# ---- block 1 ----
[src/rtl/led_scan_pkg.sv]
// Shared constants, display-word layout and digit-select helpers for the LED scanner.
// Words are sized for the widest legal display (8 digits); narrower builds leave the upper bits zero.
package led_scan_pkg;

  localparam int unsigned MAX_DIGITS = 8;
  localparam logic [7:0]  BLANK_CODE = 8'hFF;
  localparam logic [7:0]  ANODE_OFF  = 8'hFF;

  typedef struct packed {
    logic [4*MAX_DIGITS-1:0] data;
    logic [MAX_DIGITS-1:0]   dots;
    logic [MAX_DIGITS-1:0]   blank;
  } disp_word_t;

  localparam disp_word_t SHADOW_RESET = '{data: '0, dots: '0, blank: '1};

  function automatic logic [3:0] nibble_at(input logic [4*MAX_DIGITS-1:0] data,
                                           input logic [2:0] idx);
    return 4'(data >> {idx, 2'b00});
  endfunction

  function automatic logic bit_at(input logic [MAX_DIGITS-1:0] vec, input logic [2:0] idx);
    return 1'(vec >> idx);
  endfunction

endpackage

[src/rtl/led_scan_if.sv]
// Display-update handshake: the writer offers a word, the scanner signals when its pending slot is free.
interface led_scan_if #(
  parameter int DIGITS = 4
);
  logic                  wr_valid;
  logic [4*DIGITS-1:0]   wr_data;
  logic [DIGITS-1:0]     wr_dots;
  logic [DIGITS-1:0]     wr_blank;
  logic                  wr_ready;

  modport master (
    output wr_valid, wr_data, wr_dots, wr_blank,
    input  wr_ready
  );

  modport slave (
    input  wr_valid, wr_data, wr_dots, wr_blank,
    output wr_ready
  );
endinterface

[src/rtl/led_scan_tick.sv]
// Slot prescaler: counts DIV cycles per digit slot and flags the blanking window and slot edges.
module scan_tick #(
  parameter int DIV  = 50000,
  parameter int DEAD = 16
) (
  input  logic clk,
  input  logic rst,
  output logic dead_o,
  output logic slot_start_o,
  output logic slot_end_o
);

  localparam int CW = (DIV > 1) ? $clog2(DIV) : 1;

  logic [CW-1:0] cnt_q, cnt_d;

  always_comb begin
    slot_end_o   = (cnt_q == CW'(DIV - 1));
    slot_start_o = (cnt_q == '0);
    dead_o       = (int'(cnt_q) < DEAD);
    cnt_d        = slot_end_o ? '0 : cnt_q + 1'b1;
  end

  always_ff @(posedge clk or posedge rst) begin
    if (rst) begin
      cnt_q <= '0;
    end else begin
      cnt_q <= cnt_d;
    end
  end

endmodule

[src/rtl/led_scan.sv]
// Time-multiplexed common-anode LED scanner with a double-buffered display word.
// Updates are committed only at frame boundaries so a frame never mixes two words.
module led_scan
  import led_scan_pkg::*;
#(
  parameter int DIGITS = 4,
  parameter int DIV    = 50000,
  parameter int DEAD   = 16
) (
  input  logic              clk,
  input  logic              rst,
  led_scan_if.slave         wr,
  output logic [7:0]        digit_value,
  output logic              dot_n,
  output logic [DIGITS-1:0] an_n,
  output logic              frame_start
);

  localparam int IW = 3;

  logic                dead, slot_start, slot_end;
  logic [IW-1:0]       idx_q, idx_d;
  logic                pend_q, pend_d;
  disp_word_t          pend_word_q, pend_word_d;
  disp_word_t          shadow_q, shadow_d;
  logic                last_digit, boundary, accept;
  logic                dark;

  logic [7:0]          digit_value_q, digit_value_d;
  logic                dot_n_q, dot_n_d;
  logic [DIGITS-1:0]   an_n_q, an_n_d;
  logic                frame_start_q, frame_start_d;

  scan_tick #(
    .DIV  (DIV),
    .DEAD (DEAD)
  ) u_tick (
    .clk          (clk),
    .rst          (rst),
    .dead_o       (dead),
    .slot_start_o (slot_start),
    .slot_end_o   (slot_end)
  );

  assign wr.wr_ready = !pend_q;

  always_comb begin
    last_digit  = (idx_q == IW'(DIGITS - 1));
    boundary    = slot_end && last_digit;
    accept      = wr.wr_valid && !pend_q;

    idx_d       = idx_q;
    pend_d      = pend_q;
    pend_word_d = pend_word_q;
    shadow_d    = shadow_q;

    if (slot_end) begin
      idx_d = last_digit ? '0 : idx_q + 1'b1;
    end

    // Commit uses the registered pend flag, so a write accepted on the boundary
    // cycle itself waits for the following boundary.
    if (boundary && pend_q) begin
      shadow_d = pend_word_q;
      pend_d   = 1'b0;
    end

    if (accept) begin
      pend_word_d.data  = (4*MAX_DIGITS)'(wr.wr_data);
      pend_word_d.dots  = MAX_DIGITS'(wr.wr_dots);
      pend_word_d.blank = MAX_DIGITS'(wr.wr_blank);
      pend_d            = 1'b1;
    end
  end

  always_comb begin
    dark          = dead || bit_at(shadow_q.blank, idx_q);
    digit_value_d = BLANK_CODE;
    dot_n_d       = 1'b1;
    an_n_d        = ANODE_OFF[DIGITS-1:0];
    frame_start_d = slot_start && (idx_q == '0);

    if (!dark) begin
      digit_value_d = {4'h0, nibble_at(shadow_q.data, idx_q)};
      dot_n_d       = !bit_at(shadow_q.dots, idx_q);
      an_n_d        = ~(DIGITS'(1) << idx_q);
    end
  end

  always_ff @(posedge clk or posedge rst) begin
    if (rst) begin
      idx_q         <= '0;
      pend_q        <= 1'b0;
      pend_word_q   <= '0;
      shadow_q      <= SHADOW_RESET;
      digit_value_q <= BLANK_CODE;
      dot_n_q       <= 1'b1;
      an_n_q        <= ANODE_OFF[DIGITS-1:0];
      frame_start_q <= 1'b0;
    end else begin
      idx_q         <= idx_d;
      pend_q        <= pend_d;
      pend_word_q   <= pend_word_d;
      shadow_q      <= shadow_d;
      digit_value_q <= digit_value_d;
      dot_n_q       <= dot_n_d;
      an_n_q        <= an_n_d;
      frame_start_q <= frame_start_d;
    end
  end

  assign digit_value = digit_value_q;
  assign dot_n       = dot_n_q;
  assign an_n        = an_n_q;
  assign frame_start = frame_start_q;

endmodule

[src/flat_wrapper.sv]
// flat-port wrapper written by rule: the top's interface ports become plain ports
module led_scan_flat import led_scan_pkg::*;
#(
  parameter int DIGITS = 4,
  parameter int DIV    = 50000,
  parameter int DEAD   = 16
)
  (clk, rst, digit_value, dot_n, an_n, frame_start, wr_wr_valid, wr_wr_data, wr_wr_dots, wr_wr_blank, wr_wr_ready);
  led_scan_if #(.DIGITS(DIGITS)) wr_i ();
  input  logic clk;
  input  logic rst;
  output logic [7:0] digit_value;
  output logic dot_n;
  output logic [DIGITS-1:0] an_n;
  output logic frame_start;
  input wire logic [$bits(wr_i.wr_valid)-1:0] wr_wr_valid;
  input wire logic [$bits(wr_i.wr_data)-1:0] wr_wr_data;
  input wire logic [$bits(wr_i.wr_dots)-1:0] wr_wr_dots;
  input wire logic [$bits(wr_i.wr_blank)-1:0] wr_wr_blank;
  output wire logic [$bits(wr_i.wr_ready)-1:0] wr_wr_ready;
  assign wr_i.wr_valid = wr_wr_valid;
  assign wr_i.wr_data = wr_wr_data;
  assign wr_i.wr_dots = wr_wr_dots;
  assign wr_i.wr_blank = wr_wr_blank;
  assign wr_wr_ready = wr_i.wr_ready;
  led_scan #(.DIGITS(DIGITS), .DIV(DIV), .DEAD(DEAD)) u_core (.clk(clk), .rst(rst), .wr(wr_i), .digit_value(digit_value), .dot_n(dot_n), .an_n(an_n), .frame_start(frame_start));
endmodule
[config.mk]
export PLATFORM = sky130hd
export DESIGN_NAME = led_scan_flat
export DESIGN_NICKNAME = d
export VERILOG_FILES = /design/src/rtl/led_scan_pkg.sv /design/src/rtl/led_scan_if.sv /design/src/rtl/led_scan_tick.sv /design/src/rtl/led_scan.sv /design/src/flat_wrapper.sv
export SDC_FILE = /design/constraint.sdc
export NUM_CORES = 1
export LEC_CHECK = 0
export CAP_MARGIN = 15
export CELL_PAD_IN_SITES_DETAIL_PLACEMENT = 0
export CELL_PAD_IN_SITES_GLOBAL_PLACEMENT = 1
export CORE_MARGIN = 3
export CORE_UTILIZATION = 46
export DETAILED_ROUTE_END_ITERATION = 7
export PLACE_DENSITY_LB_ADDON = 0.1
export SLEW_MARGIN = 10
export SYNTH_ARGS = -nofsm -noshare
export SYNTH_HDL_FRONTEND = slang
export SYNTH_SLANG_ARGS = --single-unit
[constraint.sdc]
create_clock -name clk -period 4 [get_ports clk]
set_input_delay 1.2 -clock clk [delete_from_list [all_inputs] [get_ports clk]]
set_output_delay 1.2 -clock clk [all_outputs]
set_load 0.05 [all_outputs]
**Block 1: floorplan with the power grid**

Pins as bars on the die edge.
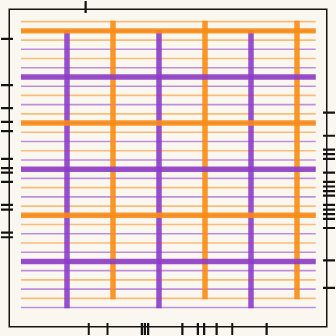
VSS: shown in purple. VDD: shown in orange.
42 signal pins sit on the boundary. 6 straps on met5.

**Block 1: cell classes on the final placement**

Scale bar: 20 µm.
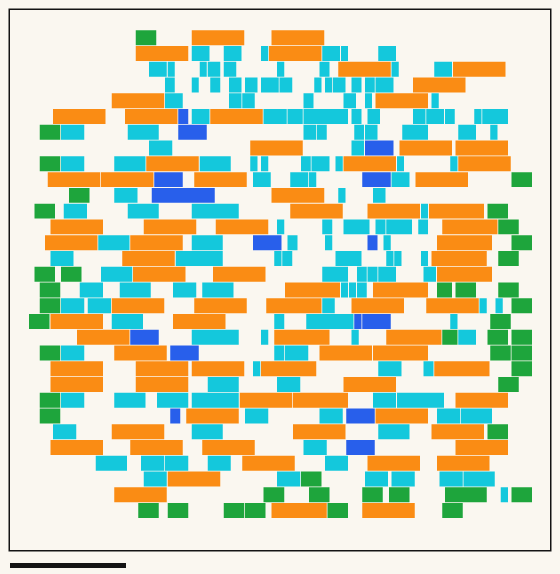
flops: shown in orange, cells 80, share of their area 50%. other buffers and delay cells: shown in green, cells 44, share of their area 11%. combinational and other logic: shown in cyan, cells 157, share of their area 34%. clock drivers and dummy loads: shown in blue, cells 15, share of their area 4.6%.
final cell utilization of the core: 0.5658
Core Footprint: 7331 µm²
sequential share of cell area: 0.4872

**Block 1: routed clock nets over the placement**

Scale bar: 20 µm.
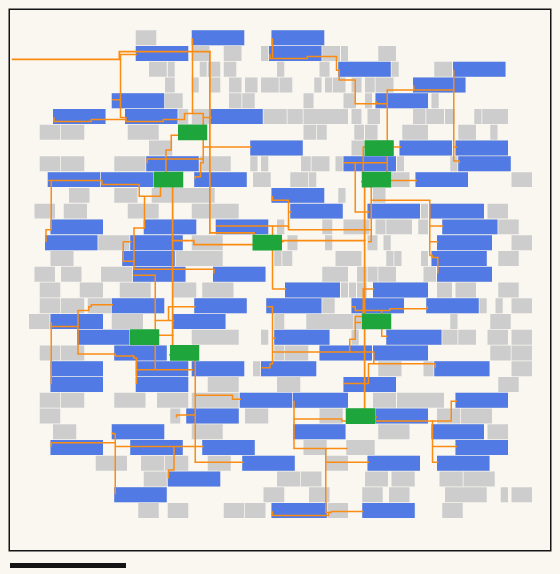
flip-flops: shown in blue, count 80. clock drivers: shown in green, count 9. clock wires: shown in orange, length 930 µm.
Position of the flops: all over the die.

==> flow_metrics.py <==
# Generated from Yosys and OpenROAD reports
metrics = {
    "run_status": {
        "status": "finished, final reports clean",
    },
    "routing": {
        "drt-pass1-iter-count": 4,
    },
    "power_and_ir_drop": {
        "p_clk_frac": 0.383,
        "power_switching_share": 0.2092,
        "p_leak_nw": 1.831,
        "power_density_nw_per_um2": 360.2,
    },
    "yosys": {
        "ys_chip_area_um2": 3497,
        "common_cells": "dfrtp_1 (65), mux2_2 (30), mux2_4 (18)",
        "syn_area_per_cell_um2": 13.99,
        "yosys.area.top_type_share": 0.4651,
        "simple_gate_area_frac": 0.1045,
        "synthArstFlopShare": 1.000,
    },
    "clocking": {
        "cts_hold_buf": 0,
        "cts_setup_buffers": 0,
    },
    "global_routing": {
        "grt_max_degree": 45,
        "use_met2": 0.2268,
    },
    "finish": {
        "clockBufferCount": 11,
        "syn_to_final_growth_pct": 18.60,
        "reg.largest.list": "u_core.shadow_q x25, u_core.pend_word_q x24, u_core.u_tick.cnt_q x16",
        "fill_cells": 588,
        "largest-register": "u_core.shadow_q",
    },
    "sta": {
        "finalHoldViolations": 0,
        "hold_slack_ns": 0.4884,
        "worst_pin_slew_ns": 0.8008,
    },
    "worst_setup_path": {
        "startpoint": "u_core.digit_value[6]",
        "critPathKind": "flip-flop to output port",
        "path_max_fanout": 4,
        "cp_top_family": "buffers and inverters",
    },
    "placed_design": {
        "io_buffers": 41,
        "dp_cells": 380,
    },
}

# ---- block 2 ----
**Block 2: floorplan with the power grid**

Pins as bars on the die edge.
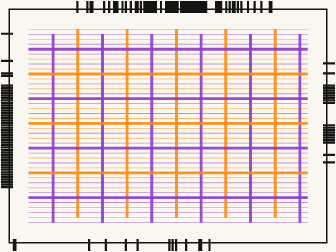
**Block 2: cell classes on the final placement**

Scale bar: 50 µm.
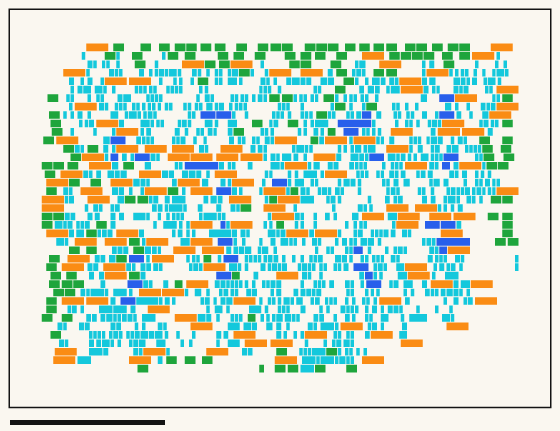
[src/rtl/mem_byte_loader_pkg.sv]
// Shared types and constants for the byte-stream to memory loader.
package loader_pkg;

  typedef enum logic [1:0] {
    IDLE    = 2'd0,
    COLLECT = 2'd1,
    WRITE   = 2'd2,
    DONE    = 2'd3
  } loader_state_t;

  localparam logic [3:0] WSTRB_FULL = 4'b1111;
  localparam logic [3:0] WSTRB_NONE = 4'b0000;

  // Word addresses ignore the two low byte-offset bits.
  function automatic logic [31:0] align_word(input logic [31:0] byte_addr);
    return {byte_addr[31:2], 2'b00};
  endfunction

endpackage

[src/rtl/mem_byte_loader_if.sv]
// Control, byte-stream and memory-bus signals of the loader.
// master = the side driving the loader (control, byte source, memory),
// slave  = the loader itself.
interface mem_byte_loader_if;

  logic        load_start;
  logic [31:0] load_base;
  logic [15:0] load_len;
  logic        in_valid;
  logic [7:0]  in_data;
  logic        in_ready;
  logic        mem_valid;
  logic        mem_ready;
  logic [31:0] mem_addr;
  logic [31:0] mem_wdata;
  logic [3:0]  mem_wstrb;
  logic        busy;
  logic        done;
  logic        error;
  logic [7:0]  checksum;

  modport master (
    output load_start, load_base, load_len, in_valid, in_data, mem_ready,
    input  in_ready, mem_valid, mem_addr, mem_wdata, mem_wstrb,
           busy, done, error, checksum
  );

  modport slave (
    input  load_start, load_base, load_len, in_valid, in_data, mem_ready,
    output in_ready, mem_valid, mem_addr, mem_wdata, mem_wstrb,
           busy, done, error, checksum
  );

endinterface

[src/rtl/mem_byte_loader_byte_packer.sv]
// Assembles accepted bytes little-endian into a 32-bit word.
module byte_packer (
  input  logic        clk,
  input  logic        reset,
  input  logic        clear,
  input  logic        accept,
  input  logic [7:0]  in_byte,
  output logic [31:0] word,
  output logic [1:0]  index,
  output logic        last
);

  assign last = (index == 2'd3);

  // Drop byte k into lane k; clear discards a partial word by rewinding the index.
  always_ff @(posedge clk) begin
    if (reset) begin
      word  <= 32'd0;
      index <= 2'd0;
    end else if (clear) begin
      index <= 2'd0;
    end else if (accept) begin
      word[{index, 3'b000} +: 8] <= in_byte;
      index                      <= index + 2'd1;
    end
  end

endmodule

[src/rtl/mem_byte_loader.sv]
// Collects a byte stream into words and writes them to consecutive
// memory addresses, with a per-load checksum and an idle timeout.
module mem_byte_loader
  import loader_pkg::*;
#(
  parameter int TIMEOUT_CYCLES = 25_000_000
) (
  input logic               clk,
  input logic               reset,
  mem_byte_loader_if.slave  bus
);

  localparam logic [31:0] TIMER_LAST = 32'(TIMEOUT_CYCLES - 1);

  loader_state_t state;
  loader_state_t state_next;

  logic [31:0] addr;
  logic [15:0] words_left;
  logic [31:0] timer;
  logic [7:0]  csum;
  logic        err;

  logic        accept;
  logic        start_ok;
  logic        timeout;
  logic        write_ack;
  logic        pack_clear;
  logic [31:0] word;
  logic [1:0]  index;
  logic        last;

  assign accept     = bus.in_valid && (state == COLLECT);
  assign pack_clear = start_ok || timeout;

  byte_packer u_packer (
    .clk     (clk),
    .reset   (reset),
    .clear   (pack_clear),
    .accept  (accept),
    .in_byte (bus.in_data),
    .word    (word),
    .index   (index),
    .last    (last)
  );

  assign bus.in_ready  = (state == COLLECT);
  assign bus.mem_valid = (state == WRITE);
  assign bus.mem_wstrb = (state == WRITE) ? WSTRB_FULL : WSTRB_NONE;
  assign bus.mem_addr  = addr;
  assign bus.mem_wdata = word;
  assign bus.busy      = (state == COLLECT) || (state == WRITE);
  assign bus.done      = (state == DONE);
  assign bus.error     = err;
  assign bus.checksum  = csum;

  // State register.
  always_ff @(posedge clk) begin
    if (reset) state <= IDLE;
    else       state <= state_next;
  end

  // Next-state decode; an accepted byte always wins over a timeout in the same cycle.
  always_comb begin
    state_next = state;
    start_ok   = 1'b0;
    timeout    = 1'b0;
    write_ack  = 1'b0;
    case (state)
      IDLE: begin
        if (bus.load_start) begin
          start_ok   = 1'b1;
          state_next = (bus.load_len == 16'd0) ? DONE : COLLECT;
        end
      end
      COLLECT: begin
        if (accept) begin
          if (last) state_next = WRITE;
        end else if ((index != 2'd0) && (timer == TIMER_LAST)) begin
          timeout    = 1'b1;
          state_next = IDLE;
        end
      end
      WRITE: begin
        if (bus.mem_ready) begin
          write_ack  = 1'b1;
          state_next = (words_left == 16'd1) ? DONE : COLLECT;
        end
      end
      DONE:    state_next = IDLE;
      default: state_next = IDLE;
    endcase
  end

  // Load bookkeeping: address, remaining words, idle timer, checksum, sticky error.
  always_ff @(posedge clk) begin
    if (reset) begin
      addr       <= 32'd0;
      words_left <= 16'd0;
      timer      <= 32'd0;
      csum       <= 8'd0;
      err        <= 1'b0;
    end else begin
      if (start_ok) begin
        addr       <= align_word(bus.load_base);
        words_left <= bus.load_len;
        timer      <= 32'd0;
        csum       <= 8'd0;
        err        <= 1'b0;
      end
      if (accept) begin
        csum  <= csum + bus.in_data;
        timer <= 32'd0;
      end else if ((state == COLLECT) && (index != 2'd0)) begin
        timer <= timer + 32'd1;
      end
      if (timeout) err <= 1'b1;
      if (write_ack) begin
        addr       <= addr + 32'd4;
        words_left <= words_left - 16'd1;
      end
    end
  end

endmodule

[src/flat_wrapper.sv]
// flat-port wrapper written by rule: the top's interface ports become plain ports
module mem_byte_loader_flat import loader_pkg::*;
#(
  parameter int TIMEOUT_CYCLES = 25_000_000
)
  (clk, reset, bus_load_start, bus_load_base, bus_load_len, bus_in_valid, bus_in_data, bus_mem_ready, bus_in_ready, bus_mem_valid, bus_mem_addr, bus_mem_wdata, bus_mem_wstrb, bus_busy, bus_done, bus_error, bus_checksum);
  mem_byte_loader_if bus_i ();
  input logic clk;
  input logic reset;
  input wire logic [$bits(bus_i.load_start)-1:0] bus_load_start;
  input wire logic [$bits(bus_i.load_base)-1:0] bus_load_base;
  input wire logic [$bits(bus_i.load_len)-1:0] bus_load_len;
  input wire logic [$bits(bus_i.in_valid)-1:0] bus_in_valid;
  input wire logic [$bits(bus_i.in_data)-1:0] bus_in_data;
  input wire logic [$bits(bus_i.mem_ready)-1:0] bus_mem_ready;
  output wire logic [$bits(bus_i.in_ready)-1:0] bus_in_ready;
  output wire logic [$bits(bus_i.mem_valid)-1:0] bus_mem_valid;
  output wire logic [$bits(bus_i.mem_addr)-1:0] bus_mem_addr;
  output wire logic [$bits(bus_i.mem_wdata)-1:0] bus_mem_wdata;
  output wire logic [$bits(bus_i.mem_wstrb)-1:0] bus_mem_wstrb;
  output wire logic [$bits(bus_i.busy)-1:0] bus_busy;
  output wire logic [$bits(bus_i.done)-1:0] bus_done;
  output wire logic [$bits(bus_i.error)-1:0] bus_error;
  output wire logic [$bits(bus_i.checksum)-1:0] bus_checksum;
  assign bus_i.load_start = bus_load_start;
  assign bus_i.load_base = bus_load_base;
  assign bus_i.load_len = bus_load_len;
  assign bus_i.in_valid = bus_in_valid;
  assign bus_i.in_data = bus_in_data;
  assign bus_i.mem_ready = bus_mem_ready;
  assign bus_in_ready = bus_i.in_ready;
  assign bus_mem_valid = bus_i.mem_valid;
  assign bus_mem_addr = bus_i.mem_addr;
  assign bus_mem_wdata = bus_i.mem_wdata;
  assign bus_mem_wstrb = bus_i.mem_wstrb;
  assign bus_busy = bus_i.busy;
  assign bus_done = bus_i.done;
  assign bus_error = bus_i.error;
  assign bus_checksum = bus_i.checksum;
  mem_byte_loader #(.TIMEOUT_CYCLES(TIMEOUT_CYCLES)) u_core (.clk(clk), .reset(reset), .bus(bus_i));
endmodule
[config.mk]
export PLATFORM = sky130hd
export DESIGN_NAME = mem_byte_loader_flat
export DESIGN_NICKNAME = d
export VERILOG_FILES = /design/src/rtl/mem_byte_loader_pkg.sv /design/src/rtl/mem_byte_loader_if.sv /design/src/rtl/mem_byte_loader_byte_packer.sv /design/src/rtl/mem_byte_loader.sv /design/src/flat_wrapper.sv
export SDC_FILE = /design/constraint.sdc
export NUM_CORES = 1
export LEC_CHECK = 0
export ABC_AREA = 1
export ABC_CLOCK_PERIOD_IN_PS = 4550
export CORE_ASPECT_RATIO = 0.7
export CORE_MARGIN = 10
export CORE_UTILIZATION = 45
export CTS_BUF_LIST = sky130_fd_sc_hd__clkbuf_4 sky130_fd_sc_hd__clkbuf_8
export CTS_CLUSTER_SIZE = 25
export DETAILED_ROUTE_END_ITERATION = 10
export PLACE_DENSITY = 0.72
export SLEW_MARGIN = 10
export SYNTH_ARGS = -nofsm -noshare
export SYNTH_HDL_FRONTEND = slang
export SYNTH_SLANG_ARGS = --single-unit
[constraint.sdc]
create_clock -name clk -period 4.55 [get_ports clk]
set_input_delay 1.1375 -clock clk [delete_from_list [all_inputs] [get_ports clk]]
set_output_delay 1.1375 -clock clk [all_outputs]
set_load 0.005 [all_outputs]
==> flow_metrics.py <==
# Generated from Yosys and OpenROAD reports
metrics = {
    "finish": {
        "inverters": 136,
        "clockBufferCount": 22,
        "largest_class": "multi-input combinational cells",
        "layout_top_cell": "nand2_1",
    },
    "routing": {
        "drc_errors": 0,
        "routed_wirelength_um": 25410,
        "topRoutingLayerUsed": "met4",
    },
    "worst_setup_path": {
        "crit_path_end_kind": "flip-flop",
        "cp_top_family": "buffers and inverters",
    },
    "yosys": {
        "xor_area_frac": 0.008231,
        "yosys.area.top_type_share": 0.3306,
        "yosysUniqueCellTypes": 44,
    },
    "sta": {
        "fin_crit_ns": 3.069,
        "hold_slack_ns": 0.4667,
    },
    "placed_design": {
        "place.gp.congestion": 1.017,
    },
    "global_routing": {
        "grt_pass1_wl_um": 39750,
    },
    "flow_run": {
        "cap_violations": 0,
    },
    "clocking": {
        "cts_max_level": 4,
    },
    "run_status": {
        "status": "finished, final reports clean",
    },
    "worst_hold_path": {
        "hold_path_end": "u_core.u_packer.word[28]",
    },
    "floorplanning": {
        "die_width_um": 173.8,
    },
}
## Picture notes: 'floorplan with the power grid' of block 2
VDD: shown in orange. VSS: shown in purple.
142 signal pins sit on the boundary. 40 met1 rails follow the rows. 7 straps on met5.

## Picture notes: 'cell classes on the final placement' of block 2
clock drivers and dummy loads: shown in blue, cells 31, share of their area 4.7%. other buffers and delay cells: shown in green, cells 146, share of their area 16%. flops: shown in orange, cells 123, share of their area 27%. combinational and other logic: shown in cyan, cells 1033, share of their area 53%.
Core Footprint: 16300 µm²
final instance area: 9395 µm²
# rows: 39
final cell utilization of the core: 0.5765


# ---- block 3 ----
**Block 3: floorplan with the power grid**

Pins as bars on the die edge.
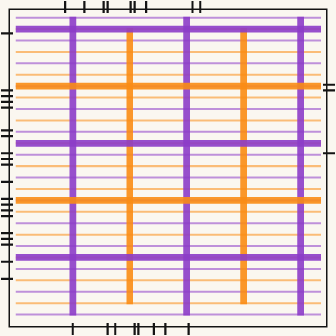
**Block 3: cell classes on the final placement**

Scale bar: 20 µm.
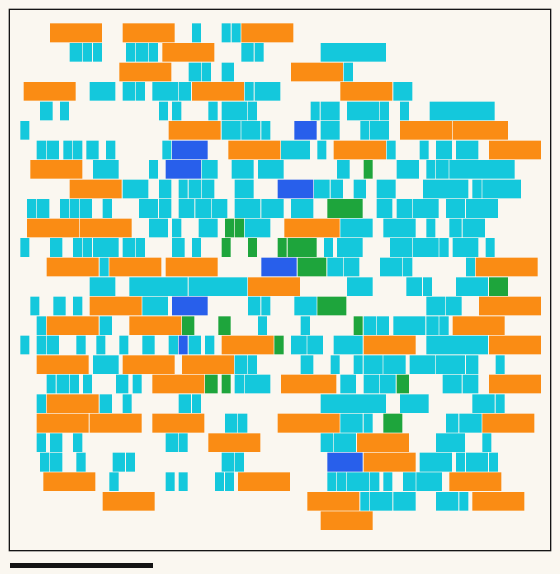
**Block 3: routed clock nets over the placement**

Scale bar: 20 µm.
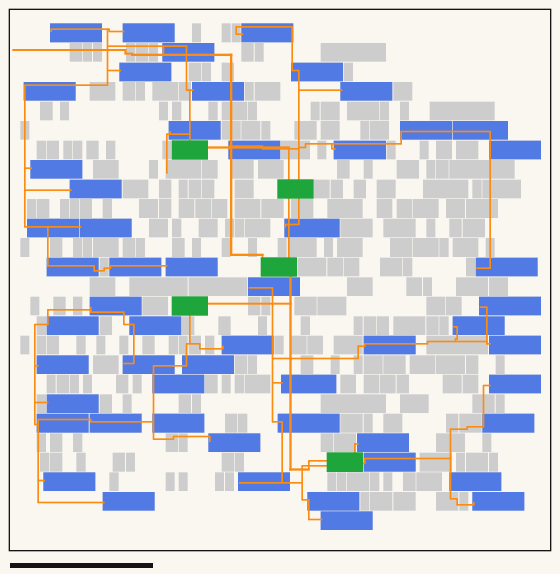
`config.mk`:
```
export PLATFORM = sky130hd
export DESIGN_NAME = uart_word_tx_flat
export DESIGN_NICKNAME = d
export VERILOG_FILES = /design/src/rtl/uart_word_tx_if.sv /design/src/rtl/uart_word_tx.sv /design/src/flat_wrapper.sv
export SDC_FILE = /design/constraint.sdc
export NUM_CORES = 1
export LEC_CHECK = 0
export CORE_UTILIZATION = 50
export DETAILED_ROUTE_END_ITERATION = 12
export DONT_BUFFER_PORTS = 1
export GPL_TIMING_DRIVEN = 0
export PLACE_DENSITY = 0.68
export SLEW_MARGIN = 20
export SYNTH_ARGS = -nofsm -noshare
export SYNTH_HDL_FRONTEND = slang
export SYNTH_SLANG_ARGS = --single-unit
export TNS_END_PERCENT = 30
```
`constraint.sdc`:
```
create_clock -name Clk -period 1.9 [get_ports Clk]
set_clock_uncertainty 0.1 [all_clocks]
set_input_delay 0.475 -clock Clk [delete_from_list [all_inputs] [get_ports Clk]]
set_output_delay 0.475 -clock Clk [all_outputs]
set_load 0.005 [all_outputs]
```
`src/rtl/uart_word_tx_if.sv`:
```
// Handshake and serial-output bundle for uart_word_tx: word request in,
// serial line plus progress/status out.
interface uart_word_tx_if;
  logic        Start;
  logic [31:0] Data_32;
  logic        Tx;
  logic        Busy;
  logic        Done;
  logic [1:0]  Byte_idx;

  modport master (
    output Start, Data_32,
    input  Tx, Busy, Done, Byte_idx
  );

  modport slave (
    input  Start, Data_32,
    output Tx, Busy, Done, Byte_idx
  );
endinterface

```
`src/rtl/uart_word_tx.sv`:
```
// 32-bit word UART transmitter: one handshake, four back-to-back 8N1 frames,
// LSB-first bits, byte order selectable; bit timing from a cycle counter.
module uart_word_tx #(
  parameter int CLKS_PER_BIT   = 5208,
  parameter bit LSB_BYTE_FIRST = 1'b1
) (
  input  logic           Clk,
  input  logic           Rst,
  uart_word_tx_if.slave  bus
);

  localparam int CNT_W = (CLKS_PER_BIT > 2) ? $clog2(CLKS_PER_BIT) : 1;
  localparam logic [CNT_W-1:0] CNT_LAST = CNT_W'(CLKS_PER_BIT - 1);

  typedef enum logic [1:0] {IDLE, START, DATA, STOP} state_t;

  state_t           state_q, state_d;
  logic [CNT_W-1:0] cnt_q, cnt_d;
  logic [2:0]       bit_q, bit_d;
  logic [1:0]       byte_q, byte_d;
  logic [31:0]      word_q, word_d;
  logic             tx_q, tx_d;
  logic             busy_q, busy_d;
  logic             done_q, done_d;

  logic [1:0]       sel;
  logic [7:0]       cur_byte;

  // Byte_idx counts in transmission order; MSB-first order maps idx to 3-idx.
  assign sel      = LSB_BYTE_FIRST ? byte_q : ~byte_q;
  assign cur_byte = word_q[{sel, 3'b000} +: 8];

  // NOTE: state registers use non-blocking assignments so every flop samples
  // the pre-edge values regardless of statement order.
  always_ff @(posedge Clk) begin
    if (Rst) begin
      state_q <= IDLE;
      cnt_q   <= '0;
      bit_q   <= '0;
      byte_q  <= '0;
      word_q  <= '0;
      tx_q    <= 1'b1;
      busy_q  <= 1'b0;
      done_q  <= 1'b0;
    end else begin
      state_q <= state_d;
      cnt_q   <= cnt_d;
      bit_q   <= bit_d;
      byte_q  <= byte_d;
      word_q  <= word_d;
      tx_q    <= tx_d;
      busy_q  <= busy_d;
      done_q  <= done_d;
    end
  end

  // NOTE: every signal gets a default before the case so no path leaves one
  // unassigned, which would otherwise infer a latch.
  always_comb begin
    state_d = state_q;
    cnt_d   = cnt_q;
    bit_d   = bit_q;
    byte_d  = byte_q;
    word_d  = word_q;
    tx_d    = tx_q;
    busy_d  = busy_q;
    done_d  = 1'b0;

    unique case (state_q)
      IDLE: begin
        tx_d = 1'b1;
        if (bus.Start) begin
          word_d  = bus.Data_32;
          byte_d  = 2'd0;
          cnt_d   = '0;
          state_d = START;
          tx_d    = 1'b0;
          busy_d  = 1'b1;
        end
      end

      START: begin
        if (cnt_q == CNT_LAST) begin
          cnt_d   = '0;
          bit_d   = 3'd0;
          state_d = DATA;
          tx_d    = cur_byte[0];
        end else begin
          cnt_d = cnt_q + 1'b1;
        end
      end

      DATA: begin
        if (cnt_q == CNT_LAST) begin
          cnt_d = '0;
          if (bit_q == 3'd7) begin
            state_d = STOP;
            tx_d    = 1'b1;
          end else begin
            bit_d = bit_q + 3'd1;
            tx_d  = cur_byte[bit_q + 3'd1];
          end
        end else begin
          cnt_d = cnt_q + 1'b1;
        end
      end

      STOP: begin
        if (cnt_q == CNT_LAST) begin
          cnt_d = '0;
          if (byte_q == 2'd3) begin
            state_d = IDLE;
            busy_d  = 1'b0;
            done_d  = 1'b1;
          end else begin
            // Next start bit follows the stop bit with no gap.
            byte_d  = byte_q + 2'd1;
            state_d = START;
            tx_d    = 1'b0;
          end
        end else begin
          cnt_d = cnt_q + 1'b1;
        end
      end

      default: state_d = IDLE;
    endcase
  end

  assign bus.Tx       = tx_q;
  assign bus.Busy     = busy_q;
  assign bus.Done     = done_q;
  assign bus.Byte_idx = byte_q;

endmodule

```
`src/flat_wrapper.sv`:
```
// flat-port wrapper written by rule: the top's interface ports become plain ports
module uart_word_tx_flat 
#(
  parameter int CLKS_PER_BIT   = 5208,
  parameter bit LSB_BYTE_FIRST = 1'b1
)
  (Clk, Rst, bus_Start, bus_Data_32, bus_Tx, bus_Busy, bus_Done, bus_Byte_idx);
  uart_word_tx_if bus_i ();
  input  logic Clk;
  input  logic Rst;
  input wire logic [$bits(bus_i.Start)-1:0] bus_Start;
  input wire logic [$bits(bus_i.Data_32)-1:0] bus_Data_32;
  output wire logic [$bits(bus_i.Tx)-1:0] bus_Tx;
  output wire logic [$bits(bus_i.Busy)-1:0] bus_Busy;
  output wire logic [$bits(bus_i.Done)-1:0] bus_Done;
  output wire logic [$bits(bus_i.Byte_idx)-1:0] bus_Byte_idx;
  assign bus_i.Start = bus_Start;
  assign bus_i.Data_32 = bus_Data_32;
  assign bus_Tx = bus_i.Tx;
  assign bus_Busy = bus_i.Busy;
  assign bus_Done = bus_i.Done;
  assign bus_Byte_idx = bus_i.Byte_idx;
  uart_word_tx #(.CLKS_PER_BIT(CLKS_PER_BIT), .LSB_BYTE_FIRST(LSB_BYTE_FIRST)) u_core (.Clk(Clk), .Rst(Rst), .bus(bus_i));
endmodule
```
==> flow_metrics.py <==
# Generated from Yosys and OpenROAD reports
metrics = {
    "clocking": {
        "clk_latency_ns": 0.31,
        "clock_sinks": 55,
    },
    "finish": {
        "n_all_buffers": 19,
        "seq_area_frac": 0.3728,
        "clockBufferCount": 7,
        "num_antenna_cells": 0,
    },
    "yosys": {
        "postSynthSeqShare": 0.4103,
        "synthArstFlopShare": 0,
        "ys_chip_area_um2": 2684,
    },
    "worst_setup_path": {
        "cp_top_family": "AND-OR/OR-AND gates",
        "slowest_stage": "dfxtp_2",
        "rrSetupSlack_ns": 0.04,
        "critPathKind": "flip-flop to flip-flop",
        "worstPathArrival_ns": 1.95,
        "worst_r2r_endpoint": "u_core.bus.Tx",
    },
    "placed_design": {
        "place_ws_ns": -0.1983,
    },
    "power_and_ir_drop": {
        "combPwrFrac": 0.335,
    },
    "run_status": {
        "status": "finished, final reports clean",
    },
    "global_routing": {
        "met1_usage": 0.2848,
    },
    "sta": {
        "final.setup.tns_ns": 0,
    },
}
Notes on 'floorplan with the power grid' of block 3 above:
VSS: shown in purple. VDD: shown in orange.
5 straps on met4. 5 straps on met5.
die width: 75.27 µm
Core Footprint: 5140 µm²
Die H: 75.27 µm

Notes on 'cell classes on the final placement' of block 3 above:
clock drivers and dummy loads: shown in blue, cells 8, share of their area 3.3%. flops: shown in orange, cells 55, share of their area 38%. other buffers and delay cells: shown in green, cells 19, share of their area 4.0%. combinational and other logic: shown in cyan, cells 246, share of their area 54%.

Notes on 'routed clock nets over the placement' of block 3 above:
flip-flops: shown in blue, count 55. clock drivers: shown in green, count 5. clock wires: shown in orange, length 651 µm.
Position of the flops: all over the die.


# ---- block 4 ----
==> config.mk <==
export PLATFORM = sky130hd
export DESIGN_NAME = core_if_fetch
export DESIGN_NICKNAME = d
export VERILOG_FILES = /design/src/rtl/core_if_fetch.sv
export SDC_FILE = /design/constraint.sdc
export NUM_CORES = 1
export LEC_CHECK = 0
export CAP_MARGIN = 20
export CORE_MARGIN = 2
export CORE_UTILIZATION = 46
export CTS_CLUSTER_DIAMETER = 30
export CTS_CLUSTER_SIZE = 12
export DETAILED_ROUTE_END_ITERATION = 8
export PLACE_DENSITY_LB_ADDON = 0.3
export SLEW_MARGIN = 25
export SYNTH_ARGS = -nofsm -noshare
export SYNTH_HDL_FRONTEND = slang
export SYNTH_SLANG_ARGS = --single-unit
==> constraint.sdc <==
create_clock -name clk -period 5.3 [get_ports clk]
set_clock_uncertainty 0.15 [all_clocks]
set_input_delay 0.53 -clock clk [delete_from_list [all_inputs] [get_ports clk]]
set_output_delay 0.53 -clock clk [all_outputs]
set_load 0.02 [all_outputs]
==> src/rtl/core_if_fetch.sv <==
// Instruction fetch unit: owns the PC, keeps one fetch outstanding, and hands words to decode.
// Optional macro CORE_IF_MISALIGN_CHK_EN traps misaligned redirect targets instead of fetching them.
module core_if_fetch #(
    parameter logic [31:0] RESET_PC = 32'h8000_0000,
    parameter int          XLEN     = 32
) (
    input  logic            clk,
    input  logic            rst_n,
    output logic            o_ifu_req_valid,
    input  logic            i_ifu_req_ready,
    output logic [XLEN-1:0] o_ifu_req_addr,
    input  logic            i_ifu_rsp_valid,
    output logic            o_ifu_rsp_ready,
    input  logic [XLEN-1:0] i_ifu_rsp_inst,
    output logic            o_if_valid,
    input  logic            i_id_ready,
    output logic [XLEN-1:0] o_if_inst,
    output logic [XLEN-1:0] o_if_pc,
    input  logic            i_redirect,
    input  logic [XLEN-1:0] i_redirect_pc,
    input  logic            i_halt,
    output logic            o_if_misalign
);

    typedef enum logic [1:0] {S_IDLE, S_REQ, S_WAIT, S_OUT} state_t;

    state_t          state_q, state_d;
    logic [XLEN-1:0] pc_q, pc_d;
    logic [XLEN-1:0] inst_q, opc_q;
    logic            kill_q, kill_d;
    logic            park_q, park_d;
    logic            mis_q;
    logic            cap_inst, cap_mis, clr_mis;
    logic            req_hs;
    logic [XLEN-1:0] redir_tgt;
    logic            redir_mis, pc_mis;

`ifdef CORE_IF_MISALIGN_CHK_EN
    assign redir_tgt = i_redirect_pc;
    assign redir_mis = |i_redirect_pc[1:0];
    assign pc_mis    = |pc_q[1:0];
`else
    logic unused_redir_lsb;
    assign unused_redir_lsb = ^i_redirect_pc[1:0];
    assign redir_tgt = {i_redirect_pc[XLEN-1:2], 2'b00};
    assign redir_mis = 1'b0;
    assign pc_mis    = 1'b0;
`endif

    assign o_ifu_req_valid = (state_q == S_REQ) && !i_halt;
    assign o_ifu_req_addr  = pc_q;
    assign o_ifu_rsp_ready = (state_q == S_WAIT);
    assign o_if_valid      = (state_q == S_OUT);
    assign o_if_inst       = inst_q;
    assign o_if_pc         = opc_q;
    assign o_if_misalign   = mis_q;
    assign req_hs          = o_ifu_req_valid && i_ifu_req_ready;

    always_comb begin
        state_d  = state_q;
        pc_d     = pc_q;
        kill_d   = kill_q;
        park_d   = park_q;
        cap_inst = 1'b0;
        cap_mis  = 1'b0;
        clr_mis  = 1'b0;
        unique case (state_q)
            S_IDLE: begin
                if (i_redirect) begin
                    pc_d   = redir_tgt;
                    park_d = 1'b0;
                    if (redir_mis) begin
                        state_d = S_OUT;
                        cap_mis = 1'b1;
                    end else begin
                        state_d = S_REQ;
                    end
                end else if (!park_q) begin
                    state_d = S_REQ;
                end
            end
            S_REQ: begin
                if (i_redirect) begin
                    pc_d = redir_tgt;
                    // An accepted request still owes a response; drain it before acting on the target.
                    if (req_hs) begin
                        state_d = S_WAIT;
                        kill_d  = 1'b1;
                    end else if (redir_mis) begin
                        state_d = S_OUT;
                        cap_mis = 1'b1;
                    end
                end else if (req_hs) begin
                    state_d = S_WAIT;
                end
            end
            S_WAIT: begin
                if (i_redirect) begin
                    pc_d = redir_tgt;
                    if (i_ifu_rsp_valid) begin
                        kill_d = 1'b0;
                        if (redir_mis) begin
                            state_d = S_OUT;
                            cap_mis = 1'b1;
                        end else begin
                            state_d = S_REQ;
                        end
                    end else begin
                        kill_d = 1'b1;
                    end
                end else if (i_ifu_rsp_valid) begin
                    if (kill_q) begin
                        kill_d = 1'b0;
                        if (pc_mis) begin
                            state_d = S_OUT;
                            cap_mis = 1'b1;
                        end else begin
                            state_d = S_REQ;
                        end
                    end else begin
                        cap_inst = 1'b1;
                        pc_d     = pc_q + XLEN'(4);
                        state_d  = S_OUT;
                    end
                end
            end
            S_OUT: begin
                // A redirect here drops the buffered word even if decode is ready this cycle.
                if (i_redirect) begin
                    pc_d = redir_tgt;
                    if (redir_mis) begin
                        cap_mis = 1'b1;
                    end else begin
                        state_d = S_REQ;
                        clr_mis = 1'b1;
                    end
                end else if (i_id_ready) begin
                    clr_mis = 1'b1;
                    if (mis_q) begin
                        state_d = S_IDLE;
                        park_d  = 1'b1;
                    end else begin
                        state_d = S_REQ;
                    end
                end
            end
            default: state_d = S_IDLE;
        endcase
    end

    always_ff @(posedge clk) begin
        if (!rst_n) begin
            state_q <= S_IDLE;
            pc_q    <= RESET_PC;
            kill_q  <= 1'b0;
            park_q  <= 1'b0;
            inst_q  <= '0;
            opc_q   <= '0;
            mis_q   <= 1'b0;
        end else begin
            state_q <= state_d;
            pc_q    <= pc_d;
            kill_q  <= kill_d;
            park_q  <= park_d;
            if (cap_inst) begin
                inst_q <= i_ifu_rsp_inst;
                opc_q  <= pc_q;
                mis_q  <= 1'b0;
            end else if (cap_mis) begin
                inst_q <= '0;
                opc_q  <= pc_d;
                mis_q  <= 1'b1;
            end else if (clr_mis) begin
                mis_q  <= 1'b0;
            end
        end
    end

endmodule

**Block 4: floorplan with the power grid**

Pins as bars on the die edge.
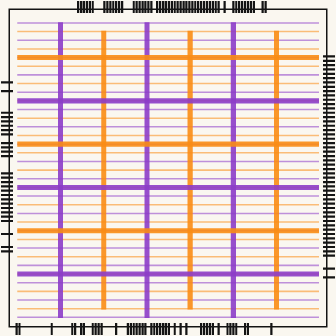
VDD: shown in orange. VSS: shown in purple.
6 straps on met4. The core has 34 rows.

==> flow_metrics.py <==
# Generated from Yosys and OpenROAD reports
metrics = {
    "global_routing": {
        "grt_pass1_vias": 3870,
    },
    "run_status": {
        "status": "finished, final reports clean",
    },
    "placed_design": {
        "placed_area_um2": 5859,
    },
    "finish": {
        "final_cells": 778,
        "buf_share": 0.2805,
        "seq_area_frac": 0.3309,
    },
    "worst_setup_path": {
        "path_max_fanout": 35,
        "worst_r2r_endpoint": "o_if_inst[21]",
    },
    "clocking": {
        "cts_hold_buf": 0,
        "path_clk_slew_ns": 0.10,
        "ctsResizeCount": 0,
    },
    "yosys": {
        "yosysUniqueCellTypes": 37,
        "synthAdderAreaFrac": 0.01799,
        "synthAoiAreaFrac": 0.1529,
        "yosys.area.top_type_share": 0.4796,
    },
    "floorplanning": {
        "coreArea_um2": 8763,
        "die_h_um": 99.26,
        "tap_cells": 108,
    },
    "sta": {
        "timing.fmax_ghz": 0.3727,
        "setup_viol_count_final": 0,
        "setup_slack_ns": 2.617,
    },
    "flow_run": {
        "cap_violations": 0,
    },
}

# ---- block 5 ----
**Block 5: floorplan with the power grid**

Pins as bars on the die edge.
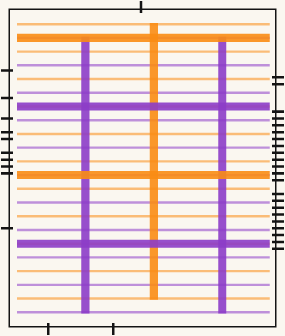
**Block 5: cell classes on the final placement**

Scale bar: 20 µm.
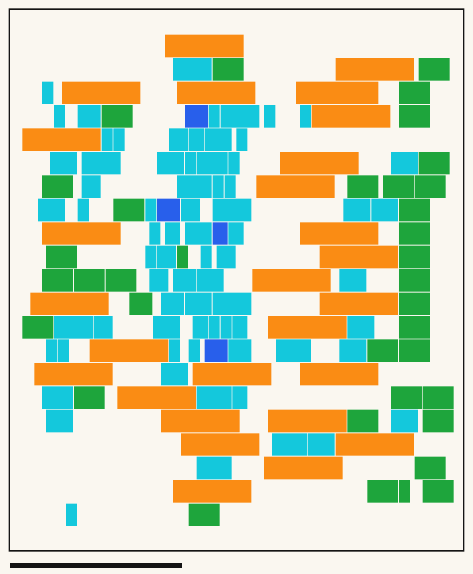
**Block 5: routed clock nets over the placement**

Scale bar: 20 µm.
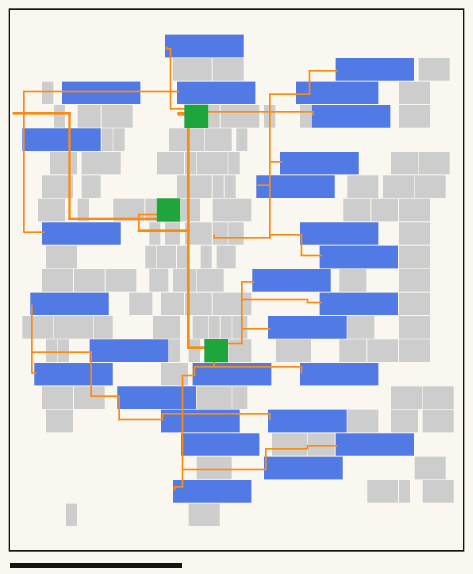
File: config.mk
export PLATFORM = sky130hd
export DESIGN_NAME = zloader_flat
export DESIGN_NICKNAME = d
export VERILOG_FILES = /design/src/rtl/zloader_if.sv /design/src/rtl/zloader.sv /design/src/flat_wrapper.sv
export SDC_FILE = /design/constraint.sdc
export NUM_CORES = 1
export LEC_CHECK = 0
export CAP_MARGIN = 10
export CORE_ASPECT_RATIO = 1.2
export CORE_UTILIZATION = 40
export DETAILED_ROUTE_END_ITERATION = 10
export GPL_ROUTABILITY_DRIVEN = 0
export PLACE_DENSITY = 0.74
export RECOVER_POWER = 100
export SYNTH_ARGS = -nofsm -noshare
export SYNTH_HDL_FRONTEND = slang
export SYNTH_SLANG_ARGS = --single-unit
export TNS_END_PERCENT = 30
File: constraint.sdc
create_clock -name CLK -period 2.2 [get_ports CLK]
set_input_delay 0.44 -clock CLK [delete_from_list [all_inputs] [get_ports CLK]]
set_output_delay 0.44 -clock CLK [all_outputs]
set_load 0.005 [all_outputs]
File: src/rtl/zloader_if.sv
// Byte-stream handshake from the boot source into the zloader.
interface zloader_if #(
  parameter int unsigned DATA_W = 8
) ();
  logic [DATA_W-1:0] IN_DATA;
  logic              IN_VALID;
  logic              IN_LAST;
  logic              IN_READY;

  modport master (output IN_DATA, output IN_VALID, output IN_LAST, input IN_READY);
  modport slave  (input IN_DATA, input IN_VALID, input IN_LAST, output IN_READY);
endinterface

File: src/rtl/zloader.sv
// Boot-time program loader: streams bytes into the zephyr RAM, zero-fills the rest, then releases the core.
// Optional trailing-checksum verification is built when ZLOADER_CHECKSUM_EN is defined.
module zloader #(
  parameter int unsigned ADDR_W = 4,
  parameter int unsigned DATA_W = 8,
  parameter int unsigned DEPTH  = 16
) (
  input  logic              CLK,
  input  logic              RESET_N,
  input  logic              START,
  zloader_if.slave          in_if,
  output logic              RAM_WE,
  output logic [ADDR_W-1:0] RAM_ADDR,
  output logic [DATA_W-1:0] RAM_WDATA,
  output logic              CPU_RESET,
  output logic              DONE,
  output logic              ERROR,
  output logic [ADDR_W:0]   BYTE_COUNT
);

  localparam int unsigned CNT_W = ADDR_W + 1;

  typedef enum logic [2:0] {
    S_IDLE = 3'd0,
    S_LOAD = 3'd1,
    S_FILL = 3'd2,
    S_RUN  = 3'd3
`ifdef ZLOADER_CHECKSUM_EN
    ,
    S_CSUM = 3'd4,
    S_ERR  = 3'd5
`endif
  } state_t;

  state_t            state_q, state_d;
  logic [ADDR_W-1:0] addr_q, addr_d;
  logic [CNT_W-1:0]  cnt_d;
  logic              in_ready_q, in_ready_d;
  logic              ram_we_d;
  logic [ADDR_W-1:0] ram_addr_d;
  logic [DATA_W-1:0] ram_wdata_d;
  logic              cpu_reset_d;
  logic              done_d;
  logic              restart_c;
  logic              hs_c;
  logic              last_byte_c;

`ifdef ZLOADER_CHECKSUM_EN
  logic [DATA_W-1:0] csum_q, csum_d;
  logic              error_q, error_d;
`endif

  assign in_if.IN_READY = in_ready_q;
  assign hs_c           = in_if.IN_VALID & in_ready_q;
  // A byte ends the program if flagged last or if it fills the final RAM word.
  assign last_byte_c    = in_if.IN_LAST | (BYTE_COUNT == CNT_W'(DEPTH - 1));

  // State and output registers.
  always_ff @(posedge CLK or negedge RESET_N) begin
    if (!RESET_N) begin
      state_q    <= S_IDLE;
      addr_q     <= '0;
      BYTE_COUNT <= '0;
      in_ready_q <= 1'b0;
      RAM_WE     <= 1'b0;
      RAM_ADDR   <= '0;
      RAM_WDATA  <= '0;
      CPU_RESET  <= 1'b1;
      DONE       <= 1'b0;
`ifdef ZLOADER_CHECKSUM_EN
      csum_q     <= '0;
      error_q    <= 1'b0;
`endif
    end else begin
      state_q    <= state_d;
      addr_q     <= addr_d;
      BYTE_COUNT <= cnt_d;
      in_ready_q <= in_ready_d;
      RAM_WE     <= ram_we_d;
      RAM_ADDR   <= ram_addr_d;
      RAM_WDATA  <= ram_wdata_d;
      CPU_RESET  <= cpu_reset_d;
      DONE       <= done_d;
`ifdef ZLOADER_CHECKSUM_EN
      csum_q     <= csum_d;
      error_q    <= error_d;
`endif
    end
  end

`ifdef ZLOADER_CHECKSUM_EN
  assign ERROR = error_q;
`else
  assign ERROR = 1'b0;
`endif

  // Next-state and next-output logic.
  always_comb begin
    state_d     = state_q;
    addr_d      = addr_q;
    cnt_d       = BYTE_COUNT;
    in_ready_d  = 1'b0;
    ram_we_d    = 1'b0;
    ram_addr_d  = RAM_ADDR;
    ram_wdata_d = RAM_WDATA;
    cpu_reset_d = 1'b1;
    done_d      = 1'b0;
    restart_c   = 1'b0;
`ifdef ZLOADER_CHECKSUM_EN
    csum_d      = csum_q;
    error_d     = error_q;
`endif

    case (state_q)
      S_IDLE: begin
        if (START) restart_c = 1'b1;
      end

      S_LOAD: begin
        in_ready_d = 1'b1;
        if (hs_c) begin
          ram_we_d    = 1'b1;
          ram_addr_d  = addr_q;
          ram_wdata_d = in_if.IN_DATA;
          addr_d      = addr_q + ADDR_W'(1);
          cnt_d       = BYTE_COUNT + CNT_W'(1);
`ifdef ZLOADER_CHECKSUM_EN
          csum_d      = csum_q + in_if.IN_DATA;
          if (last_byte_c) state_d = S_CSUM;
`else
          if (last_byte_c) begin
            in_ready_d = 1'b0;
            state_d    = (BYTE_COUNT == CNT_W'(DEPTH - 1)) ? S_RUN : S_FILL;
          end
`endif
        end
      end

`ifdef ZLOADER_CHECKSUM_EN
      S_CSUM: begin
        in_ready_d = 1'b1;
        if (hs_c) begin
          in_ready_d = 1'b0;
          if (in_if.IN_DATA == csum_q) begin
            state_d = (BYTE_COUNT < CNT_W'(DEPTH)) ? S_FILL : S_RUN;
          end else begin
            state_d = S_ERR;
            error_d = 1'b1;
          end
        end
      end

      S_ERR: begin
        if (START) begin
          restart_c = 1'b1;
          error_d   = 1'b0;
        end
      end
`endif

      S_FILL: begin
        ram_we_d    = 1'b1;
        ram_addr_d  = addr_q;
        ram_wdata_d = '0;
        addr_d      = addr_q + ADDR_W'(1);
        if (addr_q == ADDR_W'(DEPTH - 1)) state_d = S_RUN;
      end

      S_RUN: begin
        // Core released only one edge after entering RUN, i.e. after the last write lands.
        cpu_reset_d = 1'b0;
        done_d      = 1'b1;
        if (START) restart_c = 1'b1;
      end

      default: state_d = S_IDLE;
    endcase

    // Ready rises one edge after LOAD is entered.
    if (restart_c) begin
      state_d     = S_LOAD;
      addr_d      = '0;
      cnt_d       = '0;
      in_ready_d  = 1'b0;
      cpu_reset_d = 1'b1;
      done_d      = 1'b0;
`ifdef ZLOADER_CHECKSUM_EN
      csum_d      = '0;
`endif
    end
  end

endmodule

File: src/flat_wrapper.sv
// flat-port wrapper written by rule: the top's interface ports become plain ports
module zloader_flat 
#(
  parameter int unsigned ADDR_W = 4,
  parameter int unsigned DATA_W = 8,
  parameter int unsigned DEPTH  = 16
)
  (CLK, RESET_N, START, RAM_WE, RAM_ADDR, RAM_WDATA, CPU_RESET, DONE, ERROR, BYTE_COUNT, in_if_IN_DATA, in_if_IN_VALID, in_if_IN_LAST, in_if_IN_READY);
  zloader_if #(.DATA_W(DATA_W)) in_if_i ();
  input  logic CLK;
  input  logic RESET_N;
  input  logic START;
  output logic RAM_WE;
  output logic [ADDR_W-1:0] RAM_ADDR;
  output logic [DATA_W-1:0] RAM_WDATA;
  output logic CPU_RESET;
  output logic DONE;
  output logic ERROR;
  output logic [ADDR_W:0] BYTE_COUNT;
  input wire logic [$bits(in_if_i.IN_DATA)-1:0] in_if_IN_DATA;
  input wire logic [$bits(in_if_i.IN_VALID)-1:0] in_if_IN_VALID;
  input wire logic [$bits(in_if_i.IN_LAST)-1:0] in_if_IN_LAST;
  output wire logic [$bits(in_if_i.IN_READY)-1:0] in_if_IN_READY;
  assign in_if_i.IN_DATA = in_if_IN_DATA;
  assign in_if_i.IN_VALID = in_if_IN_VALID;
  assign in_if_i.IN_LAST = in_if_IN_LAST;
  assign in_if_IN_READY = in_if_i.IN_READY;
  zloader #(.ADDR_W(ADDR_W), .DATA_W(DATA_W), .DEPTH(DEPTH)) u_core (.CLK(CLK), .RESET_N(RESET_N), .START(START), .in_if(in_if_i), .RAM_WE(RAM_WE), .RAM_ADDR(RAM_ADDR), .RAM_WDATA(RAM_WDATA), .CPU_RESET(CPU_RESET), .DONE(DONE), .ERROR(ERROR), .BYTE_COUNT(BYTE_COUNT));
endmodule
==> flow_metrics.py <==
# Generated from Yosys and OpenROAD reports
metrics = {
    "run_status": {
        "status": "finished, final reports clean",
    },
    "clocking": {
        "path_clk_slew_ns": 0.14,
        "numCtsBuffers": 3,
    },
    "finish": {
        "seq_cells": 27,
        "reg.largest.list": "u_core.RAM_WDATA x8, u_core.BYTE_COUNT x5",
    },
    "sta": {
        "finalHoldViolations": 0,
        "setup_slack_ns": 0.3377,
    },
    "power_and_ir_drop": {
        "power.switching_mw": 0.6396,
        "p_clk_mw": 0.214,
        "p_leak_nw": 0.8111,
        "power.internal_mw": 1.140,
        "power_switching_share": 0.3595,
    },
    "flow_run": {
        "warning_count": 28,
    },
    "worst_setup_path": {
        "crit_cells": 5,
        "cp_top_family": "simple AND/OR/NAND/NOR gates",
    },
    "yosys": {
        "fp_nets": 122,
        "syn_area_um2": 1226,
        "simple_gate_area_frac": 0.1255,
    },
    "placed_design": {
        "post-dp-hpwl_um": 1841,
    },
    "global_routing": {
        "antenna_found_initial": 0,
        "grt_pass1_wl_um": 4367,
    },
    "routing": {
        "routed_wirelength_um": 2445,
        "avgRoutedWirePerCell_um": 14.13,
    },
    "floorplanning": {
        "die_width_um": 52.54,
    },
    "worst_hold_path": {
        "hold_path_end": "u_core.RAM_WDATA[7]",
    },
}
Notes on 'floorplan with the power grid' of block 5 above:
VSS: shown in purple. VDD: shown in orange.
4 straps on met5. 35 signal pins sit on the boundary. 22 met1 rails follow the rows.

Notes on 'cell classes on the final placement' of block 5 above:
clock drivers and dummy loads: shown in blue, cells 4, share of their area 1.8%. other buffers and delay cells: shown in green, cells 36, share of their area 22%. combinational and other logic: shown in cyan, cells 72, share of their area 32%. flops: shown in orange, cells 27, share of their area 44%.
final cell utilization of the core: 0.5570
final instance area: 1595 µm²
Core Footprint: 2864 µm²

Notes on 'routed clock nets over the placement' of block 5 above:
clock drivers: shown in green, count 3. clock wires: shown in orange, length 301 µm. flip-flops: shown in blue, count 27.
Position of the flops: all over the die.
Clk pwr share: 0.120
skew final: 0.008413 ns


# ---- block 6 ----
**Block 6: floorplan with the power grid**

Pins as bars on the die edge.
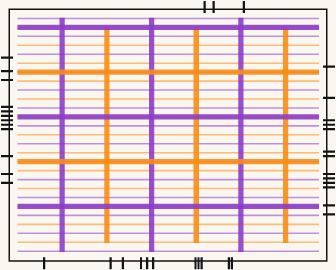
**Block 6: cell classes on the final placement**

Scale bar: 20 µm.
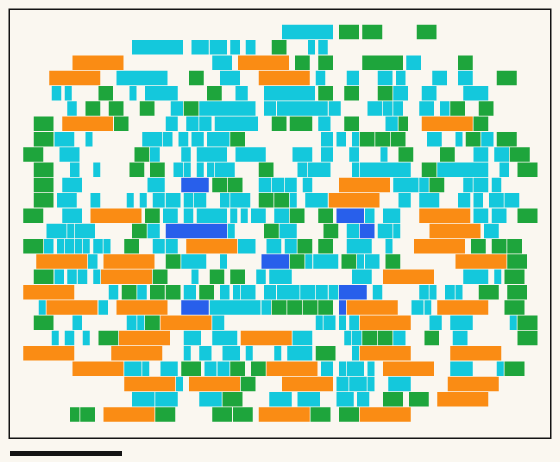
## src/rtl/gcd_pkg.sv

```systemverilog
// Shared types for the GCD engine: FSM state encoding, datapath select codes, default width.
package gcd_pkg;

  localparam int GCD_WIDTH_DEF = 8;

  typedef enum logic [1:0] {
    IDLE = 2'd0,
    CALC = 2'd1,
    DONE = 2'd2
  } state_t;

  typedef enum logic [1:0] {
    SEL_HOLD = 2'd0,
    SEL_LOAD = 2'd1,
    SEL_DIFF = 2'd2
  } sel_t;

endpackage

```

## src/rtl/gcd_sel_mux.sv

```systemverilog
// Next-value select for one operand register: hold, load new operand, or take the difference.
// Purely combinational, zero latency, no backpressure.
module gcd_sel_mux
  import gcd_pkg::*;
#(
  parameter int WIDTH = GCD_WIDTH_DEF
) (
  input  sel_t             sel,
  input  logic [WIDTH-1:0] hold_val,
  input  logic [WIDTH-1:0] load_val,
  input  logic [WIDTH-1:0] diff_val,
  output logic [WIDTH-1:0] next_val
);

  always_comb begin
    next_val = hold_val;
    unique case (sel)
      SEL_HOLD: next_val = hold_val;
      SEL_LOAD: next_val = load_val;
      SEL_DIFF: next_val = diff_val;
      default:  next_val = hold_val;
    endcase
  end

endmodule

```

## src/rtl/gcd_engine.sv

```systemverilog
// Subtractive-Euclid GCD engine; result appears iter_out+1 cycles after the input handshake.
// Accepts only in IDLE; holds the result in DONE until out_ready, then returns to IDLE.
module gcd_engine
  import gcd_pkg::*;
#(
  parameter int WIDTH = GCD_WIDTH_DEF
) (
  input  logic             clk,
  input  logic             rst_n,
  input  logic             in_valid,
  output logic             in_ready,
  input  logic [WIDTH-1:0] a_in,
  input  logic [WIDTH-1:0] b_in,
  output logic             out_valid,
  input  logic             out_ready,
  output logic [WIDTH-1:0] gcd_out,
  output logic [WIDTH-1:0] iter_out,
  output logic             busy
);

  state_t           state_q, state_d;
  logic [WIDTH-1:0] a_q, b_q, a_d, b_d;
  logic [WIDTH-1:0] cnt_q;
  logic [WIDTH-1:0] gcd_q, iter_q;
  sel_t             sel_a, sel_b;
  logic             accept, step, result_load;
  logic [WIDTH-1:0] result_val;

  // Single comparator and single subtractor; operands are steered so the larger is the minuend.
  logic             a_gt_b;
  logic [WIDTH-1:0] minuend, subtrahend, diff;

  assign a_gt_b     = (a_q > b_q);
  assign minuend    = a_gt_b ? a_q : b_q;
  assign subtrahend = a_gt_b ? b_q : a_q;
  assign diff       = minuend - subtrahend;

  gcd_sel_mux #(.WIDTH(WIDTH)) u_sel_a (
    .sel      (sel_a),
    .hold_val (a_q),
    .load_val (a_in),
    .diff_val (diff),
    .next_val (a_d)
  );

  gcd_sel_mux #(.WIDTH(WIDTH)) u_sel_b (
    .sel      (sel_b),
    .hold_val (b_q),
    .load_val (b_in),
    .diff_val (diff),
    .next_val (b_d)
  );

  always_comb begin
    state_d     = state_q;
    sel_a       = SEL_HOLD;
    sel_b       = SEL_HOLD;
    accept      = 1'b0;
    step        = 1'b0;
    result_load = 1'b0;
    result_val  = a_q;
    unique case (state_q)
      IDLE: begin
        if (in_valid) begin
          accept  = 1'b1;
          sel_a   = SEL_LOAD;
          sel_b   = SEL_LOAD;
          state_d = CALC;
        end
      end
      CALC: begin
        if (a_q == '0) begin
          result_load = 1'b1;
          result_val  = b_q;
          state_d     = DONE;
        end else if ((b_q == '0) || (a_q == b_q)) begin
          result_load = 1'b1;
          result_val  = a_q;
          state_d     = DONE;
        end else begin
          step = 1'b1;
          if (a_gt_b) sel_a = SEL_DIFF;
          else        sel_b = SEL_DIFF;
        end
      end
      DONE: begin
        if (out_ready) state_d = IDLE;
      end
      default: state_d = IDLE;
    endcase
  end

  always_ff @(posedge clk or negedge rst_n) begin
    if (!rst_n) begin
      state_q <= IDLE;
      a_q     <= '0;
      b_q     <= '0;
      cnt_q   <= '0;
      gcd_q   <= '0;
      iter_q  <= '0;
    end else begin
      state_q <= state_d;
      a_q     <= a_d;
      b_q     <= b_d;
      if (accept)                    cnt_q <= '0;
      else if (step && cnt_q != '1)  cnt_q <= cnt_q + 1'b1;
      // Result registers only change on entry to DONE, so they persist through IDLE/CALC.
      if (result_load) begin
        gcd_q  <= result_val;
        iter_q <= cnt_q;
      end
    end
  end

  assign in_ready  = (state_q == IDLE);
  assign out_valid = (state_q == DONE);
  assign busy      = (state_q != IDLE);
  assign gcd_out   = gcd_q;
  assign iter_out  = iter_q;

endmodule

```

## config.mk

```make
export PLATFORM = sky130hd
export DESIGN_NAME = gcd_engine
export DESIGN_NICKNAME = d
export VERILOG_FILES = /design/src/rtl/gcd_pkg.sv /design/src/rtl/gcd_sel_mux.sv /design/src/rtl/gcd_engine.sv
export SDC_FILE = /design/constraint.sdc
export NUM_CORES = 1
export LEC_CHECK = 0
export CAP_MARGIN = 15
export CORE_AREA = 2 2 94 74
export DETAILED_ROUTE_END_ITERATION = 6
export DIE_AREA = 0 0 96 76
export HOLD_SLACK_MARGIN = 0.05
export MAX_ROUTING_LAYER = met4
export PLACE_DENSITY = 0.68
export SLEW_MARGIN = 20
export SYNTH_ARGS = -nofsm -noshare
export SYNTH_HDL_FRONTEND = slang
export SYNTH_SLANG_ARGS = --single-unit
```

## constraint.sdc

```tcl
create_clock -name clk -period 2.7 [get_ports clk]
set_clock_uncertainty 0.15 [all_clocks]
set_input_delay 0.675 -clock clk [delete_from_list [all_inputs] [get_ports clk]]
set_output_delay 0.675 -clock clk [all_outputs]
set_load 0.02 [all_outputs]
```

==> flow_metrics.py <==
# Generated from Yosys and OpenROAD reports
metrics = {
    "sta": {
        "setup_viol_count_final": 4,
        "setup_slack_ns": -0.05576,
    },
    "finish": {
        "post-route-util": 0.6119,
    },
    "routing": {
        "drc_errors": 0,
        "met3_length_um": 320,
    },
    "yosys": {
        "yosys.area.top_type_share": 0.3862,
        "ys_warn_count": 0,
        "largest_area_cell": "dfrtp_1",
    },
    "worst_setup_path": {
        "cpPeakStageDelay_ns": 0.41,
    },
    "run_status": {
        "status": "complete, but fails checks",
        "violations": "negative setup slack",
    },
    "clocking": {
        "ctsResizeCount": 13,
    },
    "worst_hold_path": {
        "hp-class": "input port to async pin",
    },
    "global_routing": {
        "grt_max_degree": 43,
        "use_met2": 0.3375,
    },
}
About 'floorplan with the power grid' of block 6:
VDD: shown in orange. VSS: shown in purple.
The core has 26 rows. 39 signal pins sit on the boundary. 6 straps on met4. 5 straps on met5. 27 met1 rails follow the rows.

About 'cell classes on the final placement' of block 6:
combinational and other logic: shown in cyan, cells 236, share of their area 45%. clock drivers and dummy loads: shown in blue, cells 8, share of their area 2.9%. other buffers and delay cells: shown in green, cells 113, share of their area 25%. flops: shown in orange, cells 42, share of their area 27%.
sequential share of cell area: 0.2653
final instance area: 3961 µm²
Core Footprint: 6474 µm²


# ---- block 7 ----
**Block 7: floorplan with the power grid**

Pins as bars on the die edge.
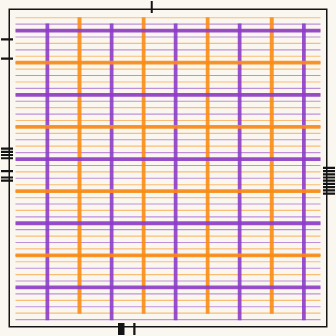
==> config.mk <==
export PLATFORM = sky130hd
export DESIGN_NAME = uart_rx_monitor
export DESIGN_NICKNAME = d
export VERILOG_FILES = /design/src/rtl/uart_rx_monitor.sv
export SDC_FILE = /design/constraint.sdc
export NUM_CORES = 1
export LEC_CHECK = 0
export CORE_MARGIN = 2
export CORE_UTILIZATION = 50
export CTS_BUF_LIST = sky130_fd_sc_hd__clkbuf_4
export DETAILED_ROUTE_END_ITERATION = 16
export GPL_TIMING_DRIVEN = 0
export PLACE_DENSITY = 0.64
export SYNTH_ARGS = -nofsm -noshare
export SYNTH_HDL_FRONTEND = slang
export SYNTH_SLANG_ARGS = --single-unit
==> constraint.sdc <==
create_clock -name sysclk -period 8.4 [get_ports sysclk]
set_input_delay 2.1 -clock sysclk [delete_from_list [all_inputs] [get_ports sysclk]]
set_output_delay 2.1 -clock sysclk [all_outputs]
set_load 0.03 [all_outputs]
==> src/rtl/uart_rx_monitor.sv <==
// UART receive monitor: 2-flop synchroniser, frame decoder, FWFT FIFO, done/timeout flags.
// Build option UART_MON_DISPLAY_EN echoes received characters and error reports to the simulator console.
`timescale 1ns/1ps
module uart_rx_monitor #(
  parameter int          CLKS_PER_BIT   = 87,
  parameter int          DATA_BITS      = 8,
  parameter int          PARITY_MODE    = 0,
  parameter int          FIFO_DEPTH     = 16,
  parameter logic [7:0]  END_CHAR       = 8'h04,
  parameter int          TIMEOUT_CYCLES = 1000000
) (
  input  logic                            sysclk,
  input  logic                            cpu_resetn,
  input  logic                            uart_rx,
  input  logic                            rd_en,
  output logic [DATA_BITS-1:0]            rd_data,
  output logic                            rd_valid,
  output logic [$clog2(FIFO_DEPTH):0]     fifo_count,
  output logic                            frame_err,
  output logic                            parity_err,
  output logic                            overflow,
  output logic                            done,
  output logic                            timeout
);

  localparam int CNT_W = $clog2(CLKS_PER_BIT);
  localparam int BIT_W = $clog2(DATA_BITS);
  localparam int AW    = $clog2(FIFO_DEPTH);
  localparam int CW    = AW + 1;
  localparam int TO_W  = $clog2(TIMEOUT_CYCLES + 1);
  localparam int CMP_W = (DATA_BITS < 8) ? DATA_BITS : 8;

  localparam logic [CNT_W-1:0] CNT_MAX  = CNT_W'(CLKS_PER_BIT - 1);
  localparam logic [CNT_W-1:0] CNT_HALF = CNT_W'(CLKS_PER_BIT / 2 - 1);
  localparam logic [BIT_W-1:0] LAST_BIT = BIT_W'(DATA_BITS - 1);
  localparam logic [CW-1:0]    FULL_CNT = CW'(FIFO_DEPTH);
  localparam logic [TO_W-1:0]  TO_MAX   = TO_W'(TIMEOUT_CYCLES);

  typedef enum logic [2:0] {
    S_IDLE, S_START, S_DATA, S_PARITY, S_STOP, S_BREAK
  } state_t;

  // synchroniser
  logic rx_meta, rx_sync;

  always_ff @(posedge sysclk or negedge cpu_resetn) begin
    if (!cpu_resetn) begin
      rx_meta <= 1'b1;
      rx_sync <= 1'b1;
    end else begin
      rx_meta <= uart_rx;
      rx_sync <= rx_meta;
    end
  end

  // frame decoder
  state_t               state, state_n;
  logic [CNT_W-1:0]     cnt, cnt_n;
  logic [BIT_W-1:0]     bit_idx, bit_n;
  logic [DATA_BITS-1:0] shreg, shreg_n;
  logic                 par_bad, par_bad_n;
  logic                 push_pend, push_n;
  logic                 ferr_n, perr_n;
  logic                 start_det;
  logic                 par_exp;

  assign par_exp = (PARITY_MODE == 1) ? ~(^shreg) : (^shreg);

  always_ff @(posedge sysclk or negedge cpu_resetn) begin
    if (!cpu_resetn) begin
      state      <= S_IDLE;
      cnt        <= '0;
      bit_idx    <= '0;
      shreg      <= '0;
      par_bad    <= 1'b0;
      push_pend  <= 1'b0;
      frame_err  <= 1'b0;
      parity_err <= 1'b0;
    end else begin
      state      <= state_n;
      cnt        <= cnt_n;
      bit_idx    <= bit_n;
      shreg      <= shreg_n;
      par_bad    <= par_bad_n;
      push_pend  <= push_n;
      frame_err  <= ferr_n;
      parity_err <= perr_n;
    end
  end

  always_comb begin
    state_n   = state;
    cnt_n     = cnt;
    bit_n     = bit_idx;
    shreg_n   = shreg;
    par_bad_n = par_bad;
    push_n    = 1'b0;
    ferr_n    = 1'b0;
    perr_n    = 1'b0;
    start_det = 1'b0;
    case (state)
      S_IDLE: begin
        if (!rx_sync) begin
          state_n   = S_START;
          cnt_n     = CNT_HALF;
          start_det = 1'b1;
        end
      end
      S_START: begin
        if (cnt != '0) cnt_n = cnt - 1'b1;
        else if (!rx_sync) begin
          state_n   = S_DATA;
          cnt_n     = CNT_MAX;
          bit_n     = '0;
          par_bad_n = 1'b0;
        end else state_n = S_IDLE;
      end
      S_DATA: begin
        if (cnt != '0) cnt_n = cnt - 1'b1;
        else begin
          shreg_n = {rx_sync, shreg[DATA_BITS-1:1]};
          cnt_n   = CNT_MAX;
          bit_n   = bit_idx + 1'b1;
          if (bit_idx == LAST_BIT) state_n = (PARITY_MODE != 0) ? S_PARITY : S_STOP;
        end
      end
      S_PARITY: begin
        if (cnt != '0) cnt_n = cnt - 1'b1;
        else begin
          par_bad_n = (rx_sync != par_exp);
          cnt_n     = CNT_MAX;
          state_n   = S_STOP;
        end
      end
      S_STOP: begin
        if (cnt != '0) cnt_n = cnt - 1'b1;
        else if (rx_sync) begin
          state_n = S_IDLE;
          if (par_bad) perr_n = 1'b1;
          else         push_n = 1'b1;
        end else begin
          ferr_n  = 1'b1;
          state_n = S_BREAK;
        end
      end
      S_BREAK: begin
        // a held-low line must return high before a new start can be seen
        if (rx_sync) state_n = S_IDLE;
      end
      default: state_n = S_IDLE;
    endcase
  end

  // idle / timeout counter
  logic [TO_W-1:0] idle_cnt;

  always_ff @(posedge sysclk or negedge cpu_resetn) begin
    if (!cpu_resetn)                                   idle_cnt <= '0;
    else if (start_det)                                idle_cnt <= '0;
    else if (state == S_IDLE && idle_cnt != TO_MAX)    idle_cnt <= idle_cnt + 1'b1;
  end

  assign timeout = (idle_cnt == TO_MAX);

  // receive FIFO, first-word fall-through
  logic [DATA_BITS-1:0] mem [FIFO_DEPTH];
  logic [AW-1:0]        wr_ptr, rd_ptr;
  logic [CW-1:0]        count;
  logic                 full, pop, do_push, ovf_set, end_hit;

  assign full    = (count == FULL_CNT);
  assign pop     = rd_en && (count != '0);
  assign do_push = push_pend && (!full || pop);
  assign ovf_set = push_pend && full && !pop;
  // a dropped END_CHAR still ends the test
  assign end_hit = push_pend && (shreg[CMP_W-1:0] == END_CHAR[CMP_W-1:0]);

  always_ff @(posedge sysclk) begin
    if (do_push) mem[wr_ptr] <= shreg;
  end

  always_ff @(posedge sysclk or negedge cpu_resetn) begin
    if (!cpu_resetn) begin
      wr_ptr   <= '0;
      rd_ptr   <= '0;
      count    <= '0;
      overflow <= 1'b0;
      done     <= 1'b0;
    end else begin
      if (do_push) wr_ptr <= wr_ptr + 1'b1;
      if (pop)     rd_ptr <= rd_ptr + 1'b1;
      case ({do_push, pop})
        2'b10:   count <= count + 1'b1;
        2'b01:   count <= count - 1'b1;
        default: count <= count;
      endcase
      if (ovf_set) overflow <= 1'b1;
      if (end_hit) done     <= 1'b1;
    end
  end

  assign rd_valid   = (count != '0);
  assign rd_data    = rd_valid ? mem[rd_ptr] : '0;
  assign fifo_count = count;

`ifdef UART_MON_DISPLAY_EN
  always_ff @(posedge sysclk) begin
    if (cpu_resetn) begin
      if (do_push)          $write("%c", shreg);
      if (frame_err)        $display("%0t uart_rx_monitor: framing error", $time);
      if (parity_err)       $display("%0t uart_rx_monitor: parity error", $time);
      if (end_hit && !done) $display("UART END");
    end
  end
`else
  // console echo is left out of this build; port behaviour is the same
`endif

endmodule

==> flow_metrics.py <==
# Generated from Yosys and OpenROAD reports
metrics = {
    "yosys": {
        "syn_area_per_cell_um2": 14.43,
        "synthMostInstantiatedCell": "edfxtp_1",
        "largest_area_cell": "edfxtp_1",
        "yosys.area.top_type_share": 0.4560,
    },
    "routing": {
        "via_per_inst": 5.806,
        "ant_nets": 0,
        "routed_wirelength_um": 16550,
    },
    "worst_setup_path": {
        "r2r_start": "fifo_count[1]",
        "rrSetupSlack_ns": 5.30,
        "crit_cells": 7,
    },
    "sta": {
        "worst_pin_slew_ns": 1.065,
        "finalMaxSlewViolations": 0,
    },
    "finish": {
        "seq_cells": 190,
        "syn_to_final_growth_pct": 9.559,
        "num_antenna_cells": 0,
    },
    "placed_design": {
        "place.gp.congestion": 0.8770,
    },
    "global_routing": {
        "grt_max_degree": 36,
        "grt_pass1_wl_um": 26630,
        "grt_overflow": 0,
        "top_usage_layer": "met2",
    },
    "power_and_ir_drop": {
        "combPwrFrac": 0.068,
        "p_clk_frac": 0.303,
    },
    "run_status": {
        "status": "finished, final reports clean",
    },
    "flow_run": {
        "cap_violations": 0,
    },
}
## Picture notes: 'floorplan with the power grid' of block 7
VSS: shown in purple. VDD: shown in orange.
9 straps on met4. 9 straps on met5. 23 signal pins sit on the boundary. 48 met1 rails follow the rows. The core has 47 rows.
die width: 133.8 µm
Die H: 133.8 µm
Core Footprint: 16520 µm²
VDD IR-drop max: 0.1193 mV


# ---- block 8 ----
**Block 8: floorplan with the power grid**

Pins as bars on the die edge.
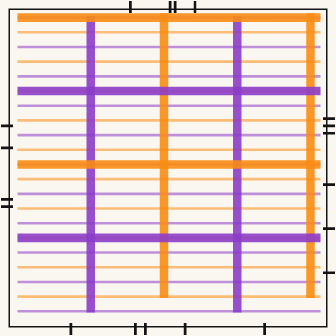
**Block 8: cell classes on the final placement**

Scale bar: 20 µm.
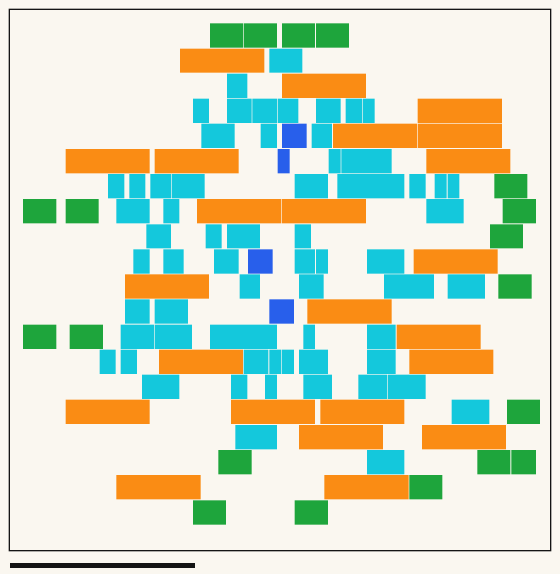
$ cat src/rtl/serial_subtractor_nbit_if.sv
// Handshake/operand bundle for the bit-serial subtractor.
//   start      request pulse from the master
//   a, b       minuend and subtrahend, sampled when a request is accepted
//   borrow_in  incoming borrow, subtracted at bit 0
//   busy       subtraction in progress
//   done       one-cycle strobe, diff/underflow valid
//   diff       registered result, (a - b - borrow_in) mod 2^BIT_WIDTH
//   underflow  final borrow out
interface serial_subtractor_nbit_if #(
  parameter int BIT_WIDTH = 4
);
  logic                 start;
  logic [BIT_WIDTH-1:0] a;
  logic [BIT_WIDTH-1:0] b;
  logic                 borrow_in;
  logic                 busy;
  logic                 done;
  logic [BIT_WIDTH-1:0] diff;
  logic                 underflow;

  modport master (
    output start, a, b, borrow_in,
    input  busy, done, diff, underflow
  );

  modport slave (
    input  start, a, b, borrow_in,
    output busy, done, diff, underflow
  );
endinterface

$ cat src/rtl/serial_subtractor_nbit.sv
// Bit-serial n-bit subtractor: diff = a - b - borrow_in, one bit per clock,
// LSB first, through a single full-subtractor cell and a registered borrow.
// Ports:
//   clk    system clock, rising edge
//   n_rst  asynchronous active-low reset
//   bus    slave side of serial_subtractor_nbit_if (start/operands in,
//          busy/done/diff/underflow out, all outputs registered)
//
// state  | meaning
// IDLE   | waiting for start; operands sampled on the accepting edge
// SHIFT  | one result bit per edge, busy=1
// DONE   | done=1 for one cycle; start here is accepted back-to-back
module serial_subtractor_nbit #(
  parameter int BIT_WIDTH = 4
) (
  input  logic                    clk,
  input  logic                    n_rst,
  serial_subtractor_nbit_if.slave bus
);
  localparam int CNT_W = (BIT_WIDTH > 1) ? $clog2(BIT_WIDTH) : 1;
  localparam logic [CNT_W-1:0] CNT_LAST = CNT_W'(BIT_WIDTH - 1);

  localparam logic [1:0] S_IDLE  = 2'd0;
  localparam logic [1:0] S_SHIFT = 2'd1;
  localparam logic [1:0] S_DONE  = 2'd2;

  logic [1:0]           state_q, state_d;
  logic [BIT_WIDTH-1:0] a_sh_q, a_sh_d;
  logic [BIT_WIDTH-1:0] b_sh_q, b_sh_d;
  logic [BIT_WIDTH-1:0] res_q, res_d;
  logic                 brw_q, brw_d;
  logic [CNT_W-1:0]     cnt_q, cnt_d;
  logic [BIT_WIDTH-1:0] diff_q, diff_d;
  logic                 underflow_q, underflow_d;
  logic                 busy_q, busy_d;
  logic                 done_q, done_d;

  logic d_bit;
  logic brw_nxt;

  always_comb begin
    d_bit   = a_sh_q[0] ^ b_sh_q[0] ^ brw_q;
    brw_nxt = (~a_sh_q[0] & b_sh_q[0]) | (~(a_sh_q[0] ^ b_sh_q[0]) & brw_q);

    state_d     = state_q;
    a_sh_d      = a_sh_q;
    b_sh_d      = b_sh_q;
    res_d       = res_q;
    brw_d       = brw_q;
    cnt_d       = cnt_q;
    diff_d      = diff_q;
    underflow_d = underflow_q;

    case (state_q)
      S_IDLE, S_DONE: begin
        if (bus.start) begin
          a_sh_d  = bus.a;
          b_sh_d  = bus.b;
          brw_d   = bus.borrow_in;
          res_d   = '0;
          cnt_d   = '0;
          state_d = S_SHIFT;
        end else begin
          state_d = S_IDLE;
        end
      end
      S_SHIFT: begin
        a_sh_d = a_sh_q >> 1;
        b_sh_d = b_sh_q >> 1;
        res_d  = {d_bit, res_q[BIT_WIDTH-1:1]};
        brw_d  = brw_nxt;
        // cnt_q names the bit being processed on this edge; the counter
        // holds at its last value instead of wrapping.
        if (cnt_q == CNT_LAST) begin
          state_d     = S_DONE;
          diff_d      = res_d;
          underflow_d = brw_nxt;
        end else begin
          cnt_d = cnt_q + 1'b1;
        end
      end
      default: state_d = S_IDLE;
    endcase

    // Status flags are registered copies of the next state so outputs
    // come straight from flops.
    busy_d = (state_d == S_SHIFT);
    done_d = (state_d == S_DONE);
  end

  always_ff @(posedge clk or negedge n_rst) begin
    if (!n_rst) begin
      state_q     <= S_IDLE;
      a_sh_q      <= '0;
      b_sh_q      <= '0;
      res_q       <= '0;
      brw_q       <= 1'b0;
      cnt_q       <= '0;
      diff_q      <= '0;
      underflow_q <= 1'b0;
      busy_q      <= 1'b0;
      done_q      <= 1'b0;
    end else begin
      state_q     <= state_d;
      a_sh_q      <= a_sh_d;
      b_sh_q      <= b_sh_d;
      res_q       <= res_d;
      brw_q       <= brw_d;
      cnt_q       <= cnt_d;
      diff_q      <= diff_d;
      underflow_q <= underflow_d;
      busy_q      <= busy_d;
      done_q      <= done_d;
    end
  end

  assign bus.busy      = busy_q;
  assign bus.done      = done_q;
  assign bus.diff      = diff_q;
  assign bus.underflow = underflow_q;
endmodule
$ cat src/flat_wrapper.sv
// flat-port wrapper written by rule: the top's interface ports become plain ports
module serial_subtractor_nbit_flat 
#(
  parameter int BIT_WIDTH = 4
)
  (clk, n_rst, bus_start, bus_a, bus_b, bus_borrow_in, bus_busy, bus_done, bus_diff, bus_underflow);
  serial_subtractor_nbit_if #(.BIT_WIDTH(BIT_WIDTH)) bus_i ();
  input  logic clk;
  input  logic n_rst;
  input wire logic [$bits(bus_i.start)-1:0] bus_start;
  input wire logic [$bits(bus_i.a)-1:0] bus_a;
  input wire logic [$bits(bus_i.b)-1:0] bus_b;
  input wire logic [$bits(bus_i.borrow_in)-1:0] bus_borrow_in;
  output wire logic [$bits(bus_i.busy)-1:0] bus_busy;
  output wire logic [$bits(bus_i.done)-1:0] bus_done;
  output wire logic [$bits(bus_i.diff)-1:0] bus_diff;
  output wire logic [$bits(bus_i.underflow)-1:0] bus_underflow;
  assign bus_i.start = bus_start;
  assign bus_i.a = bus_a;
  assign bus_i.b = bus_b;
  assign bus_i.borrow_in = bus_borrow_in;
  assign bus_busy = bus_i.busy;
  assign bus_done = bus_i.done;
  assign bus_diff = bus_i.diff;
  assign bus_underflow = bus_i.underflow;
  serial_subtractor_nbit #(.BIT_WIDTH(BIT_WIDTH)) u_core (.clk(clk), .n_rst(n_rst), .bus(bus_i));
endmodule
$ cat config.mk
export PLATFORM = sky130hd
export DESIGN_NAME = serial_subtractor_nbit_flat
export DESIGN_NICKNAME = d
export VERILOG_FILES = /design/src/rtl/serial_subtractor_nbit_if.sv /design/src/rtl/serial_subtractor_nbit.sv /design/src/flat_wrapper.sv
export SDC_FILE = /design/constraint.sdc
export NUM_CORES = 1
export LEC_CHECK = 0
export CAP_MARGIN = 10
export CORE_UTILIZATION = 35
export CTS_CLUSTER_DIAMETER = 80
export CTS_CLUSTER_SIZE = 20
export DETAILED_ROUTE_END_ITERATION = 12
export PLACE_DENSITY = 0.68
export SLEW_MARGIN = 20
export SYNTH_ARGS = -nofsm -noshare
export SYNTH_HDL_FRONTEND = slang
export SYNTH_SLANG_ARGS = --single-unit
$ cat constraint.sdc
create_clock -name clk -period 2.9 [get_ports clk]
set_clock_uncertainty 0.05 [all_clocks]
set_input_delay 0.435 -clock clk [delete_from_list [all_inputs] [get_ports clk]]
set_output_delay 0.435 -clock clk [all_outputs]
set_load 0.005 [all_outputs]
==> flow_metrics.py <==
# Generated from Yosys and OpenROAD reports
metrics = {
    "yosys": {
        "xor_area_frac": 0.007830,
        "synthMostInstantiatedCell": "dfrtp_1",
        "edf_count": 0,
    },
    "floorplanning": {
        "row_count": 20,
        "io_pins": 19,
        "die_h_um": 58.53,
    },
    "clocking": {
        "cts_setup_buffers": 0,
        "cts_tree": "built",
        "path_clk_slew_ns": 0.13,
    },
    "routing": {
        "met3_length_um": 43,
        "avgRoutedWirePerCell_um": 12.06,
    },
    "worst_setup_path": {
        "worstPathCellList": "nand3b_4 > mux2_2",
        "path_max_fanout": 28,
    },
    "global_routing": {
        "use_met2": 0.2020,
        "grt_pass1_vias": 693,
        "antenna_found_initial": 0,
        "grt_pass1_wl_um": 3091,
    },
    "finish": {
        "syn_to_final_growth_pct": 20.13,
    },
    "power_and_ir_drop": {
        "power_leader": "sequential cells",
        "power_switching_share": 0.3331,
        "pg_comb_mw": 0.550,
        "p_clk_mw": 0.143,
    },
    "run_status": {
        "status": "finished, final reports clean",
    },
    "placed_design": {
        "placed_area_um2": 1318,
        "post-dp-hpwl_um": 1257,
    },
    "sta": {
        "finalHoldViolations": 0,
        "worst_pin_slew_ns": 0.8818,
    },
    "flow_run": {
        "cap_violations": 0,
    },
}
## Picture notes: 'floorplan with the power grid' of block 8
VSS: shown in purple. VDD: shown in orange.
19 signal pins sit on the boundary. 21 met1 rails follow the rows. 4 straps on met5. 4 straps on met4. The core has 20 rows.

## Picture notes: 'cell classes on the final placement' of block 8
combinational and other logic: shown in cyan, cells 63, share of their area 39%. flops: shown in orange, cells 23, share of their area 45%. clock drivers and dummy loads: shown in blue, cells 4, share of their area 2.0%. other buffers and delay cells: shown in green, cells 19, share of their area 15%.


# ---- block 9 ----
==> src/rtl/imem_loader.sv <==
// Streams 24-bit instructions from a byte host into instruction memory, then
// verifies an XOR checksum before releasing the processor from reset.
module imem_loader #(
    parameter logic [7:0] BASE = 8'h00
) (
    input  logic        clk,
    input  logic        rst,
    input  logic        start,
    input  logic [7:0]  len,
    input  logic [7:0]  in_data,
    input  logic        in_valid,
    output logic        in_ready,
    output logic [7:0]  wa,
    output logic [23:0] wd,
    output logic        we,
    output logic        cpu_rst,
    output logic        busy,
    output logic        done,
    output logic        err
);

    typedef enum logic [1:0] {IDLE, LOAD, CHECK, DONE} state_t;

    state_t      state_reg, state_next;
    logic [8:0]  cnt_reg;
    logic [1:0]  bidx_reg;
    logic [7:0]  addr_reg;
    logic [7:0]  csum_reg;
    logic [7:0]  b0_reg, b1_reg;
    logic [7:0]  wa_reg;
    logic [23:0] wd_reg;
    logic        we_reg;
    logic        err_reg;
    logic        cpu_rst_reg;
    logic        accept;
    logic        start_ok;
    logic        word_end;

    always_ff @(posedge clk or posedge rst) begin
        if (rst) begin
            state_reg <= IDLE;
        end else begin
            state_reg <= state_next;
        end
    end

    always_comb begin
        state_next = state_reg;
        in_ready   = 1'b0;
        busy       = 1'b0;
        done       = 1'b0;
        start_ok   = 1'b0;
        case (state_reg)
            IDLE: begin
                start_ok = start;
                if (start) state_next = LOAD;
            end
            LOAD: begin
                in_ready = 1'b1;
                busy     = 1'b1;
                if (in_valid && bidx_reg == 2'd2 && cnt_reg == 9'd1) state_next = CHECK;
            end
            CHECK: begin
                in_ready = 1'b1;
                busy     = 1'b1;
                if (in_valid) state_next = DONE;
            end
            DONE: begin
                done     = 1'b1;
                start_ok = start;
                if (start) state_next = LOAD;
            end
            default: state_next = IDLE;
        endcase
    end

    assign accept   = in_valid && in_ready;
    assign word_end = (bidx_reg == 2'd2);

    // Datapath: byte assembly, running checksum, registered write port.
    always_ff @(posedge clk or posedge rst) begin
        if (rst) begin
            cnt_reg     <= 9'd0;
            bidx_reg    <= 2'd0;
            addr_reg    <= 8'h00;
            csum_reg    <= 8'h00;
            b0_reg      <= 8'h00;
            b1_reg      <= 8'h00;
            wa_reg      <= 8'h00;
            wd_reg      <= 24'h0;
            we_reg      <= 1'b0;
            err_reg     <= 1'b0;
            cpu_rst_reg <= 1'b1;
        end else begin
            we_reg <= 1'b0;
            if (start_ok) begin
                // len of zero encodes a full 256-word image
                cnt_reg     <= (len == 8'h00) ? 9'd256 : {1'b0, len};
                bidx_reg    <= 2'd0;
                addr_reg    <= BASE;
                csum_reg    <= 8'h00;
                err_reg     <= 1'b0;
                cpu_rst_reg <= 1'b1;
            end else if (accept && state_reg == LOAD) begin
                csum_reg <= csum_reg ^ in_data;
                case (bidx_reg)
                    2'd0: begin
                        b0_reg   <= in_data;
                        bidx_reg <= 2'd1;
                    end
                    2'd1: begin
                        b1_reg   <= in_data;
                        bidx_reg <= 2'd2;
                    end
                    default: begin
                        bidx_reg <= 2'd0;
                    end
                endcase
                if (word_end) begin
                    we_reg   <= 1'b1;
                    wa_reg   <= addr_reg;
                    wd_reg   <= {b0_reg, b1_reg, in_data};
                    addr_reg <= addr_reg + 8'd1;
                    cnt_reg  <= cnt_reg - 9'd1;
                end
            end else if (accept && state_reg == CHECK) begin
                err_reg     <= (in_data != csum_reg);
                cpu_rst_reg <= (in_data != csum_reg);
            end
        end
    end

    assign wa      = wa_reg;
    assign wd      = wd_reg;
    assign we      = we_reg;
    assign err     = err_reg;
    assign cpu_rst = cpu_rst_reg;

endmodule
==> config.mk <==
export PLATFORM = sky130hd
export DESIGN_NAME = imem_loader
export DESIGN_NICKNAME = d
export VERILOG_FILES = /design/src/rtl/imem_loader.sv
export SDC_FILE = /design/constraint.sdc
export NUM_CORES = 1
export LEC_CHECK = 0
export CORE_ASPECT_RATIO = 1.2
export CORE_MARGIN = 2
export CORE_UTILIZATION = 30
export DETAILED_ROUTE_END_ITERATION = 7
export GPL_TIMING_DRIVEN = 0
export SYNTH_ARGS = -nofsm -noshare
export SYNTH_HDL_FRONTEND = slang
export SYNTH_SLANG_ARGS = --single-unit
==> constraint.sdc <==
create_clock -name clk -period 3 [get_ports clk]
set_input_delay 0.75 -clock clk [delete_from_list [all_inputs] [get_ports clk]]
set_output_delay 0.75 -clock clk [all_outputs]
set_load 0.01 [all_outputs]
**Block 9: floorplan with the power grid**

Pins as bars on the die edge.
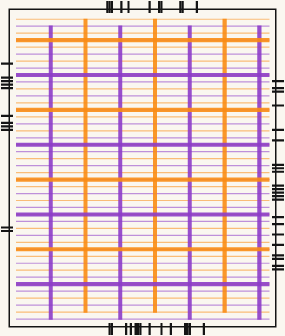
VDD: shown in orange. VSS: shown in purple.
8 straps on met5. 58 signal pins sit on the boundary.
Core Footprint: 11570 µm²
Die H: 123.3 µm
VDD IR-drop max: 0.3630 mV
die width: 103.4 µm

**Block 9: cell classes on the final placement**

Scale bar: 20 µm.
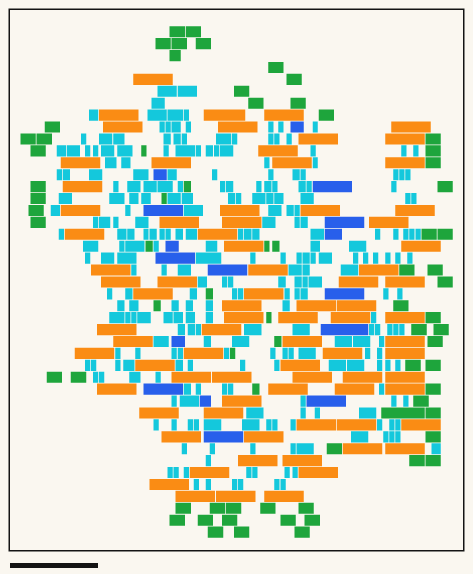
combinational and other logic: shown in cyan, cells 269, share of their area 33%. clock drivers and dummy loads: shown in blue, cells 16, share of their area 6.9%. other buffers and delay cells: shown in green, cells 71, share of their area 15%. flops: shown in orange, cells 80, share of their area 45%.

**Block 9: routed clock nets over the placement**

Scale bar: 20 µm.
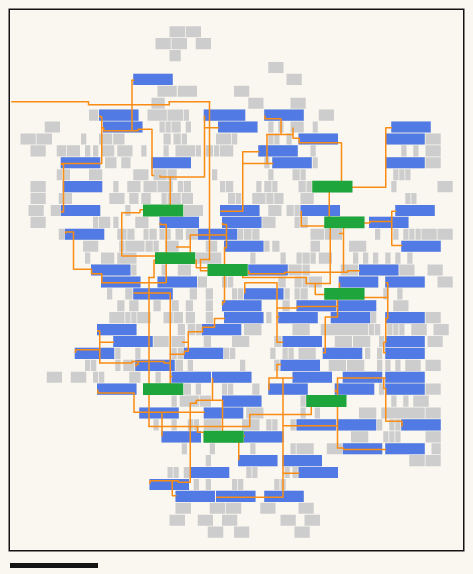
flip-flops: shown in blue, count 80. clock drivers: shown in green, count 9. clock wires: shown in orange, length 1030 µm.
There are 10 routed clock nets.

==> flow_metrics.py <==
# Generated from Yosys and OpenROAD reports
metrics = {
    "run_status": {
        "status": "finished, final reports clean",
    },
    "yosys": {
        "netlist_instances": 362,
        "simple_gate_area_frac": 0.2110,
        "area_leaders": "dfrtp_1 (56%), nand2_1 (14%), mux2_2 (5.1%)",
        "top_logic_kind": "simple AND/OR/NAND/NOR gates",
    },
    "worst_setup_path": {
        "startpoint": "state_reg[0]",
        "startpoint_type": "flip-flop",
        "path_buffers": 4,
        "worstPathCellList": "inv_1 > ha_1 > inv_1 > buf_4 > clkdlybuf4s50_1",
    },
    "global_routing": {
        "grt_pass1_wl_um": 13550,
    },
    "routing": {
        "ant_nets": 0,
        "avgRoutedWirePerCell_um": 13.86,
    },
    "floorplanning": {
        "die-area_um2": 12750,
        "row_count": 43,
        "io_pins": 58,
    },
    "placed_design": {
        "place_ws_ns": 0.4009,
    },
    "clocking": {
        "numCtsBuffers": 9,
    },
    "finish": {
        "seq_area_frac": 0.4296,
        "register_area_um2": 2003,
    },
    "sta": {
        "setup_slack_ns": 0.3123,
    },
    "power_and_ir_drop": {
        "p_clk_mw": 1.14,
    },
    "worst_hold_path": {
        "hp-class": "flip-flop to flip-flop",
    },
}

# ---- block 10 ----
## config.mk

```make
export PLATFORM = sky130hd
export DESIGN_NAME = uart_reg_bridge
export DESIGN_NICKNAME = d
export VERILOG_FILES = /design/src/rtl/uart_pkg.sv /design/src/rtl/uart_reg_bridge.sv
export SDC_FILE = /design/constraint.sdc
export NUM_CORES = 1
export LEC_CHECK = 0
export ABC_AREA = 0
export CAP_MARGIN = 15
export CORE_MARGIN = 2
export CORE_UTILIZATION = 51
export DETAILED_ROUTE_END_ITERATION = 10
export HOLD_SLACK_MARGIN = 0.15
export PLACE_DENSITY = 0.86
export SLEW_MARGIN = 30
export SYNTH_ARGS = -nofsm -noshare
export SYNTH_HDL_FRONTEND = slang
export SYNTH_SLANG_ARGS = --single-unit
```

## constraint.sdc

```tcl
create_clock -name i_clk -period 2.7 [get_ports i_clk]
set_input_delay 0.81 -clock i_clk [delete_from_list [all_inputs] [get_ports i_clk]]
set_output_delay 0.81 -clock i_clk [all_outputs]
set_load 0.005 [all_outputs]
```

## src/rtl/uart_pkg.sv

```systemverilog
// Shared constants and types for the UART register bridge: host command bytes,
// default response bytes, bridge FSM states and the local-bus request payload.
package uart_pkg;

    localparam logic [7:0] CMD_WR      = 8'h57;
    localparam logic [7:0] CMD_RD      = 8'h52;
    localparam logic [7:0] ACK_DEFAULT = 8'h06;
    localparam logic [7:0] NAK_DEFAULT = 8'h15;

    typedef enum logic [2:0] {
        ST_IDLE,
        ST_GET_ADDR,
        ST_GET_DATA,
        ST_BUS_WR,
        ST_BUS_RD,
        ST_RD_CAP,
        ST_SEND,
        ST_SEND_WAIT
    } bridge_state_e;

    typedef struct packed {
        logic [7:0] addr;
        logic [7:0] wdata;
    } reg_req_t;

    function automatic logic is_known_cmd(input logic [7:0] b);
        return (b == CMD_WR) || (b == CMD_RD);
    endfunction

endpackage

```

## src/rtl/uart_reg_bridge.sv

```systemverilog
// Decodes host frames ('W' addr data / 'R' addr) from the UART receive side into
// single-byte local-bus accesses and answers with ACK, NAK or the read byte.
module uart_reg_bridge
    import uart_pkg::*;
#(
    parameter int unsigned TIMEOUT_CLKS = 21_700,
    parameter logic [7:0]  ACK_BYTE     = ACK_DEFAULT,
    parameter logic [7:0]  NAK_BYTE     = NAK_DEFAULT
) (
    input  logic       i_clk,
    input  logic       i_rstn,
    input  logic [7:0] i_rx_data,
    input  logic       i_rx_valid,
    output logic       o_tx_wr,
    output logic [7:0] o_tx_data,
    input  logic       i_tx_busy,
    output logic       o_reg_wr,
    output logic       o_reg_rd,
    output logic [7:0] o_reg_addr,
    output logic [7:0] o_reg_wdata,
    input  logic [7:0] i_reg_rdata,
    output logic       o_err
);

    localparam int unsigned    CNT_W   = (TIMEOUT_CLKS > 1) ? $clog2(TIMEOUT_CLKS) : 1;
    localparam logic [CNT_W-1:0] CNT_MAX = CNT_W'(TIMEOUT_CLKS - 1);

    bridge_state_e    state_q, state_d;
    logic             is_wr_q, is_wr_d;
    logic [CNT_W-1:0] cnt_q, cnt_d;
    reg_req_t         req_q, req_d;
    logic [7:0]       tx_data_q, tx_data_d;
    logic             tx_wr_q, tx_wr_d;
    logic             reg_wr_q, reg_wr_d;
    logic             reg_rd_q, reg_rd_d;
    logic             err_q, err_d;

    // Next-state and registered-output logic; strobes default low every cycle.
    always_comb begin
        state_d   = state_q;
        is_wr_d   = is_wr_q;
        cnt_d     = cnt_q;
        req_d     = req_q;
        tx_data_d = tx_data_q;
        tx_wr_d   = 1'b0;
        reg_wr_d  = 1'b0;
        reg_rd_d  = 1'b0;
        err_d     = 1'b0;

        case (state_q)
            ST_IDLE: begin
                if (i_rx_valid) begin
                    if (is_known_cmd(i_rx_data)) begin
                        is_wr_d = (i_rx_data == CMD_WR);
                        cnt_d   = '0;
                        state_d = ST_GET_ADDR;
                    end else begin
                        tx_data_d = NAK_BYTE;
                        err_d     = 1'b1;
                        state_d   = ST_SEND;
                    end
                end
            end

            ST_GET_ADDR: begin
                if (i_rx_valid) begin
                    req_d.addr = i_rx_data;
                    if (is_wr_q) begin
                        cnt_d   = '0;
                        state_d = ST_GET_DATA;
                    end else begin
                        reg_rd_d = 1'b1;
                        state_d  = ST_BUS_RD;
                    end
                end else if (cnt_q == CNT_MAX) begin
                    err_d   = 1'b1;
                    state_d = ST_IDLE;
                end else begin
                    cnt_d = cnt_q + CNT_W'(1);
                end
            end

            ST_GET_DATA: begin
                if (i_rx_valid) begin
                    req_d.wdata = i_rx_data;
                    reg_wr_d    = 1'b1;
                    state_d     = ST_BUS_WR;
                end else if (cnt_q == CNT_MAX) begin
                    err_d   = 1'b1;
                    state_d = ST_IDLE;
                end else begin
                    cnt_d = cnt_q + CNT_W'(1);
                end
            end

            ST_BUS_WR: begin
                tx_data_d = ACK_BYTE;
                state_d   = ST_SEND;
            end

            ST_BUS_RD: begin
                state_d = ST_RD_CAP;
            end

            // Read data is valid the cycle after the read strobe.
            ST_RD_CAP: begin
                tx_data_d = i_reg_rdata;
                state_d   = ST_SEND;
            end

            ST_SEND: begin
                if (!i_tx_busy) begin
                    tx_wr_d = 1'b1;
                    state_d = ST_SEND_WAIT;
                end
            end

            // Transmitter raises busy one cycle after the write, so skip the first cycle.
            ST_SEND_WAIT: begin
                if (!tx_wr_q && !i_tx_busy) begin
                    state_d = ST_IDLE;
                end
            end

            default: begin
                state_d = ST_IDLE;
            end
        endcase
    end

    always_ff @(posedge i_clk or negedge i_rstn) begin
        if (!i_rstn) begin
            state_q   <= ST_IDLE;
            is_wr_q   <= 1'b0;
            cnt_q     <= '0;
            req_q     <= '0;
            tx_data_q <= '0;
            tx_wr_q   <= 1'b0;
            reg_wr_q  <= 1'b0;
            reg_rd_q  <= 1'b0;
            err_q     <= 1'b0;
        end else begin
            state_q   <= state_d;
            is_wr_q   <= is_wr_d;
            cnt_q     <= cnt_d;
            req_q     <= req_d;
            tx_data_q <= tx_data_d;
            tx_wr_q   <= tx_wr_d;
            reg_wr_q  <= reg_wr_d;
            reg_rd_q  <= reg_rd_d;
            err_q     <= err_d;
        end
    end

    assign o_tx_wr     = tx_wr_q;
    assign o_tx_data   = tx_data_q;
    assign o_reg_wr    = reg_wr_q;
    assign o_reg_rd    = reg_rd_q;
    assign o_reg_addr  = req_q.addr;
    assign o_reg_wdata = req_q.wdata;
    assign o_err       = err_q;

endmodule
```

**Block 10: floorplan with the power grid**

Pins as bars on the die edge.
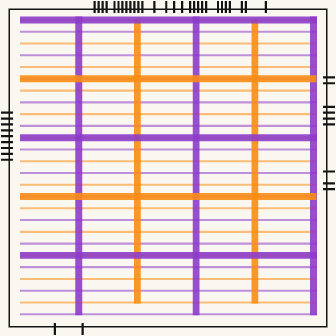
VSS: shown in purple. VDD: shown in orange.
5 straps on met5. 26 met1 rails follow the rows. 5 straps on met4.

==> flow_metrics.py <==
# Generated from Yosys and OpenROAD reports
metrics = {
    "run_status": {
        "status": "finished, final reports clean",
    },
    "yosys": {
        "synth-seq-cells": 47,
        "netlist_instances": 233,
        "simple_gate_area_frac": 0.1751,
    },
    "worst_setup_path": {
        "crit_cells": 6,
        "rrSetupSlack_ns": 0.59,
        "startpoint_type": "input port",
    },
    "placed_design": {
        "dp_cells": 333,
        "io_buffers": 47,
        "place.gp.congestion": 0.7795,
    },
    "floorplanning": {
        "tap_cells": 54,
        "die-area_um2": 5333,
    },
    "global_routing": {
        "grt_overflow": 0,
    },
    "power_and_ir_drop": {
        "p_clk_mw": 0.415,
        "p_clk_frac": 0.146,
    },
    "routing": {
        "via_per_inst": 5.894,
    },
    "sta": {
        "setup_slack_ns": 0.2961,
        "hold_slack_ns": 0.4786,
    },
    "clocking": {
        "clock_sinks": 47,
    },
    "flow_run": {
        "cap_violations": 0,
    },
}

# ---- block 11 ----
**Block 11: floorplan with the power grid**

Pins as bars on the die edge.
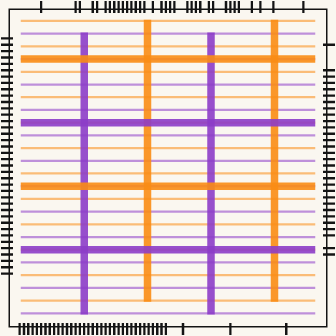
**Block 11: cell classes on the final placement**

Scale bar: 20 µm.
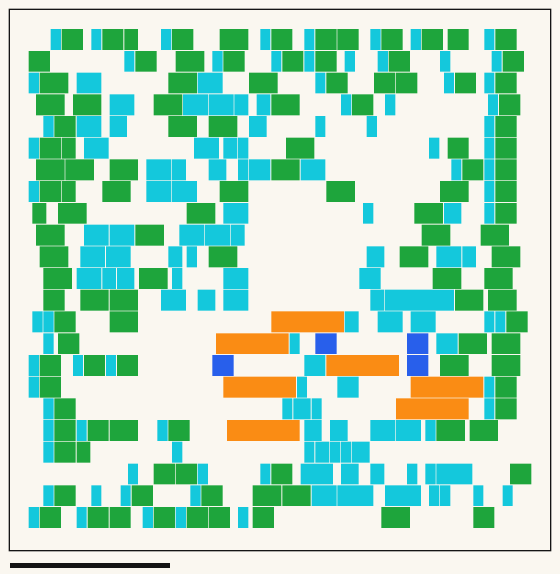
--- src/rtl/bp_be_pkg.sv ---
// ============================================================================
// Module  : bp_be_pkg
// Brief   : Shared types for the BE dual-issue scheduler: processor config
//           selector, issue packet, dispatch FSM states and pair-hazard bits.
// Revision: 1.0 - initial release
// ============================================================================
`default_nettype none

package bp_be_pkg;

  // Processor configuration selector
  typedef enum logic [0:0] {
    e_bp_default_cfg = 1'b0
  } bp_params_e;

  localparam int reg_addr_width_gp = 5;

  // Register-address width implied by a processor configuration
  function automatic int bp_reg_addr_width(input bp_params_e cfg);
    case (cfg)
      e_bp_default_cfg: return reg_addr_width_gp;
      default:          return reg_addr_width_gp;
    endcase
  endfunction

  // Pre-issue packet as presented at the head of the FE issue queue
  typedef struct packed {
    logic                         csr_v;
    logic                         fence_v;
    logic                         mem_v;
    logic                         long_v;
    logic                         irs1_v;
    logic                         irs2_v;
    logic                         frs1_v;
    logic                         frs2_v;
    logic                         frs3_v;
    logic [reg_addr_width_gp-1:0] rs1_addr;
    logic [reg_addr_width_gp-1:0] rs2_addr;
    logic [reg_addr_width_gp-1:0] rs3_addr;
  } bp_be_issue_pkt_s;

  localparam int issue_pkt_width_lp = $bits(bp_be_issue_pkt_s);

  // Dispatch controller states
  typedef enum logic [1:0] {
    e_dis_reset  = 2'd0,
    e_dis_run    = 2'd1,
    e_dis_serial = 2'd2
  } bp_be_dis_state_e;

  // Individual reasons a head pair cannot issue together (also used by trace)
  typedef struct packed {
    logic serial;
    logic mem;
    logic long_op;
    logic raw_int;
    logic raw_fp;
    logic waw;
  } bp_be_pair_block_s;

  localparam int pair_block_width_lp = $bits(bp_be_pair_block_s);

endpackage

`default_nettype wire

--- src/rtl/bp_be_pair_check.sv ---
// ============================================================================
// Module  : bp_be_pair_check
// Brief   : Combinational pairing-hazard detector for the two head issue
//           packets; reports every reason slot 2 may not issue with slot 1,
//           plus the slot-1 attributes the dispatch controller needs.
// Revision: 1.0 - initial release
// ============================================================================
`default_nettype none

module bp_be_pair_check
  import bp_be_pkg::*;
(
  input  logic [issue_pkt_width_lp-1:0]  pkt1_i,
  input  logic [issue_pkt_width_lp-1:0]  pkt2_i,
  input  logic [reg_addr_width_gp-1:0]   rd1_addr_i,
  input  logic [reg_addr_width_gp-1:0]   rd2_addr_i,
  input  logic                           irf_w1_i,
  input  logic                           frf_w1_i,
  input  logic                           irf_w2_i,
  input  logic                           frf_w2_i,
  output logic [pair_block_width_lp-1:0] block_o,
  output logic                           pkt1_serial_o,
  output logic                           pkt1_mem_o,
  output logic                           pkt1_long_o
);

  bp_be_issue_pkt_s  w_pkt1;
  bp_be_issue_pkt_s  w_pkt2;
  bp_be_pair_block_s w_block;
  logic              w_rd1_nz;
  logic              w_unused_pkt1_srcs;

  assign w_pkt1 = bp_be_issue_pkt_s'(pkt1_i);
  assign w_pkt2 = bp_be_issue_pkt_s'(pkt2_i);

  // Slot-1 source fields only matter against older, already-issued ops
  assign w_unused_pkt1_srcs = ^{w_pkt1.irs1_v, w_pkt1.irs2_v, w_pkt1.frs1_v,
                                w_pkt1.frs2_v, w_pkt1.frs3_v, w_pkt1.rs1_addr,
                                w_pkt1.rs2_addr, w_pkt1.rs3_addr};

  assign w_rd1_nz = (rd1_addr_i != '0);

  // Collect each pairing hazard separately so trace can show the cause
  always_comb begin
    w_block = '0;
    w_block.serial  = w_pkt1.csr_v | w_pkt1.fence_v | w_pkt2.csr_v | w_pkt2.fence_v;
    w_block.mem     = w_pkt1.mem_v & w_pkt2.mem_v;
    w_block.long_op = w_pkt1.long_v & w_pkt2.long_v;
    // x0 is hard-wired zero, so an int write to it never creates a dependency
    w_block.raw_int = irf_w1_i & w_rd1_nz
                    & ((w_pkt2.irs1_v & (w_pkt2.rs1_addr == rd1_addr_i))
                     | (w_pkt2.irs2_v & (w_pkt2.rs2_addr == rd1_addr_i)));
    w_block.raw_fp  = frf_w1_i
                    & ((w_pkt2.frs1_v & (w_pkt2.rs1_addr == rd1_addr_i))
                     | (w_pkt2.frs2_v & (w_pkt2.rs2_addr == rd1_addr_i))
                     | (w_pkt2.frs3_v & (w_pkt2.rs3_addr == rd1_addr_i)));
    w_block.waw     = (rd1_addr_i == rd2_addr_i)
                    & ((irf_w1_i & irf_w2_i & w_rd1_nz) | (frf_w1_i & frf_w2_i));
  end

  assign block_o       = w_block;
  assign pkt1_serial_o = w_pkt1.csr_v | w_pkt1.fence_v;
  assign pkt1_mem_o    = w_pkt1.mem_v;
  assign pkt1_long_o   = w_pkt1.long_v;

endmodule

`default_nettype wire

--- src/rtl/bp_be_dual_issue_scheduler.sv ---
// ============================================================================
// Module  : bp_be_dual_issue_scheduler
// Brief   : Issue-pairing controller between the dual-slot FE issue queue and
//           BE dispatch. Chooses pair / slot-1-only / none each cycle, drives
//           the queue yumi handshakes and registered issue-valid strobes, and
//           serialises CSR/fence ops behind a drain window.
//           Optional perf counters: define BP_BE_DUAL_ISSUE_STATS_EN.
// Revision: 1.0 - initial release
// ============================================================================
`default_nettype none

module bp_be_dual_issue_scheduler
  import bp_be_pkg::*;
#(
  parameter bp_params_e bp_params_p    = e_bp_default_cfg,
  parameter int         drain_cycles_p = 4,
  parameter int         cnt_width_p    = 32
)(
  input  logic                                      clk_i,
  input  logic                                      reset_n_i,
  input  logic                                      clr_i,
  input  logic [issue_pkt_width_lp-1:0]             pkt1_i,
  input  logic [issue_pkt_width_lp-1:0]             pkt2_i,
  input  logic                                      v1_i,
  input  logic                                      v2_i,
  input  logic [bp_reg_addr_width(bp_params_p)-1:0] rd1_addr_i,
  input  logic [bp_reg_addr_width(bp_params_p)-1:0] rd2_addr_i,
  input  logic                                      irf_w1_i,
  input  logic                                      frf_w1_i,
  input  logic                                      irf_w2_i,
  input  logic                                      frf_w2_i,
  input  logic                                      dispatch_ready_i,
  input  logic                                      mem_ready_i,
  input  logic                                      long_busy_i,
  input  logic                                      pipe_empty_i,
  output logic                                      yumi1_o,
  output logic                                      yumi2_o,
  output logic                                      issue_v1_o,
  output logic                                      issue_v2_o,
  output logic                                      serial_o,
  output logic [cnt_width_p-1:0]                    pair_cnt_o,
  output logic [cnt_width_p-1:0]                    single_cnt_o
);

  localparam int drain_width_lp = (drain_cycles_p < 1) ? 1 : $clog2(drain_cycles_p + 1);
  localparam logic [drain_width_lp-1:0] c_drain_init = drain_width_lp'(drain_cycles_p);

  bp_be_dis_state_e            r_state;
  bp_be_dis_state_e            w_state_n;
  logic [drain_width_lp-1:0]   r_drain_cnt;
  logic [drain_width_lp-1:0]   w_drain_cnt_n;
  logic                        r_issue_v1;
  logic                        r_issue_v2;

  logic [pair_block_width_lp-1:0] w_block;
  logic                           w_pkt1_serial;
  logic                           w_pkt1_mem;
  logic                           w_pkt1_long;
  logic                           w_ok1;
  logic                           w_ok2;

  bp_be_pair_check u_pair_check (
    .pkt1_i        (pkt1_i),
    .pkt2_i        (pkt2_i),
    .rd1_addr_i    (rd1_addr_i),
    .rd2_addr_i    (rd2_addr_i),
    .irf_w1_i      (irf_w1_i),
    .frf_w1_i      (frf_w1_i),
    .irf_w2_i      (irf_w2_i),
    .frf_w2_i      (frf_w2_i),
    .block_o       (w_block),
    .pkt1_serial_o (w_pkt1_serial),
    .pkt1_mem_o    (w_pkt1_mem),
    .pkt1_long_o   (w_pkt1_long)
  );

  // Slot 2 only ever goes together with slot 1, so ok2 is built on ok1
  assign w_ok1 = v1_i & dispatch_ready_i & ~clr_i & (r_state == e_dis_run)
               & (~w_pkt1_mem | mem_ready_i)
               & (~w_pkt1_long | ~long_busy_i);
  assign w_ok2 = w_ok1 & v2_i & ~(|w_block);

  assign yumi1_o  = w_ok1;
  assign yumi2_o  = w_ok2;
  assign serial_o = (r_state == e_dis_serial);

  // Dispatch state and drain counter registers
  always_ff @(posedge clk_i or negedge reset_n_i) begin
    if (!reset_n_i) begin
      r_state     <= e_dis_reset;
      r_drain_cnt <= '0;
    end else begin
      r_state     <= w_state_n;
      r_drain_cnt <= w_drain_cnt_n;
    end
  end

  // Next-state logic; a flush overrides everything and reopens issue
  always_comb begin
    w_state_n     = r_state;
    w_drain_cnt_n = r_drain_cnt;
    case (r_state)
      e_dis_reset: begin
        w_state_n = e_dis_run;
      end
      e_dis_run: begin
        if (yumi1_o & w_pkt1_serial) begin
          w_state_n     = e_dis_serial;
          w_drain_cnt_n = c_drain_init;
        end
      end
      e_dis_serial: begin
        if (r_drain_cnt != '0) begin
          w_drain_cnt_n = r_drain_cnt - 1'b1;
        end
        // Leave once the window has elapsed and nothing is left in flight
        if ((w_drain_cnt_n == '0) & pipe_empty_i) begin
          w_state_n = e_dis_run;
        end
      end
      default: begin
        w_state_n = e_dis_reset;
      end
    endcase
    if (clr_i) begin
      w_state_n     = e_dis_run;
      w_drain_cnt_n = '0;
    end
  end

  // Issue strobes line up with the queue's own issue register
  always_ff @(posedge clk_i or negedge reset_n_i) begin
    if (!reset_n_i) begin
      r_issue_v1 <= 1'b0;
      r_issue_v2 <= 1'b0;
    end else begin
      r_issue_v1 <= yumi1_o & ~clr_i;
      r_issue_v2 <= yumi2_o & ~clr_i;
    end
  end

  assign issue_v1_o = r_issue_v1;
  assign issue_v2_o = r_issue_v2;

`ifdef BP_BE_DUAL_ISSUE_STATS_EN
  if (1) begin : g_stats
    logic [cnt_width_p-1:0] r_pair_cnt;
    logic [cnt_width_p-1:0] r_single_cnt;

    // Saturating pair/single issue counters; flushes do not clear them
    always_ff @(posedge clk_i or negedge reset_n_i) begin
      if (!reset_n_i) begin
        r_pair_cnt   <= '0;
        r_single_cnt <= '0;
      end else begin
        if (yumi2_o && (r_pair_cnt != '1)) begin
          r_pair_cnt <= r_pair_cnt + 1'b1;
        end
        if (yumi1_o && !yumi2_o && (r_single_cnt != '1)) begin
          r_single_cnt <= r_single_cnt + 1'b1;
        end
      end
    end

    assign pair_cnt_o   = r_pair_cnt;
    assign single_cnt_o = r_single_cnt;
  end
`else
  if (1) begin : g_no_stats
    assign pair_cnt_o   = '0;
    assign single_cnt_o = '0;
  end
`endif

endmodule

`default_nettype wire

--- config.mk ---
export PLATFORM = sky130hd
export DESIGN_NAME = bp_be_dual_issue_scheduler
export DESIGN_NICKNAME = d
export VERILOG_FILES = /design/src/rtl/bp_be_pkg.sv /design/src/rtl/bp_be_pair_check.sv /design/src/rtl/bp_be_dual_issue_scheduler.sv
export SDC_FILE = /design/constraint.sdc
export NUM_CORES = 1
export LEC_CHECK = 0
export CORE_MARGIN = 2
export CORE_UTILIZATION = 31
export CTS_BUF_LIST = sky130_fd_sc_hd__clkbuf_4
export DETAILED_ROUTE_END_ITERATION = 12
export GPL_TIMING_DRIVEN = 0
export MAX_ROUTING_LAYER = met4
export PLACE_DENSITY_LB_ADDON = 0.08
export SLEW_MARGIN = 20
export SYNTH_ARGS = -nofsm -noshare
export SYNTH_HDL_FRONTEND = slang
export SYNTH_SLANG_ARGS = --single-unit
--- constraint.sdc ---
create_clock -name clk_i -period 4.4 [get_ports clk_i]
set_input_delay 0.88 -clock clk_i [delete_from_list [all_inputs] [get_ports clk_i]]
set_output_delay 0.88 -clock clk_i [all_outputs]
set_load 0.02 [all_outputs]
==> flow_metrics.py <==
# Generated from Yosys and OpenROAD reports
metrics = {
    "yosys": {
        "postSynthSeqShare": 0.1396,
        "syn_area_per_cell_um2": 7.893,
        "largest_area_cell": "buf_4",
    },
    "worst_setup_path": {
        "cp_top_family": "buffers and inverters",
        "cpPeakStageDelay_ns": 0.70,
        "r2r_start": "r_drain_cnt[0]",
        "crit_cells": 6,
        "worstPathRequired_ns": 3.52,
    },
    "power_and_ir_drop": {
        "finalPower_mw": 0.3075,
        "power.switching_mw": 0.1074,
        "power_switching_share": 0.3493,
        "combPwrFrac": 0.578,
    },
    "sta": {
        "finalHoldViolations": 0,
        "fin_crit_ns": 4.112,
        "rsz0062_at_grt": "no",
    },
    "finish": {
        "final_cells": 326,
        "seq_cells": 7,
    },
    "global_routing": {
        "grt_max_degree": 9,
        "grt_pass1_wl_um": 3926,
        "grt_overflow": 0,
    },
    "run_status": {
        "status": "finished, final reports clean",
    },
    "routing": {
        "ant_nets": 0,
    },
}
Notes on 'floorplan with the power grid' of block 11 above:
VSS: shown in purple. VDD: shown in orange.
The core has 23 rows. 4 straps on met4.
Die H: 67.63 µm
VDD IR-drop max: 0.07273 mV
Core Footprint: 3943 µm²

Notes on 'cell classes on the final placement' of block 11 above:
combinational and other logic: shown in cyan, cells 146, share of their area 40%. other buffers and delay cells: shown in green, cells 119, share of their area 50%. flops: shown in orange, cells 7, share of their area 8.7%. clock drivers and dummy loads: shown in blue, cells 4, share of their area 1.5%.
final cell utilization of the core: 0.5287
final instance area: 2085 µm²


# ---- block 12 ----
==> config.mk <==
export PLATFORM = sky130hd
export DESIGN_NAME = harris_response_pipe
export DESIGN_NICKNAME = d
export VERILOG_FILES = /design/src/rtl/harris_response_pipe.sv
export SDC_FILE = /design/constraint.sdc
export NUM_CORES = 1
export LEC_CHECK = 0
export CAP_MARGIN = 25
export CORE_ASPECT_RATIO = 0.8
export CORE_MARGIN = 2
export CORE_UTILIZATION = 30
export CTS_BUF_LIST = sky130_fd_sc_hd__clkbuf_16
export CTS_CLUSTER_SIZE = 10
export DETAILED_ROUTE_END_ITERATION = 12
export SYNTH_ARGS = -nofsm -noshare
export SYNTH_HDL_FRONTEND = slang
export SYNTH_SLANG_ARGS = --single-unit
==> constraint.sdc <==
create_clock -name clk -period 5.95 [get_ports clk]
set_input_delay 1.4875 -clock clk [delete_from_list [all_inputs] [get_ports clk]]
set_output_delay 1.4875 -clock clk [all_outputs]
set_load 0.05 [all_outputs]
==> src/rtl/harris_response_pipe.sv <==
// harris_response_pipe
//   Three-stage pipelined Harris corner response:
//     cim = a*c - b*b - ((a+c)^2 >>> K_SHIFT)
//   where a, b, c are the smoothed gradients arithmetically shifted right by
//   PRE_SHIFT. All arithmetic wraps modulo 2^W. A signed threshold flag and a
//   saturating count of emitted corners accompany each result.
//
// Ports
//   clk, rst_n        clock, asynchronous active-low reset
//   in_valid/in_ready input handshake (in_ready is the global advance enable)
//   in_lgxx/lgxy/lgyy signed smoothed gradient triple
//   thresh            signed threshold, captured as the result enters stage 3
//   cnt_clear         synchronous clear of corner_count (wins over increment)
//   out_valid/ready   output handshake
//   out_cim           signed corner response
//   out_corner        out_cim > thresh (signed, strict)
//   corner_count      saturating count of transferred results with out_corner=1
module harris_response_pipe #(
  parameter int W         = 16,
  parameter int PRE_SHIFT = 6,
  parameter int K_SHIFT   = 4,
  parameter int CNT_W     = 16
) (
  input  logic             clk,
  input  logic             rst_n,
  input  logic             in_valid,
  output logic             in_ready,
  input  logic [W-1:0]     in_lgxx,
  input  logic [W-1:0]     in_lgxy,
  input  logic [W-1:0]     in_lgyy,
  input  logic [W-1:0]     thresh,
  input  logic             cnt_clear,
  output logic             out_valid,
  input  logic             out_ready,
  output logic [W-1:0]     out_cim,
  output logic             out_corner,
  output logic [CNT_W-1:0] corner_count
);

  // Single advance enable for every stage: the whole pipe moves together,
  // and stage 3 refills in the same cycle its result is consumed.
  logic adv;
  logic take;
  assign adv      = !out_valid || out_ready;
  assign in_ready = adv;
  assign take     = in_valid && adv;

  // Stage 1 operands
  logic signed [W-1:0] sa, sb, sc;
  logic signed [W-1:0] a1, b1, c1, t1;
  logic                v1;

  // Stage 2 products
  logic [W-1:0] p2, q2, r2;
  logic         v2;

  // Stage 3 combinational result
  logic signed [W-1:0] r_sh;
  logic [W-1:0]        cim_d;
  logic                corner_d;

  always_comb begin
    sa = $signed(in_lgxx) >>> PRE_SHIFT;
    sb = $signed(in_lgxy) >>> PRE_SHIFT;
    sc = $signed(in_lgyy) >>> PRE_SHIFT;
  end

  always_comb begin
    r_sh     = $signed(r2) >>> K_SHIFT;
    cim_d    = p2 - q2 - r_sh;
    corner_d = $signed(cim_d) > $signed(thresh);
  end

  // Data registers carry no reset; only the valids and outputs do.
  always_ff @(posedge clk) begin
    if (take) begin
      a1 <= sa;
      b1 <= sb;
      c1 <= sc;
      t1 <= sa + sc;
    end
    if (adv) begin
      p2 <= a1 * c1;
      q2 <= b1 * b1;
      r2 <= t1 * t1;
    end
  end

  always_ff @(posedge clk or negedge rst_n) begin
    if (!rst_n) begin
      v1         <= 1'b0;
      v2         <= 1'b0;
      out_valid  <= 1'b0;
      out_cim    <= '0;
      out_corner <= 1'b0;
    end else if (adv) begin
      v1         <= in_valid;
      v2         <= v1;
      out_valid  <= v2;
      out_cim    <= cim_d;
      out_corner <= corner_d;
    end
  end

  always_ff @(posedge clk or negedge rst_n) begin
    if (!rst_n) begin
      corner_count <= '0;
    end else if (cnt_clear) begin
      corner_count <= '0;
    end else if (out_valid && out_ready && out_corner && !(&corner_count)) begin
      corner_count <= corner_count + CNT_W'(1);
    end
  end

endmodule
**Block 12: floorplan with the power grid**

Pins as bars on the die edge.
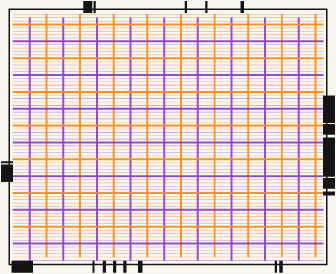
VDD: shown in orange. VSS: shown in purple.
74 met1 rails follow the rows. 18 straps on met4.
die width: 255.0 µm
Core Footprint: 49780 µm²

==> flow_metrics.py <==
# Generated from Yosys and OpenROAD reports
metrics = {
    "run_status": {
        "status": "finished, final reports clean",
    },
    "worst_setup_path": {
        "crit_path_end_kind": "flip-flop",
        "r2r_start": "t1[2]",
        "rrSetupSlack_ns": 0.47,
    },
    "yosys": {
        "largest_area_cell": "fa_1",
        "ys_warn_count": 0,
        "syn_area_per_cell_um2": 9.930,
        "yosys.area.top_type_share": 0.2820,
        "ys_chip_area_um2": 15120,
        "ys_cells": 1523,
    },
    "finish": {
        "seq_area_frac": 0.1977,
        "fill_cells": 5041,
    },
    "global_routing": {
        "use_met2": 0.1934,
        "top_usage_layer": "met2",
    },
    "sta": {
        "setup_slack_ns": 0.4743,
        "fin_skew_ns": 0.01459,
    },
    "routing": {
        "via_per_inst": 4.369,
        "ant_nets": 0,
    },
    "worst_hold_path": {
        "hp-start": "v2",
    },
    "clocking": {
        "cts_hold_buf": 0,
    },
}


==> gallery <==
Routed clock nets over the placement.
Plate I
Scale bar: 20 µm.
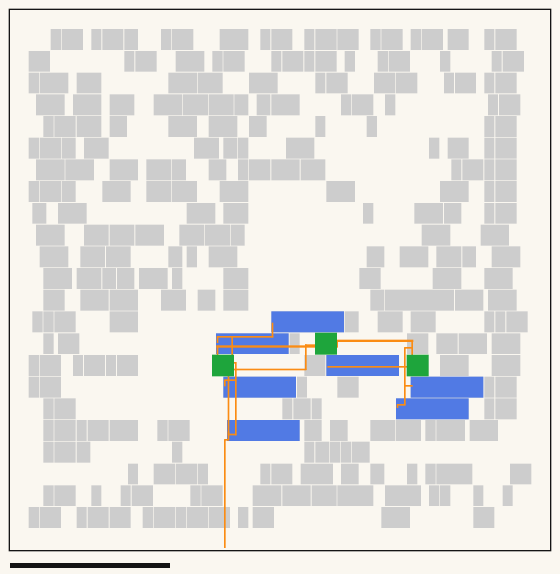
Plate II
Scale bar: 20 µm.
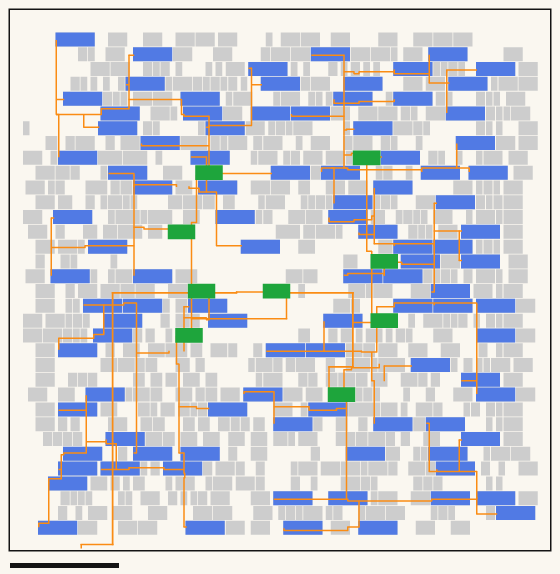
Plate III
Scale bar: 50 µm.
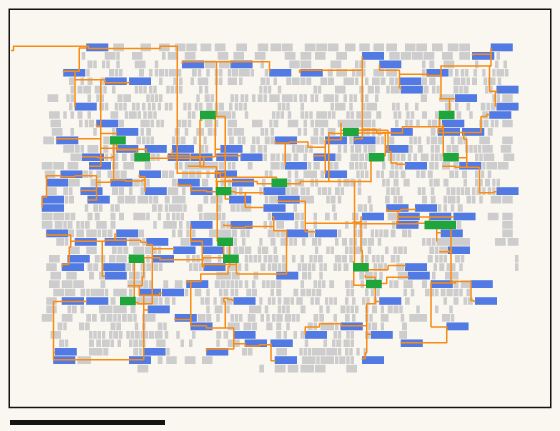
Plate IV
Scale bar: 20 µm.
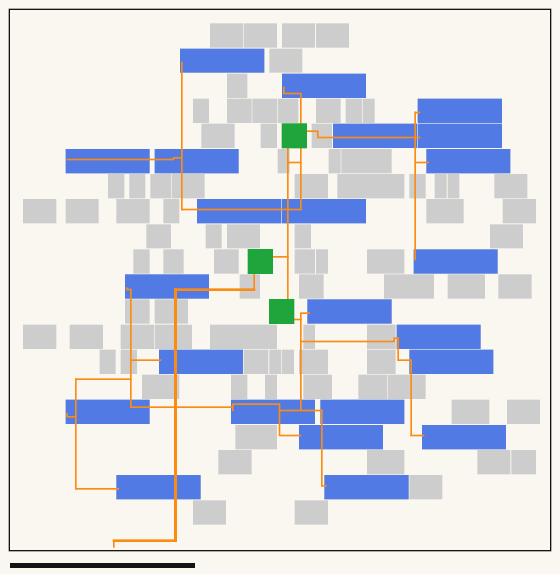
Plate V
Scale bar: 20 µm.
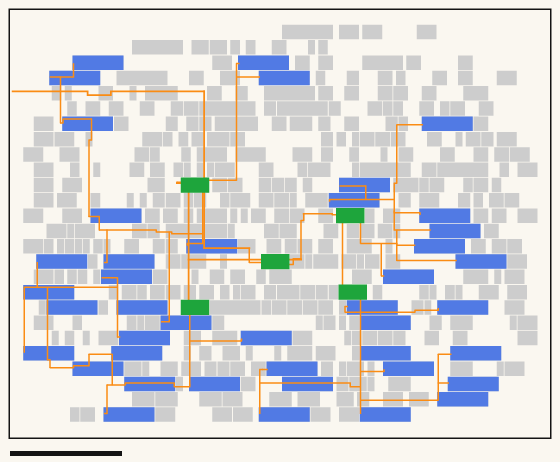
Plate VI
Scale bar: 20 µm.
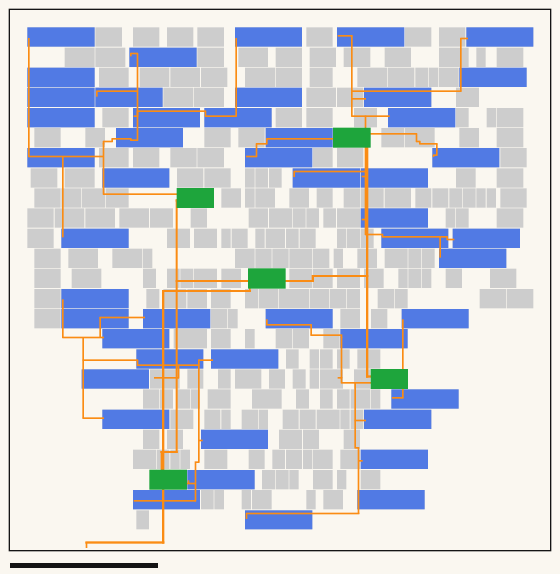
Plate IV -> block 8
Plate I -> block 11
Plate III -> block 2
Plate V -> block 6
Plate II -> block 4
Plate VI -> block 10
- smallest die: Plate IV
- fewest sequential cells: Plate I

Key to Plate IV:
clock drivers: shown in green, count 3. clock wires: shown in orange, length 272 µm. flip-flops: shown in blue, count 23.
There are 4 routed clock nets.


==> layout pictures side by side <==
Cell classes on the final placement.
picture 1
Scale bar: 20 µm.
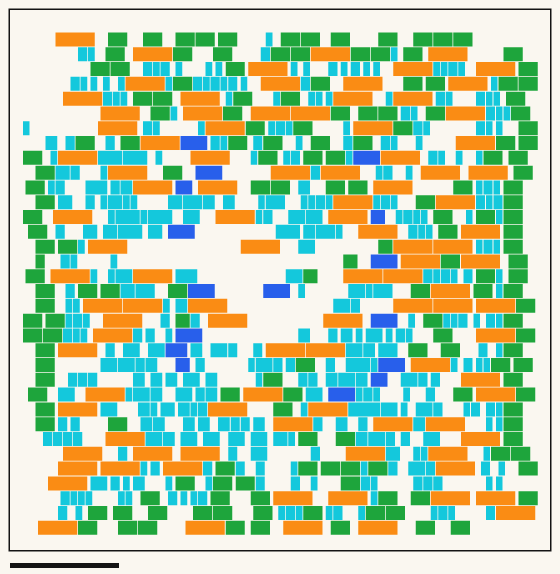
picture 2
Scale bar: 20 µm.
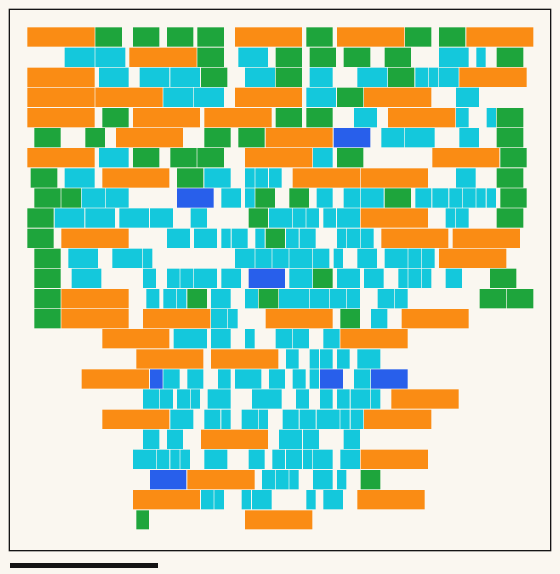
picture 3
Scale bar: 50 µm.
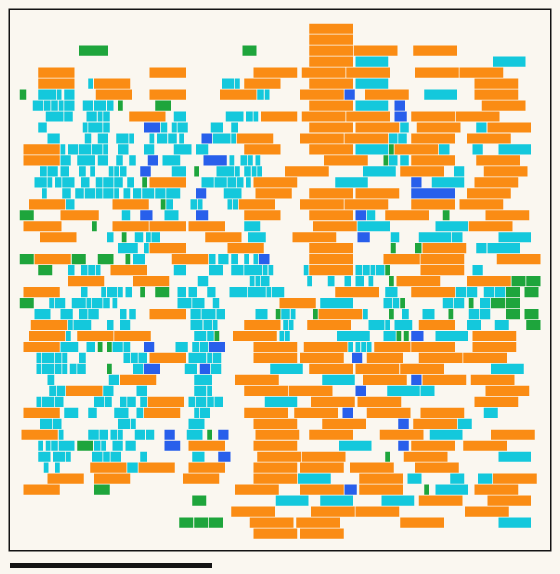
picture 4
Scale bar: 100 µm.
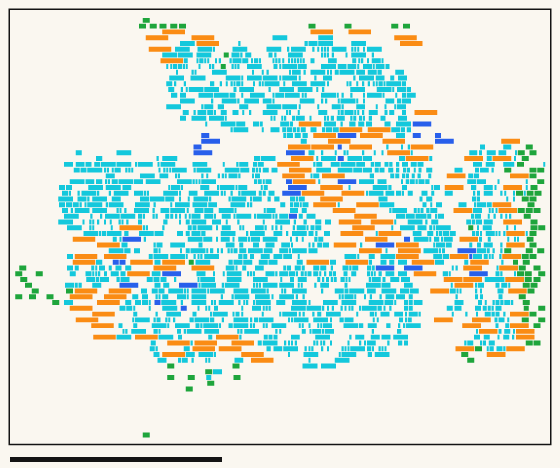
| picture | from |
|---|---|
| picture 3 | block 7 |
| picture 1 | block 4 |
| picture 4 | block 12 |
| picture 2 | block 10 |
- fewest sequential cells: picture 2
- fewest cells: picture 2

Key to picture 2:
other buffers and delay cells: shown in green, cells 58, share of their area 18%. combinational and other logic: shown in cyan, cells 174, share of their area 39%. flops: shown in orange, cells 47, share of their area 40%. clock drivers and dummy loads: shown in blue, cells 7, share of their area 2.8%.

Power figures rest on the tool's default switching activity, not on a simulated workload.
